# ---- design 1 ----
**Design 1: routed metal, one colour a layer**

Scale: 2 px per um.
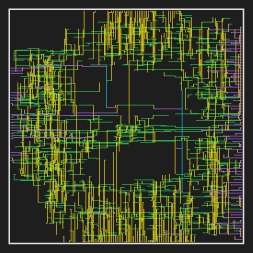

$ cat config.mk
export PLATFORM = sky130hd
export DESIGN_NAME = ifu_fetch
export DESIGN_NICKNAME = d
export VERILOG_FILES = /design/src/rtl/ifu_fetch_pkg.sv /design/src/rtl/ifu_fetch.sv
export SDC_FILE = /design/constraint.sdc
export NUM_CORES = 1
export LEC_CHECK = 0
export CORE_MARGIN = 2
export CORE_UTILIZATION = 35
export DETAILED_ROUTE_END_ITERATION = 12
export GPL_TIMING_DRIVEN = 0
export HOLD_SLACK_MARGIN = 0.05
export PLACE_DENSITY = 0.8
export REMOVE_ABC_BUFFERS = 1
export SLEW_MARGIN = 20
export SYNTH_ARGS = -nofsm -noshare
export SYNTH_HDL_FRONTEND = slang
export SYNTH_SLANG_ARGS = --single-unit
export TNS_END_PERCENT = 10
$ cat constraint.sdc
create_clock -name clk -period 3.9 [get_ports clk]
set_input_delay 0.585 -clock clk [delete_from_list [all_inputs] [get_ports clk]]
set_output_delay 0.585 -clock clk [all_outputs]
set_load 0.005 [all_outputs]
$ cat src/rtl/ifu_fetch_pkg.sv
// Shared encodings for the instruction-fetch unit: FSM states and default reset PC.
package ifu_fetch_pkg;

    typedef enum logic [1:0] {
        S_REQ  = 2'd0,
        S_WAIT = 2'd1,
        S_HOLD = 2'd2,
        S_HALT = 2'd3
    } ifu_state_e;

    localparam logic [31:0] IFU_RESET_PC = 32'h0000_0000;

endpackage

$ cat src/rtl/ifu_fetch.sv
// Instruction-fetch unit: owns the architectural PC, issues fetch requests and holds
// the returned instruction for decode until it retires, then loads the next PC.
module ifu_fetch
    import ifu_fetch_pkg::*;
#(
    parameter logic [31:0] RESET_PC = IFU_RESET_PC,
    parameter int          CNT_W    = 32
) (
    input  logic             clk,
    input  logic             rstn,
    input  logic [31:0]      npc_i,
    output logic [31:0]      pc_o,
    output logic             imem_req_valid,
    input  logic             imem_req_ready,
    output logic [31:0]      imem_addr,
    input  logic             imem_rsp_valid,
    input  logic [31:0]      imem_rsp_data,
    output logic             inst_valid_o,
    output logic [31:0]      inst_o,
    input  logic             inst_ready_i,
    input  logic             halt_i,
    output logic             misalign_o,
    output logic [CNT_W-1:0] retired_o
);

    ifu_state_e state, state_nxt;
    logic       req_pending;
    logic       retire;
    logic       npc_misaligned;

    assign npc_misaligned = (npc_i[1:0] != 2'b00);
    assign retire         = (state == S_HOLD) && inst_ready_i;
    assign imem_addr      = pc_o;
    assign inst_valid_o   = (state == S_HOLD);

    // A request already presented must not be withdrawn, so halt only gates fresh ones.
    // The rstn term keeps the request low while reset is asserted.
    always_comb begin
        imem_req_valid = 1'b0;
        if (rstn && state == S_REQ) begin
            imem_req_valid = req_pending || !halt_i;
        end
    end

    always_comb begin
        state_nxt = state;
        case (state)
            S_REQ: begin
                if (imem_req_valid && imem_req_ready) begin
                    state_nxt = S_WAIT;
                end else if (halt_i && !req_pending) begin
                    state_nxt = S_HALT;
                end
            end
            S_WAIT: begin
                if (imem_rsp_valid) begin
                    state_nxt = S_HOLD;
                end
            end
            S_HOLD: begin
                if (inst_ready_i) begin
                    state_nxt = npc_misaligned ? S_HALT : S_REQ;
                end
            end
            S_HALT: begin
                if (!halt_i && !misalign_o) begin
                    state_nxt = S_REQ;
                end
            end
            default: state_nxt = S_REQ;
        endcase
    end

    always_ff @(posedge clk or negedge rstn) begin
        if (!rstn) begin
            state       <= S_REQ;
            req_pending <= 1'b0;
            pc_o        <= RESET_PC;
            inst_o      <= 32'h0;
            misalign_o  <= 1'b0;
            retired_o   <= '0;
        end else begin
            state       <= state_nxt;
            req_pending <= imem_req_valid && !imem_req_ready;
            if (state == S_WAIT && imem_rsp_valid) begin
                inst_o <= imem_rsp_data;
            end
            if (retire) begin
                retired_o <= retired_o + {{(CNT_W-1){1'b0}}, 1'b1};
                if (npc_misaligned) begin
                    misalign_o <= 1'b1;
                end else begin
                    pc_o <= npc_i;
                end
            end
        end
    end

endmodule
# ---- design 2 ----
[src/rtl/hilo_muldiv_pkg.sv]
// Shared definitions for the HI/LO multiply/divide unit: operation codes,
// FSM states and the constants used when building results.
package hilo_muldiv_pkg;

    localparam int WIDTH = 32;
    localparam logic [WIDTH-1:0] DIV0_QUOTIENT = '1;

    localparam logic [1:0] OP_MULT  = 2'b00;
    localparam logic [1:0] OP_MULTU = 2'b01;
    localparam logic [1:0] OP_DIV   = 2'b10;
    localparam logic [1:0] OP_DIVU  = 2'b11;

    typedef enum logic [1:0] {
        IDLE,
        CALC,
        FIX
    } mdState_t;

    function automatic logic isSignedOp(input logic [1:0] opCode);
        return (opCode == OP_MULT) || (opCode == OP_DIV);
    endfunction

    function automatic logic isDivOp(input logic [1:0] opCode);
        return (opCode == OP_DIV) || (opCode == OP_DIVU);
    endfunction

endpackage

[src/rtl/muldiv_step.sv]
// One radix-2 iteration: shift-add for multiply, restoring subtract for divide.
// Purely combinational; the caller owns the shifting of the low word.
module muldiv_step #(
    parameter int WIDTH = hilo_muldiv_pkg::WIDTH
) (
    input  logic             isDiv,
    input  logic [WIDTH-1:0] accIn,
    input  logic             inBit,
    input  logic [WIDTH-1:0] operand,
    output logic [WIDTH-1:0] accOut,
    output logic             qBit
);

    logic [WIDTH:0] sum;
    logic [WIDTH:0] shifted;

    always_comb begin
        sum     = {1'b0, accIn} + (inBit ? {1'b0, operand} : '0);
        shifted = {accIn, inBit};
        accOut  = '0;
        qBit    = 1'b0;
        if (isDiv) begin
            // Difference is below the divisor, so the low WIDTH bits are exact.
            if (shifted >= {1'b0, operand}) begin
                accOut = shifted[WIDTH-1:0] - operand;
                qBit   = 1'b1;
            end else begin
                accOut = shifted[WIDTH-1:0];
                qBit   = 1'b0;
            end
        end else begin
            // qBit is the bit that shifts into the top of the multiplier word.
            accOut = sum[WIDTH:1];
            qBit   = sum[0];
        end
    end

endmodule

[src/rtl/hilo_muldiv.sv]
// Iterative multiply/divide unit holding the architectural HI/LO registers.
// Operands are made non-negative on accept, iterated 32 times, then sign-fixed.
//
// state | meaning
// IDLE  | waiting; accepts start or MTHI/MTLO moves
// CALC  | one multiply/divide iteration per clock
// FIX   | sign correction, HI/LO write, done pulse
import hilo_muldiv_pkg::*;

module hilo_muldiv #(
    parameter int WIDTH = hilo_muldiv_pkg::WIDTH
) (
    input  logic             clk,
    input  logic             rst_n,
    input  logic             start,
    input  logic [1:0]       op,
    input  logic [WIDTH-1:0] rs_data,
    input  logic [WIDTH-1:0] rt_data,
    input  logic             mthi,
    input  logic             mtlo,
    output logic             busy,
    output logic             done,
    output logic             div_by_zero,
    output logic [WIDTH-1:0] hi,
    output logic [WIDTH-1:0] lo
);

    localparam int CNT_W = $clog2(WIDTH);
    localparam logic [CNT_W-1:0] LAST_STEP = CNT_W'(WIDTH - 1);

    mdState_t         state;
    logic [1:0]       opReg;
    logic             signA;
    logic             signB;
    logic             divZero;
    logic [CNT_W-1:0] cnt;
    logic [WIDTH-1:0] accHi;
    logic [WIDTH-1:0] accLo;
    logic [WIDTH-1:0] operandB;

    logic [WIDTH-1:0] absA;
    logic [WIDTH-1:0] absB;
    logic             stepIn;
    logic [WIDTH-1:0] stepAcc;
    logic             stepBit;
    logic             negProd;
    logic             negQuot;
    logic             negRem;

    // Absolute value only for signed ops; 0x80000000 maps to itself.
    assign absA = (isSignedOp(op) && rs_data[WIDTH-1]) ? -rs_data : rs_data;
    assign absB = (isSignedOp(op) && rt_data[WIDTH-1]) ? -rt_data : rt_data;

    assign stepIn  = isDivOp(opReg) ? accLo[WIDTH-1] : accLo[0];
    assign negProd = isSignedOp(opReg) && (signA ^ signB);
    assign negQuot = negProd;
    assign negRem  = isSignedOp(opReg) && signA;

    muldiv_step #(.WIDTH(WIDTH)) uStep (
        .isDiv   (isDivOp(opReg)),
        .accIn   (accHi),
        .inBit   (stepIn),
        .operand (operandB),
        .accOut  (stepAcc),
        .qBit    (stepBit)
    );

    always_ff @(posedge clk or negedge rst_n) begin
        if (!rst_n) begin
            state       <= IDLE;
            opReg       <= '0;
            signA       <= 1'b0;
            signB       <= 1'b0;
            divZero     <= 1'b0;
            cnt         <= '0;
            accHi       <= '0;
            accLo       <= '0;
            operandB    <= '0;
            busy        <= 1'b0;
            done        <= 1'b0;
            div_by_zero <= 1'b0;
            hi          <= '0;
            lo          <= '0;
        end else begin
            done        <= 1'b0;
            div_by_zero <= 1'b0;
            case (state)
                IDLE: begin
                    if (start) begin
                        opReg    <= op;
                        signA    <= rs_data[WIDTH-1];
                        signB    <= rt_data[WIDTH-1];
                        cnt      <= '0;
                        accHi    <= '0;
                        accLo    <= absA;
                        operandB <= absB;
                        busy     <= 1'b1;
                        if (isDivOp(op) && (rt_data == '0)) begin
                            // Raw dividend parked in accHi becomes HI.
                            divZero <= 1'b1;
                            accHi   <= rs_data;
                            state   <= FIX;
                        end else begin
                            divZero <= 1'b0;
                            state   <= CALC;
                        end
                    end else begin
                        if (mthi) hi <= rs_data;
                        if (mtlo) lo <= rs_data;
                    end
                end
                CALC: begin
                    accHi <= stepAcc;
                    accLo <= isDivOp(opReg) ? {accLo[WIDTH-2:0], stepBit}
                                            : {stepBit, accLo[WIDTH-1:1]};
                    cnt   <= cnt + 1'b1;
                    if (cnt == LAST_STEP) state <= FIX;
                end
                FIX: begin
                    busy  <= 1'b0;
                    done  <= 1'b1;
                    state <= IDLE;
                    if (divZero) begin
                        hi          <= accHi;
                        lo          <= DIV0_QUOTIENT[WIDTH-1:0];
                        div_by_zero <= 1'b1;
                    end else if (isDivOp(opReg)) begin
                        lo <= negQuot ? -accLo : accLo;
                        hi <= negRem  ? -accHi : accHi;
                    end else begin
                        {hi, lo} <= negProd ? -{accHi, accLo} : {accHi, accLo};
                    end
                end
                default: state <= IDLE;
            endcase
        end
    end

endmodule

[config.mk]
export PLATFORM = sky130hd
export DESIGN_NAME = hilo_muldiv
export DESIGN_NICKNAME = d
export VERILOG_FILES = /design/src/rtl/hilo_muldiv_pkg.sv /design/src/rtl/muldiv_step.sv /design/src/rtl/hilo_muldiv.sv
export SDC_FILE = /design/constraint.sdc
export NUM_CORES = 1
export LEC_CHECK = 0
export CAP_MARGIN = 25
export CORE_MARGIN = 1
export CORE_UTILIZATION = 55
export CTS_CLUSTER_DIAMETER = 40
export DETAILED_ROUTE_END_ITERATION = 6
export PLACE_DENSITY_LB_ADDON = 0.15
export SLEW_MARGIN = 25
export SYNTH_ARGS = -nofsm -noshare
export SYNTH_HDL_FRONTEND = slang
export SYNTH_SLANG_ARGS = --single-unit
[constraint.sdc]
create_clock -name clk -period 6.7 [get_ports clk]
set_input_delay 1.34 -clock clk [delete_from_list [all_inputs] [get_ports clk]]
set_output_delay 1.34 -clock clk [all_outputs]
set_load 0.01 [all_outputs]
# ---- design 3 ----
## config.mk

```make
export PLATFORM = sky130hd
export DESIGN_NAME = mem_rw_arbiter
export DESIGN_NICKNAME = d
export VERILOG_FILES = /design/src/rtl/mem_rw_pkg.sv /design/src/rtl/sync_ff.sv /design/src/rtl/mem_rw_arbiter.sv
export SDC_FILE = /design/constraint.sdc
export NUM_CORES = 1
export LEC_CHECK = 0
export CAP_MARGIN = 20
export CORE_MARGIN = 2
export CORE_UTILIZATION = 57
export DETAILED_ROUTE_END_ITERATION = 10
export HOLD_SLACK_MARGIN = 0.06
export PLACE_DENSITY = 0.81
export RECOVER_POWER = 50
export SLEW_MARGIN = 20
export SYNTH_ARGS = -nofsm -noshare
export SYNTH_HDL_FRONTEND = slang
export SYNTH_SLANG_ARGS = --single-unit
```

## constraint.sdc

```tcl
create_clock -name clk -period 5 [get_ports clk]
set_clock_uncertainty 0.05 [all_clocks]
set_input_delay 1.5 -clock clk [delete_from_list [all_inputs] [get_ports clk]]
set_output_delay 1.5 -clock clk [all_outputs]
set_load 0.03 [all_outputs]
```

## src/rtl/mem_rw_pkg.sv

```systemverilog
// Shared types and constants for the memory read/write arbiter.
// Holds the FSM state encoding, the dual-rail RW token codes and requester IDs,
// plus a helper that sizes the handshake timeout counter.
package mem_rw_pkg;

  typedef enum logic [2:0] {
    ST_IDLE,
    ST_DATA,
    ST_WAIT_ACK,
    ST_NULL,
    ST_WAIT_RLS,
    ST_FAULT
  } state_e;

  // Dual-rail token, packed as {rw_t, rw_f}.
  localparam logic [1:0] RW_NULL  = 2'b00;
  localparam logic [1:0] RW_READ  = 2'b01;
  localparam logic [1:0] RW_WRITE = 2'b10;

  // Requester identities; also the encoding of the round-robin priority pointer.
  localparam logic REQ_FETCH = 1'b0;
  localparam logic REQ_LS    = 1'b1;

  // Counter must hold TIMEOUT and is never narrower than 8 bits.
  function automatic int cnt_width(input int timeout);
    int w;
    w = $clog2(timeout + 1);
    return (w < 8) ? 8 : w;
  endfunction

endpackage

```

## src/rtl/sync_ff.sv

```systemverilog
// Multi-flop synchronizer for a single asynchronous level signal.
// Latency: STAGES cycles from d_i to q_o. No backpressure.
// Ports: clk, rst_n (async active-low), d_i (async input), q_o (synchronized output).
module sync_ff #(
  parameter int STAGES = 2
) (
  input  logic clk,
  input  logic rst_n,
  input  logic d_i,
  output logic q_o
);

  logic [STAGES-1:0] sync_q;

  always_ff @(posedge clk or negedge rst_n) begin
    if (!rst_n) begin
      sync_q <= '0;
    end else begin
      sync_q <= {sync_q[STAGES-2:0], d_i};
    end
  end

  assign q_o = sync_q[STAGES-1];

endmodule

```

## src/rtl/mem_rw_arbiter.sv

```systemverilog
// Round-robin arbiter between instruction fetch and load/store that issues one
// dual-rail RW token per grant to an asynchronous stage and completes a 4-phase
// handshake on ack_in. Latency: grant and token one cycle after req; NULL and done
// each SYNC_STAGES+1 cycles after the corresponding ack_in edge. Backpressure: the
// winner holds gnt until done; requests are not sampled again until the FSM is idle.
// Ports: clk, rst_n; fetch_req, ls_req, ls_we (requesters); fetch_gnt, ls_gnt, done
// (grant / completion); rw_t, rw_f, ack_in (dual-rail handshake); err (sticky timeout).
module mem_rw_arbiter
  import mem_rw_pkg::*;
#(
  parameter int SYNC_STAGES = 2,
  parameter int TIMEOUT     = 255
) (
  input  logic clk,
  input  logic rst_n,
  input  logic fetch_req,
  input  logic ls_req,
  input  logic ls_we,
  output logic fetch_gnt,
  output logic ls_gnt,
  output logic done,
  output logic rw_t,
  output logic rw_f,
  input  logic ack_in,
  output logic err
);

  localparam int CNT_W = cnt_width(TIMEOUT);

  state_e           state_q, state_d;
  logic [1:0]       rw_q, rw_d;
  logic             gnt_f_q, gnt_f_d;
  logic             gnt_l_q, gnt_l_d;
  logic             done_q, done_d;
  logic             err_q, err_d;
  logic             prio_q, prio_d;  // requester that wins a tie
  logic [CNT_W-1:0] cnt_q, cnt_d;

  logic ack_s;
  logic winner;
  logic timeout_hit;

  sync_ff #(
    .STAGES (SYNC_STAGES)
  ) u_ack_sync (
    .clk   (clk),
    .rst_n (rst_n),
    .d_i   (ack_in),
    .q_o   (ack_s)
  );

  assign winner = (fetch_req && ls_req) ? prio_q : (ls_req ? REQ_LS : REQ_FETCH);

  // Fire on the cycle the count would reach TIMEOUT, so exactly TIMEOUT cycles
  // are spent waiting before the fault is taken.
  assign timeout_hit = (cnt_q == CNT_W'(TIMEOUT - 1));

  always_comb begin
    state_d = state_q;
    rw_d    = rw_q;
    gnt_f_d = gnt_f_q;
    gnt_l_d = gnt_l_q;
    done_d  = 1'b0;
    err_d   = err_q;
    prio_d  = prio_q;
    cnt_d   = cnt_q;

    case (state_q)
      ST_IDLE: begin
        if (fetch_req || ls_req) begin
          state_d = ST_DATA;
          gnt_f_d = (winner == REQ_FETCH);
          gnt_l_d = (winner == REQ_LS);
          // Direction is captured here; later ls_we changes cannot reach the token.
          rw_d    = ((winner == REQ_LS) && ls_we) ? RW_WRITE : RW_READ;
          prio_d  = (winner == REQ_LS) ? REQ_FETCH : REQ_LS;
        end
      end

      ST_DATA: begin
        state_d = ST_WAIT_ACK;
        cnt_d   = '0;
      end

      ST_WAIT_ACK: begin
        if (ack_s) begin
          state_d = ST_NULL;
          rw_d    = RW_NULL;
        end else if (timeout_hit) begin
          state_d = ST_FAULT;
          err_d   = 1'b1;
          rw_d    = RW_NULL;
          gnt_f_d = 1'b0;
          gnt_l_d = 1'b0;
        end else begin
          cnt_d = cnt_q + CNT_W'(1);
        end
      end

      ST_NULL: begin
        state_d = ST_WAIT_RLS;
        cnt_d   = '0;
      end

      ST_WAIT_RLS: begin
        if (!ack_s) begin
          state_d = ST_IDLE;
          done_d  = 1'b1;
          gnt_f_d = 1'b0;
          gnt_l_d = 1'b0;
        end else if (timeout_hit) begin
          state_d = ST_FAULT;
          err_d   = 1'b1;
          rw_d    = RW_NULL;
          gnt_f_d = 1'b0;
          gnt_l_d = 1'b0;
        end else begin
          cnt_d = cnt_q + CNT_W'(1);
        end
      end

      ST_FAULT: begin
        rw_d    = RW_NULL;
        gnt_f_d = 1'b0;
        gnt_l_d = 1'b0;
      end

      default: begin
        // Unreachable encodings are treated as a handshake fault.
        state_d = ST_FAULT;
        err_d   = 1'b1;
        rw_d    = RW_NULL;
        gnt_f_d = 1'b0;
        gnt_l_d = 1'b0;
      end
    endcase
  end

  always_ff @(posedge clk or negedge rst_n) begin
    if (!rst_n) begin
      state_q <= ST_IDLE;
      rw_q    <= RW_NULL;
      gnt_f_q <= 1'b0;
      gnt_l_q <= 1'b0;
      done_q  <= 1'b0;
      err_q   <= 1'b0;
      prio_q  <= REQ_LS;
      cnt_q   <= '0;
    end else begin
      state_q <= state_d;
      rw_q    <= rw_d;
      gnt_f_q <= gnt_f_d;
      gnt_l_q <= gnt_l_d;
      done_q  <= done_d;
      err_q   <= err_d;
      prio_q  <= prio_d;
      cnt_q   <= cnt_d;
    end
  end

  assign {rw_t, rw_f} = rw_q;
  assign fetch_gnt    = gnt_f_q;
  assign ls_gnt       = gnt_l_q;
  assign done         = done_q;
  assign err          = err_q;

endmodule

```

**Design 1: clock network drawn from the DEF**

Scale: 4 px per um.
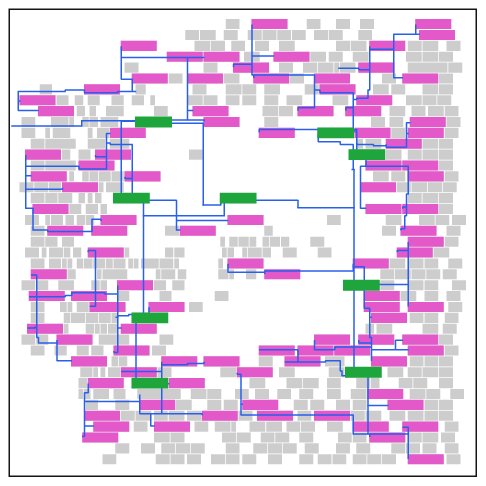
Green stands for clock-net drivers, count 9. Magenta stands for flip-flops, count 100. Blue stands for clock wires, length 1210 um.
Position of the flops: widely spread. There are 10 routed clock nets.

## Picture notes: 'routed metal, one colour a layer' of design 1
Yellow stands for M2, wire length 5340 um. Cyan stands for M4, wire length 86.4 um. Purple stands for M3, wire length 815 um. Green stands for M1, wire length 4400 um.
via count: 3109
WL per Instance: 15.7 um
total wire length: 10600 um
Total GRT Usage: 15.6%

==> deck_impl_summary.md, design 1 <==
Key Metrics from the Run

Yosys
  • Largest cells by area: dfrtp_1 57%, mux2_2 8.7%, mux2_1 7.1%
  • Ys cells: 332
  • Synth flops: 100
  • FFs w/ async S/R, synth: 100%
  • Synth Flop Type: dfrtp_1
  • Top cells by count: 100 x dfrtp_1, 34 x buf_4, 34 x mux2_2

Worst setup path
  • Critical Path Sink Type: output port
  • Worst r2r src: state[1]
  • Worst path cell trace: clkdlybuf4s50_1, nor2b_1, nor3_1, and2_1, clkdlybuf4s50_1
  • WP data required: 3.31 ns
  • Crit path buffers/inverters: 2
  • Arrival @ worst endpoint: 2.08 ns

STA
  • Clk_skew: 0.00632 ns
  • Fin crit share: 68.4%
  • Slew margin rel.: 46.7%
  • Hold Vio Cnt, Final: 0

Cells and area
  • Post-route cell area: 6680 sq um
  • Seq_cells: 100
  • Layout net count: 573
  • ClkCell Share: 4.55%
  • Mi-comb count: 187
  • # fillers: 1058

Die
  • CORE AREA: 12500 sq um
  • Number of cell rows: 41
  • Tapcell count: 172
  • Chip footprint: 13500 sq um

Pwr
  • Sw frac: 26.3%
  • Power per Cell Area: 632 nW/um^2
  • Leak Pwr: 2.88 nW
  • Int Power: 3.11 mW
  • Combinational power share: 39.2%

Placed design
  • Placed insts: 663
  • Worst slack, placed: 1.22 ns
  • Area post-placement: 6370 sq um

Status
  • Status: finished, final reports clean

Routing
  • Iter 0 DRT Violations: 109
design 1: worst register-to-register path, cell delays in order (launching register included):
cell and delay, ns:
dfrtp_1 0.48, nor2b_2 0.23, and2_1 0.21, nand2_2 0.45, mux2_1 0.52
design 1: registers in the layout, summed over array words and instances, names as in the netlist:
register	flops
retired_o	32
req_pending	1
inst_o	32
misalign_o	1
imem_addr	32
state	2
design 1: cells by family (layout without fill, tap and decap cells):
kind of cell	Yosys count	after routing	synth area share, %
buffers and inverters	45	220	7.07
muxes	63	63	16.0
DFF	100	100	56.6
AOI/OAI and AO/OA	6	6	0.877
adders and majority gates	1	1	0.283
xor gates and xnor gates	31	31	6.14
and+or+nand+nor	86	86	13.0
design 1: per-layer routing:
layer / up-vias / track usage (%) / routed length (um)
li1: 1449 / - / -
met1: 1523 / 18.9 / 4400
met2: 129 / 27.1 / 5340
met3: 8 / 4.15 / 814
met4: 0 / 5.24 / 86
met5: - / 0 / 0
design 1: per-stage QoR:
step	TNS, ns	hold WS (ns)
floorplan	0	0.289
global placement	-152.69	0.464
detailed placement	0	0.467
CTS	0	0.122
global route	0	0.132
finish	0	0.120
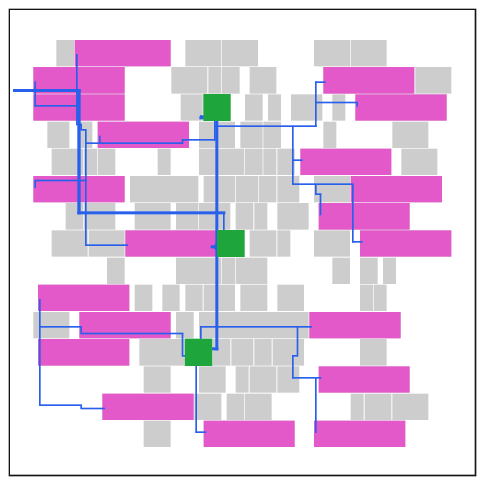
**Above:** design 3 (clock network drawn from the DEF).
Scale: 10 px per um.
Blue stands for clock wires, length 237 um. Green stands for clock-net drivers, count 3. Magenta stands for flip-flops, count 20.
There are 4 routed clock nets.
clock latency on the worst-skew pair: 0.31 ns
Clock Power Share: 21.5%

==> deck_impl_summary.md, design 3 <==
Key Metrics from the Run

Status
  • Status: finished, final reports clean

Global route
  • GRT Residual Overflow: 0
  • GR peak layer: met1
  • M3 GR Usage: 4.71%

Cells and area
  • Biggest regs: cnt_q (8), state_q (3)
  • Biggest Area Class: flip-flops and latches
  • Ant diodes: 0
  • Flop share of the area: 42.5%
  • ClkCell Share: 4.45%
  • Dominant logic cell type in the layout: dfrtp_1
  • FF+latch area: 502 sq um

STA
  • Worst Setup Slack, final: 2.08 ns
  • RSZ-0062 raised after global routing: no

Routing
  • Pre-antenna DRT Iters: 4
  • WL per Instance: 15.1 um
  • Met1 WL: 949 um
  • Iter 0 DRT Violations: 22

Clock network
  • Num Clock Sinks: 20
  • Cts hold-fix bufs: 0

Pwr
  • Leak Pwr: 0.482 nW
  • Pwr Total: 0.623 mW
  • Sw frac: 39.0%

Worst hold path
  • Worst Hold Depth: 0

Yosys
  • Post-Syn Instances: 99
  • Ys cells: 99
  • Synth Seq Share: 48.8%

Worst setup path
  • CP top delay family: buffers and inverters
  • R2R setup slack: 2.82 ns
  • WP data required: 3.45 ns
  • Crit Path Class: register to output port

Die
  • Die width: 46.5 um
==> design 3: worst max path at each step <==
stage | end | slack (ns) | cells after the start
after global placement | ls_gnt | 2.13 | 5
final | ls_gnt | 2.08 | 1
after detailed placement | rw_q[0] | 2.06 | 4
after global routing | rw_f | 2.04 | 1
after floorplan | rw_q[0] | 2.75 | 3
after CTS | ls_gnt | 2.09 | 1
==> design 3: logic make-up (layout without fill, tap and decap cells) <==
| kind of cell | after synthesis | in the layout | share of synthesized area [%] |
|---|---|---|---|
| compound gates | 34 | 34 | 24.8 |
| fa+ha+maj | 2 | 2 | 2.43 |
| buf+inv | 13 | 24 | 5.47 |
| flops | 20 | 20 | 48.8 |
| mux | 1 | 1 | 0.973 |
| simple gates | 29 | 29 | 17.5 |
==> design 3: power groups by stage <==
stage               Combinational, mW  Sequential [mW]  Clock (mW)
finish                          0.226            0.262       0.134
global route                    0.246            0.270       0.141
CTS                             0.235            0.262       0.134
detailed placement              0.234            0.265           0
global placement                0.226            0.262           0
floorplan                       0.160            0.264           0
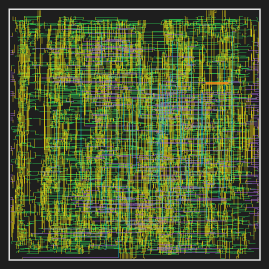
**Above:** design 2 (routed metal, one colour a layer).
Scale: 1.5 px per um.
Yellow stands for M2, wire length 22.0 mm. Orange stands for M5, wire length 13.8 um. Purple stands for M3, wire length 4480 um. Green stands for M1, wire length 21.1 mm. Cyan stands for M4, wire length 2060 um.

==> deck_impl_summary.md, design 2 <==
Key Metrics from the Run

Yosys
  • Yosys warning total: 0
  • Synth Area in Adders: 6.27%
  • Syn avg cell area: 8.04 sq um
  • Multiplexer share: 3.72%

STA
  • Hold Vio Cnt, Final: 0
  • Final Max Tran Viols: 0
  • Worst hold slack: 0.479 ns

Global route
  • Met1 usage: 49.0%
  • GR peak layer: met2

Clock network
  • CTS Buf Count: 17
  • Num Clock Sinks: 175

Run
  • OpenROAD warning count: 27
  • Maximum Capacitance Violations: 0

Status
  • Status: finished with violations
  • Violated checks: design-rule violations

Routing
  • Wire length on met3: 4480 um
  • Iter 0 DRT Violations: 1511
  • DR top layer: met5
  • Met2 WL: 22000 um
  • DRC errors left: 17

Cells and area
  • Logic share of the area: 57.4%
  • Ant diodes: 0
  • Area delta synth->final: 13.7%
  • Most frequent cells in the layout: 200 x o21ai_0, 191 x nand2_1, 174 x dfrtp_1
  • ClkCell Share: 3.51%
  • Non-CTS inverters: 69

Pwr
  • Int Power: 5.00 mW

Worst setup path
  • Worst Reg-to-Reg Cells: 12
  • CP most frequent cell: a21oi_1
[design 2: power by group through the flow]
stage | Combinational (mW) | Sequential [mW] | Clock, mW
after floorplan | 4.96 | 2.07 | 0
after global placement | 6.63 | 2.29 | 0
after detailed placement | 6.73 | 2.32 | 0
after CTS | 6.77 | 2.30 | 1.02
after global routing | 7.50 | 2.38 | 1.07
final | 6.89 | 2.32 | 1.02
[design 2: metrics by stage]
| step | setup slack (ns) | cell area (sq um) | power [mW] |
|---|---|---|---|
| 2_1_floorplan | 2.44 | 14800 | 7.03 |
| 3_3_place_gp | 2.17 | 16200 | 8.92 |
| 3_5_place_dp | 2.06 | 16200 | 9.05 |
| 4_1_cts | 2.07 | 16800 | 10.1 |
| 5_1_grt | 1.81 | 16800 | 10.9 |
| 6_report | 1.97 | 16800 | 10.2 |
[design 2: worst paths after layout]
check | start | endpoint
max in group asynchronous | rst_n | accHi[17]
min | operandB[10] | operandB[10]
max reg2reg | opReg[1] | accHi[10]
min in group asynchronous | rst_n | lo[9]
min reg2reg | operandB[10] | operandB[10]
max | opReg[1] | accHi[10]

# ---- design 4 ----
**Design 4: routed metal, one colour a layer**

Scale: 2 px per um.
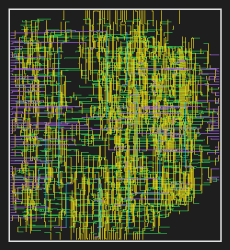

File: config.mk
export PLATFORM = sky130hd
export DESIGN_NAME = fetch_unit
export DESIGN_NICKNAME = d
export VERILOG_FILES = /design/src/rtl/fetch_unit_pkg.sv /design/src/rtl/fetch_unit.sv
export SDC_FILE = /design/constraint.sdc
export NUM_CORES = 1
export LEC_CHECK = 0
export CORE_ASPECT_RATIO = 1.1
export CORE_MARGIN = 2
export CORE_UTILIZATION = 52
export CTS_CLUSTER_SIZE = 10
export DETAILED_ROUTE_END_ITERATION = 8
export GPL_ROUTABILITY_DRIVEN = 0
export PLACE_DENSITY = 0.86
export SYNTH_ARGS = -nofsm -noshare
export SYNTH_HDL_FRONTEND = slang
export SYNTH_SLANG_ARGS = --single-unit
export TNS_END_PERCENT = 20
File: constraint.sdc
create_clock -name clk -period 15.7 [get_ports clk]
set_input_delay 3.14 -clock clk [delete_from_list [all_inputs] [get_ports clk]]
set_output_delay 3.14 -clock clk [all_outputs]
set_load 0.02 [all_outputs]
File: src/rtl/fetch_unit_pkg.sv
// Shared definitions for the instruction-fetch stage: bubble encoding, FSM state type
// and a PC alignment helper.
package fetch_unit_pkg;

  // addi $0,$0,0 -- the bubble decode sees whenever fetch has nothing to hand over.
  localparam logic [31:0] NOP_WORD = 32'h2000_0000;

  // Fetch controller states.
  typedef enum logic [1:0] {
    StIdle,  // one settling cycle after reset
    StReq,   // request presented to instruction memory
    StWait,  // request accepted, waiting for read data
    StHold   // data returned during a decode stall, parked in the hold buffer
  } fetch_state_t;

  // Instruction addresses are word aligned; the low two bits of a target are dropped.
  function automatic logic [31:0] word_align(input logic [31:0] addr);
    return addr & 32'hFFFF_FFFC;
  endfunction

endpackage

File: src/rtl/fetch_unit.sv
// Instruction-fetch stage. Owns the PC, runs the req/ready + rvalid handshake to
// instruction memory and drives the write side of the F/D pipeline register. Delivery
// to decode is combinational from rvalid (or the hold buffer), so a fetch costs two
// cycles: one presenting the request, one receiving the data.
module fetch_unit
  import fetch_unit_pkg::*;
#(
  parameter logic [31:0] RESET_PC  = 32'h0000_0000,
  parameter logic [31:0] NOP_INSTR = NOP_WORD
) (
  input  logic        clk,
  input  logic        rst,
  // decode / later-stage control
  input  logic        stall,
  input  logic        redirect_valid,
  input  logic [31:0] redirect_pc,
  // instruction memory
  output logic        imem_req,
  output logic [31:0] imem_addr,
  input  logic        imem_ready,
  input  logic        imem_rvalid,
  input  logic [31:0] imem_rdata,
  // F/D pipeline register
  output logic        fd_write_en,
  output logic        fd_flush,
  output logic [31:0] pc_value_next,
  output logic [31:0] next_instruction
);

  fetch_state_t state_q, state_d;
  logic [31:0]  pc_q, pc_d;
  logic         kill_q, kill_d;
  logic [31:0]  hold_q, hold_d;
  // Address of the request being presented. Latched on entry to StReq so that a redirect
  // arriving before imem_ready cannot move an address memory has already seen.
  logic [31:0]  req_addr_q, req_addr_d;

  logic         rsp_fire;  // memory response consumed this cycle
  logic         rsp_good;  // response is right-path and not overridden by a redirect
  logic         deliver;   // an instruction is handed to decode this cycle
  logic [31:0]  pc_plus4;

  // Response qualification and delivery decision shared by next-state and output logic.
  always_comb begin
    rsp_fire = (state_q == StWait) && imem_rvalid;
    rsp_good = rsp_fire && !kill_q && !redirect_valid;
    deliver  = !stall && (rsp_good || ((state_q == StHold) && !redirect_valid));
    pc_plus4 = pc_q + 32'd4;
  end

  // State and datapath registers.
  always_ff @(posedge clk or posedge rst) begin
    if (rst) begin
      state_q    <= StIdle;
      pc_q       <= RESET_PC;
      kill_q     <= 1'b0;
      hold_q     <= '0;
      req_addr_q <= RESET_PC;
    end else begin
      state_q    <= state_d;
      pc_q       <= pc_d;
      kill_q     <= kill_d;
      hold_q     <= hold_d;
      req_addr_q <= req_addr_d;
    end
  end

  // Next-state, PC, kill flag and hold buffer.
  always_comb begin
    state_d = state_q;
    pc_d    = pc_q;
    kill_d  = kill_q;
    hold_d  = hold_q;

    if (deliver) begin
      pc_d = pc_plus4;
    end
    // A redirect wins over any sequential PC advance.
    if (redirect_valid) begin
      pc_d = word_align(redirect_pc);
    end

    unique case (state_q)
      StIdle: begin
        state_d = StReq;
      end
      StReq: begin
        // The request cannot be withdrawn, so its eventual data is marked wrong-path.
        if (redirect_valid) begin
          kill_d = 1'b1;
        end
        if (imem_ready) begin
          state_d = StWait;
        end
      end
      StWait: begin
        if (rsp_fire) begin
          kill_d = 1'b0;
          if (rsp_good && stall) begin
            hold_d  = imem_rdata;
            state_d = StHold;
          end else begin
            // delivered, squashed by kill, or discarded by a same-cycle redirect
            state_d = StReq;
          end
        end else if (redirect_valid) begin
          kill_d = 1'b1;
        end
      end
      StHold: begin
        // Either the buffer drains to decode or a redirect drops it.
        if (redirect_valid || !stall) begin
          state_d = StReq;
        end
      end
      default: begin
        state_d = StIdle;
      end
    endcase

    req_addr_d = req_addr_q;
    if ((state_d == StReq) && (state_q != StReq)) begin
      req_addr_d = pc_d;
    end
  end

  // Memory request and F/D register controls.
  always_comb begin
    imem_req         = (state_q == StReq);
    imem_addr        = req_addr_q;
    fd_write_en      = 1'b0;
    fd_flush         = 1'b0;
    pc_value_next    = '0;
    next_instruction = NOP_INSTR;

    // Reset forces the F/D controls quiet even though the async reset already holds StIdle.
    if (!rst) begin
      if (redirect_valid) begin
        fd_write_en = 1'b1;
        fd_flush    = 1'b1;
      end else if (stall) begin
        fd_write_en = 1'b0;
        fd_flush    = 1'b0;
      end else if (deliver) begin
        fd_write_en      = 1'b1;
        pc_value_next    = pc_plus4;
        next_instruction = (state_q == StHold) ? hold_q : imem_rdata;
      end else begin
        // Bubble: never let decode re-latch a stale instruction.
        fd_write_en = 1'b1;
        fd_flush    = 1'b1;
      end
    end
  end

endmodule

# ---- design 5 ----
`src/rtl/capture_ctrl_nch_if.sv`:
```
// Bus bundle for capture_ctrl_nch: sample strobe, channel levels/config, control pulses,
// and the shared channel-RAM write port plus capture status.
interface capture_ctrl_nch_if #(
    parameter int NUM_CH = 5,
    parameter int LOG2   = 9
);
    logic                  wrt_smpl;
    logic [NUM_CH-1:0]     CHxHff5;
    logic [NUM_CH-1:0]     CHxLff5;
    logic [5*NUM_CH-1:0]   CHxTrigCfg;
    logic                  protTrig;
    logic                  prot_en;
    logic [LOG2-1:0]       trig_pos;
    logic                  start;
    logic                  abort;
    logic                  clr_done;
    logic                  we;
    logic [LOG2-1:0]       waddr;
    logic                  armed;
    logic                  triggered;
    logic                  capture_done;
    logic [LOG2-1:0]       rd_start;
    logic [31:0]           trig_tstamp;

    modport master (
        output wrt_smpl, CHxHff5, CHxLff5, CHxTrigCfg, protTrig, prot_en, trig_pos,
               start, abort, clr_done,
        input  we, waddr, armed, triggered, capture_done, rd_start, trig_tstamp
    );

    modport slave (
        input  wrt_smpl, CHxHff5, CHxLff5, CHxTrigCfg, protTrig, prot_en, trig_pos,
               start, abort, clr_done,
        output we, waddr, armed, triggered, capture_done, rd_start, trig_tstamp
    );
endinterface

```
`src/rtl/capture_ctrl_nch.sv`:
```
// N-channel trigger evaluator with pre/post-trigger circular-buffer capture FSM.
// Optional feature macro: TRIG_TSTAMP_EN (ARMED-phase sample counter on trig_tstamp).
module capture_ctrl_nch #(
    parameter int NUM_CH  = 5,
    parameter int ENTRIES = 384,
    parameter int LOG2    = 9
) (
    input  logic               clk,
    input  logic               rst,
    capture_ctrl_nch_if.slave  bus
);
    typedef enum logic [2:0] {IDLE, PRE, ARMED, POST, DONE} state_t;

    localparam logic [LOG2-1:0] LAST  = LOG2'(ENTRIES - 1);
    localparam logic [LOG2:0]   DEPTH = (LOG2 + 1)'(ENTRIES);

    state_t              r_state;
    logic [LOG2-1:0]     r_waddr;
    logic [LOG2-1:0]     r_rd_start;
    logic [LOG2-1:0]     r_tp;
    logic [LOG2-1:0]     r_pre_cnt;
    logic [LOG2-1:0]     r_post_cnt;
    logic [NUM_CH-1:0]   r_prev_h;
    logic [NUM_CH-1:0]   r_prev_l;
    logic                r_armed;
    logic                r_triggered;
    logic                r_done;

    logic                w_capturing;
    logic                w_we;
    logic [LOG2-1:0]     w_waddr_inc;
    logic [LOG2-1:0]     w_tp_in;
    logic                w_pre_last;
    logic                w_post_last;
    logic [NUM_CH-1:0]   w_chan_ok;
    logic                w_trig_q;
    logic                w_start_ok;

    assign w_capturing = (r_state == PRE) || (r_state == ARMED) || (r_state == POST);
    assign w_we        = bus.wrt_smpl & w_capturing;
    assign w_waddr_inc = (r_waddr == LAST) ? '0 : r_waddr + LOG2'(1);
    assign w_tp_in     = (bus.trig_pos > LAST) ? LAST : bus.trig_pos;
    assign w_start_ok  = (r_state == IDLE) && bus.start && !bus.abort;

    // Pre-fill length is ENTRIES-tp, which reaches ENTRIES when tp==0, hence the extra bit.
    assign w_pre_last  = ({1'b0, r_pre_cnt} + (LOG2 + 1)'(1)) == (DEPTH - {1'b0, r_tp});
    assign w_post_last = (r_post_cnt + LOG2'(1)) == r_tp;

    // cfg bits per channel: [4] rise, [3] fall, [2] high, [1] low, [0] dont_care.
    always_comb begin
        w_chan_ok = '0;
        for (int unsigned ch = 0; ch < NUM_CH; ch++) begin
            w_chan_ok[ch] = bus.CHxTrigCfg[5*ch]
                          | (bus.CHxTrigCfg[5*ch+4] &  bus.CHxHff5[ch] & ~r_prev_h[ch])
                          | (bus.CHxTrigCfg[5*ch+3] & ~bus.CHxLff5[ch] &  r_prev_l[ch])
                          | (bus.CHxTrigCfg[5*ch+2] &  bus.CHxHff5[ch])
                          | (bus.CHxTrigCfg[5*ch+1] & ~bus.CHxLff5[ch]);
        end
    end

    assign w_trig_q = (&w_chan_ok) & (~bus.prot_en | bus.protTrig);

    always_ff @(posedge clk or posedge rst) begin
        if (rst) begin
            r_state     <= IDLE;
            r_waddr     <= '0;
            r_rd_start  <= '0;
            r_tp        <= '0;
            r_pre_cnt   <= '0;
            r_post_cnt  <= '0;
            r_prev_h    <= '0;
            r_prev_l    <= '0;
            r_armed     <= 1'b0;
            r_triggered <= 1'b0;
            r_done      <= 1'b0;
        end else begin
            if (w_we) r_waddr <= w_waddr_inc;
            if (bus.wrt_smpl) begin
                r_prev_h <= bus.CHxHff5;
                r_prev_l <= bus.CHxLff5;
            end
            if (bus.abort && (r_state != IDLE)) begin
                r_state     <= IDLE;
                r_armed     <= 1'b0;
                r_triggered <= 1'b0;
                r_done      <= 1'b0;
            end else begin
                case (r_state)
                    IDLE: if (w_start_ok) begin
                        r_state   <= PRE;
                        r_pre_cnt <= '0;
                        r_tp      <= w_tp_in;
                    end
                    PRE: if (bus.wrt_smpl) begin
                        r_pre_cnt <= r_pre_cnt + LOG2'(1);
                        if (w_pre_last) begin
                            r_state <= ARMED;
                            r_armed <= 1'b1;
                        end
                    end
                    ARMED: if (bus.wrt_smpl && w_trig_q) begin
                        r_armed     <= 1'b0;
                        r_triggered <= 1'b1;
                        if (r_tp == '0) begin
                            r_state    <= DONE;
                            r_done     <= 1'b1;
                            r_rd_start <= w_waddr_inc;
                        end else begin
                            r_state    <= POST;
                            r_post_cnt <= '0;
                        end
                    end
                    POST: if (bus.wrt_smpl) begin
                        r_post_cnt <= r_post_cnt + LOG2'(1);
                        if (w_post_last) begin
                            r_state    <= DONE;
                            r_done     <= 1'b1;
                            r_rd_start <= w_waddr_inc;
                        end
                    end
                    DONE: if (bus.clr_done) begin
                        r_state     <= IDLE;
                        r_triggered <= 1'b0;
                        r_done      <= 1'b0;
                    end
                    default: r_state <= IDLE;
                endcase
            end
        end
    end

`ifdef TRIG_TSTAMP_EN
    logic [31:0] r_tstamp;

    always_ff @(posedge clk or posedge rst) begin
        if (rst) begin
            r_tstamp <= '0;
        end else if (w_start_ok) begin
            r_tstamp <= '0;
        end else if ((r_state == ARMED) && bus.wrt_smpl && !w_trig_q && (r_tstamp != '1)) begin
            r_tstamp <= r_tstamp + 32'd1;
        end
    end

    assign bus.trig_tstamp = r_tstamp;
`else
    assign bus.trig_tstamp = '0;
`endif

    assign bus.we           = w_we;
    assign bus.waddr        = r_waddr;
    assign bus.rd_start     = r_rd_start;
    assign bus.armed        = r_armed;
    assign bus.triggered    = r_triggered;
    assign bus.capture_done = r_done;
endmodule
```
`src/flat_wrapper.sv`:
```
// flat-port wrapper written by rule: the top's interface ports become plain ports
module capture_ctrl_nch_flat 
#(
    parameter int NUM_CH  = 5,
    parameter int ENTRIES = 384,
    parameter int LOG2    = 9
)
  (clk, rst, bus_wrt_smpl, bus_CHxHff5, bus_CHxLff5, bus_CHxTrigCfg, bus_protTrig, bus_prot_en, bus_trig_pos, bus_start, bus_abort, bus_clr_done, bus_we, bus_waddr, bus_armed, bus_triggered, bus_capture_done, bus_rd_start, bus_trig_tstamp);
  capture_ctrl_nch_if #(.NUM_CH(NUM_CH), .LOG2(LOG2)) bus_i ();
  input  logic clk;
  input  logic rst;
  input wire logic [$bits(bus_i.wrt_smpl)-1:0] bus_wrt_smpl;
  input wire logic [$bits(bus_i.CHxHff5)-1:0] bus_CHxHff5;
  input wire logic [$bits(bus_i.CHxLff5)-1:0] bus_CHxLff5;
  input wire logic [$bits(bus_i.CHxTrigCfg)-1:0] bus_CHxTrigCfg;
  input wire logic [$bits(bus_i.protTrig)-1:0] bus_protTrig;
  input wire logic [$bits(bus_i.prot_en)-1:0] bus_prot_en;
  input wire logic [$bits(bus_i.trig_pos)-1:0] bus_trig_pos;
  input wire logic [$bits(bus_i.start)-1:0] bus_start;
  input wire logic [$bits(bus_i.abort)-1:0] bus_abort;
  input wire logic [$bits(bus_i.clr_done)-1:0] bus_clr_done;
  output wire logic [$bits(bus_i.we)-1:0] bus_we;
  output wire logic [$bits(bus_i.waddr)-1:0] bus_waddr;
  output wire logic [$bits(bus_i.armed)-1:0] bus_armed;
  output wire logic [$bits(bus_i.triggered)-1:0] bus_triggered;
  output wire logic [$bits(bus_i.capture_done)-1:0] bus_capture_done;
  output wire logic [$bits(bus_i.rd_start)-1:0] bus_rd_start;
  output wire logic [$bits(bus_i.trig_tstamp)-1:0] bus_trig_tstamp;
  assign bus_i.wrt_smpl = bus_wrt_smpl;
  assign bus_i.CHxHff5 = bus_CHxHff5;
  assign bus_i.CHxLff5 = bus_CHxLff5;
  assign bus_i.CHxTrigCfg = bus_CHxTrigCfg;
  assign bus_i.protTrig = bus_protTrig;
  assign bus_i.prot_en = bus_prot_en;
  assign bus_i.trig_pos = bus_trig_pos;
  assign bus_i.start = bus_start;
  assign bus_i.abort = bus_abort;
  assign bus_i.clr_done = bus_clr_done;
  assign bus_we = bus_i.we;
  assign bus_waddr = bus_i.waddr;
  assign bus_armed = bus_i.armed;
  assign bus_triggered = bus_i.triggered;
  assign bus_capture_done = bus_i.capture_done;
  assign bus_rd_start = bus_i.rd_start;
  assign bus_trig_tstamp = bus_i.trig_tstamp;
  capture_ctrl_nch #(.NUM_CH(NUM_CH), .ENTRIES(ENTRIES), .LOG2(LOG2)) u_core (.clk(clk), .rst(rst), .bus(bus_i));
endmodule
```
`config.mk`:
```
export PLATFORM = sky130hd
export DESIGN_NAME = capture_ctrl_nch_flat
export DESIGN_NICKNAME = d
export VERILOG_FILES = /design/src/rtl/capture_ctrl_nch_if.sv /design/src/rtl/capture_ctrl_nch.sv /design/src/flat_wrapper.sv
export SDC_FILE = /design/constraint.sdc
export NUM_CORES = 1
export LEC_CHECK = 0
export CORE_UTILIZATION = 53
export DETAILED_ROUTE_END_ITERATION = 8
export PLACE_DENSITY = 0.95
export SYNTH_ARGS = -nofsm -noshare
export SYNTH_HDL_FRONTEND = slang
export SYNTH_SLANG_ARGS = --single-unit
```
`constraint.sdc`:
```
create_clock -name clk -period 7.5 [get_ports clk]
set_input_delay 1.5 -clock clk [delete_from_list [all_inputs] [get_ports clk]]
set_output_delay 1.5 -clock clk [all_outputs]
set_load 0.05 [all_outputs]
```
# ---- design 6 ----
<file path="config.mk">
export PLATFORM = sky130hd
export DESIGN_NAME = alu_seq
export DESIGN_NICKNAME = d
export VERILOG_FILES = /design/src/rtl/alu_pkg.sv /design/src/rtl/alu_iter_muldiv.sv /design/src/rtl/alu_seq.sv
export SDC_FILE = /design/constraint.sdc
export NUM_CORES = 1
export LEC_CHECK = 0
export ABC_AREA = 0
export CAP_MARGIN = 20
export CORE_UTILIZATION = 50
export DETAILED_ROUTE_END_ITERATION = 10
export PLACE_DENSITY_LB_ADDON = 0.12
export SYNTH_ARGS = -nofsm -noshare
export SYNTH_HDL_FRONTEND = slang
export SYNTH_SLANG_ARGS = --single-unit
export TNS_END_PERCENT = 100
</file>
<file path="constraint.sdc">
create_clock -name clk -period 6.1 [get_ports clk]
set_input_delay 1.22 -clock clk [delete_from_list [all_inputs] [get_ports clk]]
set_output_delay 1.22 -clock clk [all_outputs]
set_load 0.01 [all_outputs]
</file>
<file path="src/rtl/alu_pkg.sv">
// Shared ALU encodings: opcode/func constants, flag bit positions, FSM states, decoded op kinds.
package alu_pkg;
   localparam logic [2:0] ALU_RTYPE = 3'b010;
   localparam logic [2:0] OPC_ADDI  = 3'b000;
   localparam logic [2:0] OPC_SUBI  = 3'b001;
   localparam logic [2:0] OPC_ANDI  = 3'b011;
   localparam logic [2:0] OPC_ORI   = 3'b100;

   localparam logic [4:0] F_ADD = 5'd0;
   localparam logic [4:0] F_SUB = 5'd2;
   localparam logic [4:0] F_MUL = 5'd4;
   localparam logic [4:0] F_DIV = 5'd5;
   localparam logic [4:0] F_AND = 5'd6;
   localparam logic [4:0] F_OR  = 5'd8;
   localparam logic [4:0] F_NOT = 5'd10;
   localparam logic [4:0] F_CMP = 5'd11;

   localparam int FLAG_OVF  = 2;
   localparam int FLAG_NEG  = 1;
   localparam int FLAG_ZERO = 0;

   typedef enum logic {IDLE = 1'b0, RUN = 1'b1} state_e;

   typedef enum logic [3:0] {
      OP_ADD, OP_SUB, OP_MUL, OP_DIV, OP_AND, OP_OR, OP_NOT, OP_CMP, OP_ILL
   } op_e;
endpackage

</file>
<file path="src/rtl/alu_iter_muldiv.sv">
// One-bit-per-step unsigned shift-add multiplier / restoring divider sharing a {hi,lo} accumulator.
// o_hi/o_lo are the values the accumulator takes on the current step, so the owner can capture the last step directly.
module alu_iter_muldiv #(
   parameter int WIDTH = 32
) (
   input  logic             clk,
   input  logic             reset,
   input  logic             i_load,
   input  logic             i_step,
   input  logic             i_div,
   input  logic [WIDTH-1:0] i_a,
   input  logic [WIDTH-1:0] i_b,
   output logic [WIDTH-1:0] o_hi,
   output logic [WIDTH-1:0] o_lo
);
   logic [WIDTH-1:0] r_hi;
   logic [WIDTH-1:0] r_lo;
   logic [WIDTH-1:0] r_b;
   logic [WIDTH:0]   w_madd;
   logic [WIDTH:0]   w_rem;
   logic [WIDTH-1:0] w_trial;
   logic             w_fits;

   always_comb begin
      o_hi    = '0;
      o_lo    = '0;
      w_madd  = {1'b0, r_hi} + (r_lo[0] ? {1'b0, r_b} : '0);
      w_rem   = {r_hi, r_lo[WIDTH-1]};
      // remainder stays below the divisor, so the low WIDTH bits of the difference are exact
      w_trial = w_rem[WIDTH-1:0] - r_b;
      w_fits  = (w_rem >= {1'b0, r_b});
      if (i_div) begin
         o_hi = w_fits ? w_trial : w_rem[WIDTH-1:0];
         o_lo = {r_lo[WIDTH-2:0], w_fits};
      end else begin
         o_hi = w_madd[WIDTH:1];
         o_lo = {w_madd[0], r_lo[WIDTH-1:1]};
      end
   end

   always_ff @(posedge clk) begin
      if (reset) begin
         r_hi <= '0;
         r_lo <= '0;
         r_b  <= '0;
      end else if (i_load) begin
         r_hi <= '0;
         r_lo <= i_a;
         r_b  <= i_b;
      end else if (i_step) begin
         r_hi <= o_hi;
         r_lo <= o_lo;
      end
   end
endmodule

</file>
<file path="src/rtl/alu_seq.sv">
// Multi-cycle EX-stage ALU: single-cycle ops valid one cycle after accept, MUL/DIV after WIDTH cycles.
// ready drops for the whole MUL/DIV run; start while not ready is dropped, never queued.
module alu_seq
   import alu_pkg::*;
#(
   parameter int WIDTH  = 32,
   parameter int FUNC_W = 5,
   parameter int CTRL_W = 3
) (
   input  logic              clk,
   input  logic              reset,
   input  logic              start,
   input  logic [CTRL_W-1:0] alu_control,
   input  logic [FUNC_W-1:0] func,
   input  logic [WIDTH-1:0]  data_a,
   input  logic [WIDTH-1:0]  data_b,
   output logic              ready,
   output logic              valid,
   output logic [WIDTH-1:0]  result,
   output logic [WIDTH-1:0]  result_hi,
   output logic [2:0]        flag
);
   localparam int CNT_W = (WIDTH > 1) ? $clog2(WIDTH) : 1;

   state_e           r_state;
   state_e           w_state_nxt;
   logic [CNT_W-1:0] r_cnt;
   logic             r_valid;
   logic             r_is_div;
   logic [WIDTH-1:0] r_result;
   logic [WIDTH-1:0] r_result_hi;
   logic [2:0]       r_flag;

   op_e              w_op;
   logic             w_accept;
   logic             w_long;
   logic             w_load;
   logic             w_step;
   logic             w_fin;
   logic             w_div0;
   logic [WIDTH:0]   w_sum;
   logic [WIDTH:0]   w_dif;
   logic             w_sum_ovf;
   logic             w_dif_ovf;
   logic [WIDTH-1:0] w_logic;
   logic [WIDTH-1:0] w_md_hi;
   logic [WIDTH-1:0] w_md_lo;

   function automatic logic [2:0] mk_flag(input logic ovf, input logic [WIDTH-1:0] val);
      logic [2:0] f;
      f            = 3'b000;
      f[FLAG_OVF]  = ovf;
      f[FLAG_NEG]  = val[WIDTH-1];
      f[FLAG_ZERO] = (val == '0);
      return f;
   endfunction

   always_comb begin
      w_op = OP_ILL;
      if (alu_control == CTRL_W'(ALU_RTYPE)) begin
         case (func)
            FUNC_W'(F_ADD): w_op = OP_ADD;
            FUNC_W'(F_SUB): w_op = OP_SUB;
            FUNC_W'(F_MUL): w_op = OP_MUL;
            FUNC_W'(F_DIV): w_op = OP_DIV;
            FUNC_W'(F_AND): w_op = OP_AND;
            FUNC_W'(F_OR):  w_op = OP_OR;
            FUNC_W'(F_NOT): w_op = OP_NOT;
            FUNC_W'(F_CMP): w_op = OP_CMP;
            default:        w_op = OP_ILL;
         endcase
      end else begin
         case (alu_control)
            CTRL_W'(OPC_ADDI): w_op = OP_ADD;
            CTRL_W'(OPC_SUBI): w_op = OP_SUB;
            CTRL_W'(OPC_ANDI): w_op = OP_AND;
            CTRL_W'(OPC_ORI):  w_op = OP_OR;
            default:           w_op = OP_ILL;
         endcase
      end
   end

   // sign-extended by one bit so signed overflow shows as a mismatch of the top two bits
   assign w_sum     = {data_a[WIDTH-1], data_a} + {data_b[WIDTH-1], data_b};
   assign w_dif     = {data_a[WIDTH-1], data_a} - {data_b[WIDTH-1], data_b};
   assign w_sum_ovf = w_sum[WIDTH] ^ w_sum[WIDTH-1];
   assign w_dif_ovf = w_dif[WIDTH] ^ w_dif[WIDTH-1];
   assign w_div0    = (data_b == '0);
   assign w_long    = (w_op == OP_MUL) || ((w_op == OP_DIV) && !w_div0);

   always_comb begin
      w_logic = '0;
      case (w_op)
         OP_AND:  w_logic = data_a & data_b;
         OP_OR:   w_logic = data_a | data_b;
         OP_NOT:  w_logic = ~data_a;
         default: w_logic = '0;
      endcase
   end

   always_ff @(posedge clk) begin
      if (reset) r_state <= IDLE;
      else       r_state <= w_state_nxt;
   end

   always_comb begin
      w_state_nxt = r_state;
      w_accept    = 1'b0;
      w_load      = 1'b0;
      w_step      = 1'b0;
      w_fin       = 1'b0;
      case (r_state)
         IDLE: begin
            w_accept = start;
            if (start && w_long) begin
               w_load      = 1'b1;
               w_state_nxt = RUN;
            end
         end
         RUN: begin
            w_step = 1'b1;
            if (r_cnt == CNT_W'(WIDTH - 1)) begin
               w_fin       = 1'b1;
               w_state_nxt = IDLE;
            end
         end
         default: w_state_nxt = IDLE;
      endcase
   end

   always_ff @(posedge clk) begin
      if (reset)                r_cnt <= '0;
      else if (w_load || w_fin) r_cnt <= '0;
      else if (w_step)          r_cnt <= r_cnt + CNT_W'(1);
   end

   alu_iter_muldiv #(.WIDTH(WIDTH)) u_muldiv (
      .clk    (clk),
      .reset  (reset),
      .i_load (w_load),
      .i_step (w_step),
      .i_div  (r_is_div),
      .i_a    (data_a),
      .i_b    (data_b),
      .o_hi   (w_md_hi),
      .o_lo   (w_md_lo)
   );

   always_ff @(posedge clk) begin
      if (reset) begin
         r_valid     <= 1'b0;
         r_is_div    <= 1'b0;
         r_result    <= '0;
         r_result_hi <= '0;
         r_flag      <= 3'b000;
      end else begin
         r_valid <= 1'b0;
         if (w_load) r_is_div <= (w_op == OP_DIV);
         if (w_accept && !w_long) begin
            r_valid <= 1'b1;
            case (w_op)
               OP_ADD: begin
                  r_result    <= w_sum[WIDTH-1:0];
                  r_result_hi <= '0;
                  r_flag      <= mk_flag(w_sum_ovf, w_sum[WIDTH-1:0]);
               end
               OP_SUB: begin
                  r_result    <= w_dif[WIDTH-1:0];
                  r_result_hi <= '0;
                  r_flag      <= mk_flag(w_dif_ovf, w_dif[WIDTH-1:0]);
               end
               OP_AND, OP_OR, OP_NOT: begin
                  r_result    <= w_logic;
                  r_result_hi <= '0;
                  r_flag      <= mk_flag(1'b0, w_logic);
               end
               OP_CMP: r_flag <= mk_flag(w_dif_ovf, w_dif[WIDTH-1:0]);
               OP_DIV: begin
                  // only the divide-by-zero case reaches here; it never enters RUN
                  r_result    <= '1;
                  r_result_hi <= data_a;
                  r_flag      <= mk_flag(1'b1, '1);
               end
               default: begin
                  r_result    <= '0;
                  r_result_hi <= '0;
               end
            endcase
         end
         if (w_fin) begin
            r_valid     <= 1'b1;
            r_result    <= w_md_lo;
            r_result_hi <= w_md_hi;
            r_flag      <= mk_flag(!r_is_div && (w_md_hi != '0), w_md_lo);
         end
      end
   end

   assign ready     = (r_state == IDLE);
   assign valid     = r_valid;
   assign result    = r_result;
   assign result_hi = r_result_hi;
   assign flag      = r_flag;
endmodule

</file>
# ---- design 7 ----
`src/rtl/serial_add_scheduler.sv`:
```
// Round-robin arbiter and sequencer for a shared bit-serial adder.
// Two requesters take turns; each add shifts LSB-first through one full-adder cell.
module serial_add_scheduler #(
  parameter int WIDTH = 8
) (
  input  logic             clock,
  input  logic             reset,
  input  logic             req0,
  input  logic [WIDTH-1:0] a0,
  input  logic [WIDTH-1:0] b0,
  input  logic             req1,
  input  logic [WIDTH-1:0] a1,
  input  logic [WIDTH-1:0] b1,
  output logic             gnt0,
  output logic             gnt1,
  output logic             busy,
  output logic [WIDTH-1:0] sum,
  output logic             cout,
  output logic             done,
  output logic             done_id
);

  localparam int CW = $clog2(WIDTH);
  localparam logic [CW-1:0] LAST_BIT = CW'(WIDTH - 1);

  typedef enum logic [1:0] {IDLE, SHIFT, DONE} state_t;

  state_t           state;
  logic [WIDTH-1:0] a_sh;
  logic [WIDTH-1:0] b_sh;
  logic [WIDTH-1:0] sum_sh;
  logic [CW-1:0]    cnt;
  logic             carry;
  logic             owner;
  logic             last_gnt;
  logic             win;
  logic             s_bit;
  logic             c_next;

  // On a tie the requester that was not granted last wins
  always_comb begin
    win = req1;
    if (req0 && req1) win = ~last_gnt;
  end

  always_comb begin
    s_bit  = a_sh[0] ^ b_sh[0] ^ carry;
    c_next = (a_sh[0] & b_sh[0]) | (a_sh[0] & carry) | (b_sh[0] & carry);
  end

  always_ff @(posedge clock) begin
    if (reset) begin
      state    <= IDLE;
      gnt0     <= 1'b0;
      gnt1     <= 1'b0;
      busy     <= 1'b0;
      done     <= 1'b0;
      sum      <= '0;
      cout     <= 1'b0;
      done_id  <= 1'b0;
      a_sh     <= '0;
      b_sh     <= '0;
      sum_sh   <= '0;
      cnt      <= '0;
      carry    <= 1'b0;
      owner    <= 1'b0;
      last_gnt <= 1'b1;
    end else begin
      gnt0 <= 1'b0;
      gnt1 <= 1'b0;
      done <= 1'b0;
      case (state)
        IDLE: begin
          if (req0 || req1) begin
            gnt0     <= ~win;
            gnt1     <= win;
            busy     <= 1'b1;
            last_gnt <= win;
            owner    <= win;
            a_sh     <= win ? a1 : a0;
            b_sh     <= win ? b1 : b0;
            carry    <= 1'b0;
            sum_sh   <= '0;
            cnt      <= '0;
            state    <= SHIFT;
          end
        end
        SHIFT: begin
          carry  <= c_next;
          sum_sh <= {s_bit, sum_sh[WIDTH-1:1]};
          a_sh   <= a_sh >> 1;
          b_sh   <= b_sh >> 1;
          cnt    <= cnt + 1'b1;
          // The final bit is folded straight into the result so it is valid in DONE
          if (cnt == LAST_BIT) begin
            state   <= DONE;
            done    <= 1'b1;
            sum     <= {s_bit, sum_sh[WIDTH-1:1]};
            cout    <= c_next;
            done_id <= owner;
          end
        end
        DONE: begin
          busy  <= 1'b0;
          state <= IDLE;
        end
        default: state <= IDLE;
      endcase
    end
  end

endmodule

```
`config.mk`:
```
export PLATFORM = sky130hd
export DESIGN_NAME = serial_add_scheduler
export DESIGN_NICKNAME = d
export VERILOG_FILES = /design/src/rtl/serial_add_scheduler.sv
export SDC_FILE = /design/constraint.sdc
export NUM_CORES = 1
export LEC_CHECK = 0
export CAP_MARGIN = 15
export CORE_ASPECT_RATIO = 1.4
export CORE_MARGIN = 2
export CORE_UTILIZATION = 49
export CTS_CLUSTER_SIZE = 16
export DETAILED_ROUTE_END_ITERATION = 10
export PLACE_DENSITY = 0.87
export SYNTH_ARGS = -nofsm -noshare
export SYNTH_HDL_FRONTEND = slang
export SYNTH_SLANG_ARGS = --single-unit
```
`constraint.sdc`:
```
create_clock -name clock -period 1.75 [get_ports clock]
set_clock_uncertainty 0.2 [all_clocks]
set_input_delay 0.35 -clock clock [delete_from_list [all_inputs] [get_ports clock]]
set_output_delay 0.35 -clock clock [all_outputs]
set_load 0.05 [all_outputs]
```
**Design 6: routed metal, one colour a layer**

Scale: 1.5 px per um.
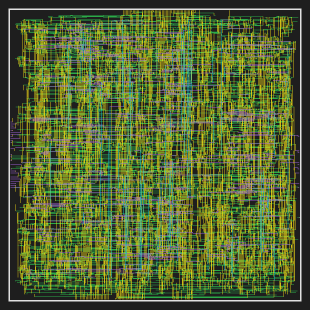
Purple stands for M3, wire length 6560 um. Green stands for M1, wire length 33.2 mm. Yellow stands for M2, wire length 34.0 mm. Cyan stands for M4, wire length 2970 um.

==> deck_impl_summary.md, design 6 <==
Key Metrics from the Run

Status
  • Status: finished with violations
  • Violated checks: design-rule violations

Cells and area
  • FF+latch area: 3430 sq um
  • Number of signal-net buffers in the layout: 238
  • Post-route insts no fill: 3139
  • Comb area: 13600 sq um
  • Seq_cells: 171

STA
  • Clk_skew: 0.0101 ns
  • Setup-failing EPs final: 0
  • Worst hold slack: 0.470 ns

Pwr
  • Power per Cell Area: 158 nW/um^2
  • Leak Pwr: 8.48 nW

Global route
  • Vias in the first global route: 19500
  • M3 GR Usage: 4.52%
  • GR peak layer: met2

Worst setup path
  • Worst path slowest cell: a2111oi_0
  • Critical Path End: flag[2]
  • End of the worst register-to-register path: flag[2]
  • Crit path buffers/inverters: 3

Routing
  • DRC errors left: 3

Yosys
  • Post-Syn Area: 18300 sq um
  • Multiplexer share: 2.96%
  • Ao+oa area frac: 32.3%
  • EDFF count, synth: 0

Placed design
  • GPL Wtd Cong: 0.989

Die
  • # IOs: 144
  • Tapcell count: 461
==> design 6: cells in the mapped netlist, types with 16 or more instances <==
cell      number  area share [%]
o211ai_1      16            0.66
o21ai_0      160             4.4
a21oi_1      271             7.4
nand3_1       70             1.9
nand2b_1      18            0.62
a211oi_1     101             4.1
xnor2_1       70             3.4
clkbuf_1     149             3.1
mux2i_1       44             2.4
nand4_1       32             1.1
a221oi_1      25             1.2
a31oi_1       28            0.96
and3_1        37             1.3
a21o_1        40             1.6
a311oi_1      26             1.2
nand2_1      217             4.5
xor2_1        19            0.91
nor3_1        58             1.6
nor2b_1       17            0.58
or3_1         17            0.58
and2_1        45             1.5
nor4_1        32             1.1
nor2_1       287             5.9
o21bai_1      22            0.90
inv_1        154             3.2
ha_1         166              11
o31ai_1       16            0.66
dfxtp_1      171              19
==> design 6: power by group <==
group	internal (mW)	switching, mW
logic	0.386	0.674
registers	1.13	0.0122
clock network	0.607	0.506
==> design 6: per-stage QoR <==
step	setup WS, ns	total power, mW	utilization, %
2_1_floorplan	1.40	1.78	-
3_3_place_gp	0.189	2.18	56.8
3_5_place_dp	0.121	2.18	56.8
4_1_cts	0.567	3.28	58.5
5_1_grt	0.271	3.42	58.5
6_report	0.533	3.31	58.5
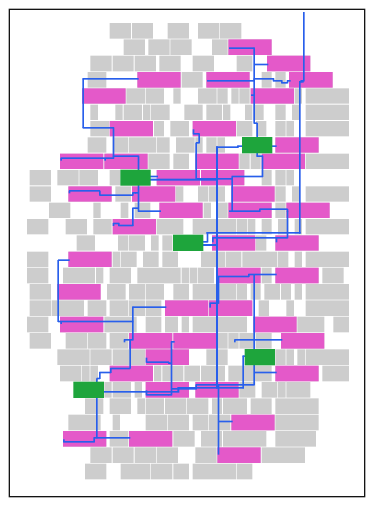
**Above:** design 7 (clock network drawn from the DEF).
Scale: 6 px per um.
Magenta stands for flip-flops, count 45. Blue stands for clock wires, length 509 um. Green stands for clock-net drivers, count 5.
There are 6 routed clock nets.

==> deck_impl_summary.md, design 7 <==
Key Metrics from the Run

Status
  • Status: finished with violations
  • Violated checks: design-rule violations

STA
  • Setup TNS: 0 ns
  • RSZ-0062 raised after global routing: no
  • Final Max Tran Viols: 0

Routing
  • Via count: 1879
  • DRC errors left: 5

Placed design
  • DPL Wire Length: 3410 um
  • GPL Wtd Cong: 0.787

Worst setup path
  • Arrival @ worst endpoint: 1.64 ns
  • Crit Path Max Fanout: 12
  • End of the worst register-to-register path: cout

Cells and area
  • Biggest regs: a_sh (8), b_sh (8), sum (8)
  • # clk buffers: 5
  • Seq_cells: 45
  • FF+latch area: 901 sq um
  • ClkCell Share: 3.07%
  • Comb area: 1040 sq um
  • Signal buf overhead: 28.6%
  • Area delta synth->final: 41.5%
  • Layout net count: 308
  • Post-route cell area: 2940 sq um

Yosys
  • Most common cell in the synthesized netlist: dfxtp_1
  • Syn Nets: 257
  • YS chip area: 2070 sq um

Die
  • # IOs: 50
  • Die width: 59.0 um
  • Tapcell count: 45

Global route
  • GR peak layer: met2
  • M3 GR Usage: 6.21%
  • Wire length of the first global-routing pass: 8040 um

Pwr
  • Combinational power share: 19.9%
  • Sw frac: 28.0%
  • Clk pwr: 0.658 mW

Clock network
  • CTS max path bufs: 2
  • Post-CTS setup buffers: 0

Worst hold path
  • Worst Hold Depth: 2
design 7: cells in the final DEF (no fill, tap or decap), drive strengths merged, types with 2 or more instances in the layout:
master         instances
inv                    3
mux2i                 16
o2111ai               14
a21oi                 22
dlymetal6s2s           2
buf                   31
nor2                   5
o221ai                14
dfxtp                 45
a211oi                 2
o211ai                11
clkdlybuf4s50         33
nand3                 13
a22oi                  2
nand2b                 2
clkbuf                 6
o21ai                  2
ha                     2
nand2                 34
design 7: kinds of logic (layout without fill, tap and decap cells):
kind of cell | Yosys count | count (layout) | share of synthesized area (%)
AOI/OAI and AO/OA | 72 | 72 | 27.6
adders and majority gates | 3 | 3 | 2.17
buffers and inverters | 25 | 77 | 7.00
DFF | 45 | 45 | 43.4
muxes | 16 | 16 | 7.72
and+or+nand+nor | 57 | 57 | 12.1
design 7: worst max-delay path, cell delays in order (launching register included):
cell	delay (ns)
dfxtp_1	0.33
ha_1	0.21
ha_1	0.20
nand3b_1	0.35
nand2_1	0.10
a21oi_1	0.15
design 7: layer usage:
layer	up-vias	routed length [um]
met3	10	252
met1	892	1990
met5	-	0
met2	59	2650
li1	918	-
met4	0	97
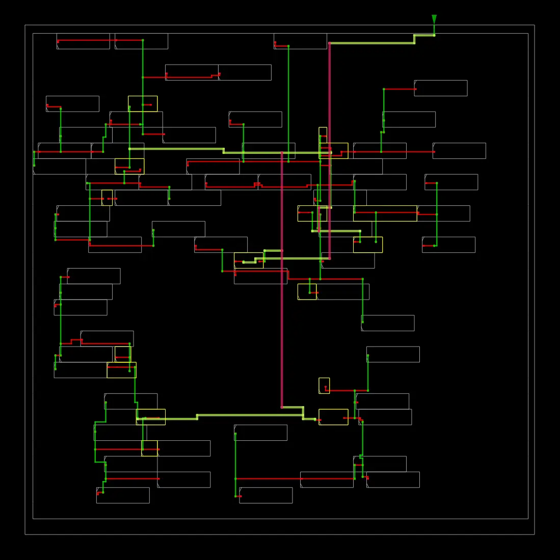
**Above:** design 5 (clock nets).
clk_skew: 0.0148 ns
clk pwr: 0.287 mW
seq_cells: 61
clock latency on the worst-skew pair: 0.35 ns

==> deck_impl_summary.md, design 5 <==
Key Metrics from the Run

Worst setup path
  • Critical Path End: bus_we
  • Crit Path Max Fanout: 19
  • R2R setup slack: 4.06 ns
  • Worst Reg-to-Reg Cells: 8
  • CP Launch Type: input pin
  • End of the worst register-to-register path: u_core.bus.rd_start[2]

Routing
  • WL per Instance: 15.5 um
  • Via density: 5.67
  • Wire length on met3: 548 um
  • DRC errors left: 0
  • Total wire length: 9250 um

Clock network
  • Root Buffer: clkbuf_8
  • Cts repair resizes: 0

Yosys
  • Synth Seq Share: 38.5%
  • Yosys warning total: 0
  • Top comb family, area: simple AND/OR/NAND/NOR gates
  • Ao+oa area frac: 15.5%
  • EDFF count, synth: 0

Global route
  • Vias in the first global route: 3259
  • M3 GR Usage: 6.16%
  • GR peak layer: met2
  • Wire length of the first global-routing pass: 15100 um

Pwr
  • Clock Power Share: 28.7%
  • Sequential share of power: 41.2%
  • Int Power: 0.638 mW
  • Seq. pwr: 0.412 mW

STA
  • Setup TNS: 0 ns
  • Worst hold slack: 0.510 ns
  • Fin crit share: 78.2%
  • Worst Setup Slack, final: 1.63 ns

Placed design
  • GPL Wtd Cong: 0.944
  • Port Buffers: 73

Cells and area
  • FF+latch area: 1530 sq um
  • Utilization after layout: 66.2%

Run
  • OpenROAD warning count: 26

Die
  • Chip footprint: 7830 sq um

Status
  • Status: finished, final reports clean
-- design 5: synthesized netlist by cell type (3+ instances only) --
master      n  area, sq um
mux2i_1     4         40.0
mux2_2     14          158
buf_4      35          263
a2111oi_0   3         26.3
o21ai_0    29          145
dfrtp_1    61         1530
nand2b_1   12         75.1
buf_1       3         11.3
a31oi_1     8         50.1
o21a_1      6         45.0
xnor2_1    26          228
nor3_1      8         40.0
inv_1       6         22.5
xor2_1     11         96.3
and2_1      4         25.0
nand2_1    46          173
a21oi_1    24          120
nand3b_1    3         22.5
a22o_1      3         26.3
clkbuf_1   14         52.6
ha_1        4         50.1
nor3b_1     4         30.0
mux2_4      9          135
and3_1     11         68.8
nor2_1     20         75.1
nand4_1     5         31.3
nand3_1    10         50.1
a211oi_1    3         22.5
nor2b_1     8         50.1
nor4_1      4         25.0
-- design 5: cell type report --
| cell class | count | share of cell area, % |
|---|---|---|
| clock buffer | 10 | 2.66 |
| clock inverter | 6 | 1.33 |
| inverter | 6 | 0.469 |
| multi-input combinational | 340 | 45.6 |
| sequential | 61 | 31.8 |
| tap | 99 | 2.58 |
| timing repair buffer | 75 | 15.5 |
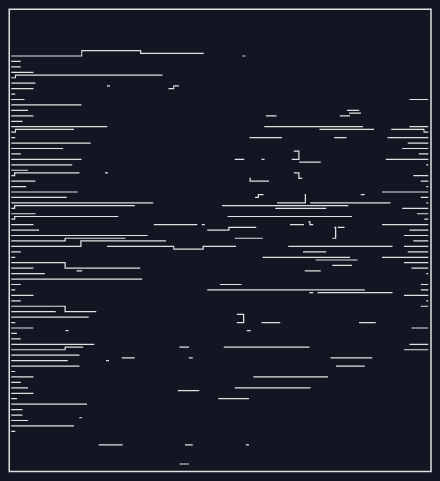
**Above:** design 4 (metal 3).
Scale: 4 px per um.
The wires run mostly horizontal. 146 nets have wire on it.
via count: 5120
total wire length: 16300 um
M3 GR Usage: 7.88%

Notes on 'routed metal, one colour a layer' of design 4 above:
Yellow stands for M2, wire length 8060 um. Purple stands for M3, wire length 1500 um. Green stands for M1, wire length 6300 um. Cyan stands for M4, wire length 390 um.

==> deck_impl_summary.md, design 4 <==
Key Metrics from the Run

Worst setup path
  • CP max stage delay: 0.66 ns
  • Worst path slowest cell: nand2_2
  • CP most frequent cell: clkdlybuf4s50_1
  • Crit path buffers/inverters: 2
  • CP Launch Type: input pin
  • CP top delay family: buffers and inverters

Placed design
  • Port Buffers: 166
  • DPL Wire Length: 11400 um
  • Placed insts: 866

Cells and area
  • FF+latch area: 2480 sq um
  • Number of signal-net buffers in the layout: 172
  • Post-route insts no fill: 882
  • Comb area: 3110 sq um
  • Proportion of layout cells with a drive suffix above 1: 13.6%
  • # clk buffers: 11
  • Flop share of the area: 31.5%
  • Non-CTS inverters: 16

Routing
  • Iter 0 DRT Violations: 260

STA
  • Post-layout minimum cycle time: 9.38 ns
  • Setup TNS: 0 ns
  • Fin crit share: 59.8%
  • Worst Max-Slew Pin Slew: 1.16 ns
  • RSZ-0062 raised after global routing: no

Clock network
  • Clock transition at path regs: 0.07 ns
  • Root Buffer: clkbuf_16
  • CTS H-tree depth: 3
  • Cts hold-fix bufs: 0

Pwr
  • Power per Cell Area: 131 nW/um^2
  • Pwr Total: 1.03 mW
  • Leak Pwr: 3.08 nW

Yosys
  • Syn Nets: 665
  • Largest type area fraction: 42.4%
  • Basic Gates by Area: 19.2%
  • Ys cells: 588
  • Synth cell types: 61
  • EDFF count, synth: 0
  • Top comb family, area: simple AND/OR/NAND/NOR gates
  • Synth Area in Adders: 1.50%

Run
  • Maximum Capacitance Violations: 0

Global route
  • Met2 usage: 47.3%
  • Total GRT Usage: 27.3%

Die
  • Die height: 115 um

Status
  • Status: finished, final reports clean
-- design 4: power by group --
group          switching (mW)  internal [mW]
Clock                  0.0997          0.149
Sequential             0.0478          0.321
Combinational           0.202          0.210
Total                   0.350          0.680
-- design 4: worst min path at each step --
stage / cells past startpoint / to
2_1_floorplan: 1 / hold_q[30]
3_5_place_dp: 1 / imem_addr[28]
4_1_cts: 1 / imem_addr[28]
6_report: 1 / imem_addr[4]
5_1_grt: 1 / imem_addr[15]
3_3_place_gp: 1 / hold_q[9]
-- design 4: layer usage --
metal	routed length, um	part of all wire, %
met1	6300	39
met2	8060	50
met3	1500	9.2
met4	389	2.4
met5	0	0
-- design 4: stage by stage --
stage	hold slack (ns)	util, %	setup slack, ns
after floorplan	0.480	-	6.17
after global placement	0.489	68.8	6.45
after detailed placement	0.496	68.8	6.34
after CTS	0.511	71.8	6.35
after global routing	0.525	71.8	6.12
final	0.508	71.8	6.32
-- design 4: cells in the mapped netlist (9+ instances only) --
cell type,n
nor2_1,82
clkbuf_1,21
inv_1,16
nand2_1,32
dfrtp_1,99
buf_2,9
o21ai_0,16
mux2_2,62
xnor2_1,26
nor3_1,16
nand3_1,21
nor2b_1,10
nand4_1,11
nor4_1,9
mux2i_1,33


==> layout pictures side by side <==
Routed metal, one colour a layer.
Plate I
Scale: 3 px per um.
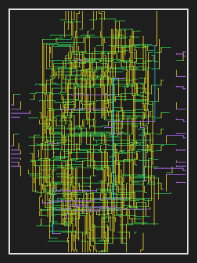
Plate II
Scale: 6 px per um.
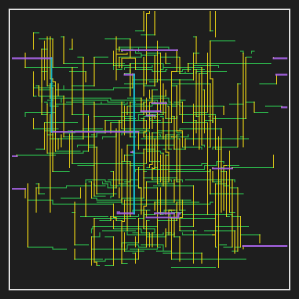
Plate III
Scale: 3 px per um.
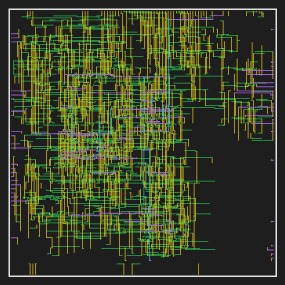
Plate II: design 3
Plate III: design 5
Plate I: design 7


==> screenshots <==
Gate families picked out.
shot_01.png
Scale: 1.5 px per um.
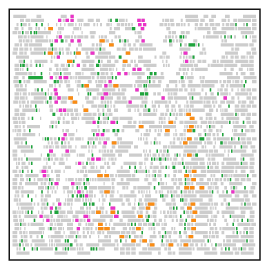
shot_02.png
Scale: 3 px per um.
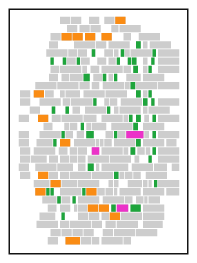
shot_03.png
Scale: 2 px per um.
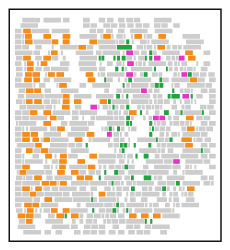
shot_04.png
Scale: 2 px per um.
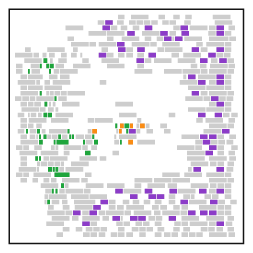
shot_05.png
Scale: 6 px per um.
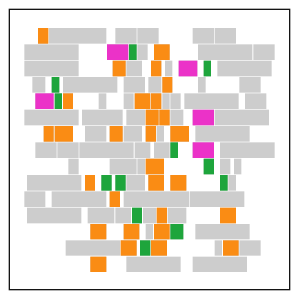
shot_06.png
Scale: 3 px per um.
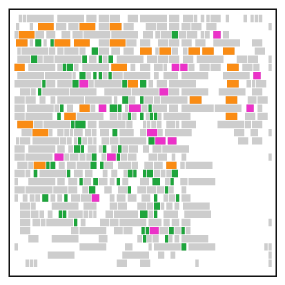
For design 2, see shot_01.png.
For design 5, see shot_06.png.
For design 4, see shot_03.png.
For design 7, see shot_02.png.
For design 1, see shot_04.png.
For design 3, see shot_05.png.
- largest die: shot_01.png

Key to shot_04.png:
Orange stands for aoi and oai cells, cells 6, where centre. Purple stands for mux cells, cells 63. Green stands for nand cells, cells 40.

Power is estimated from default activity; no workload was simulated.
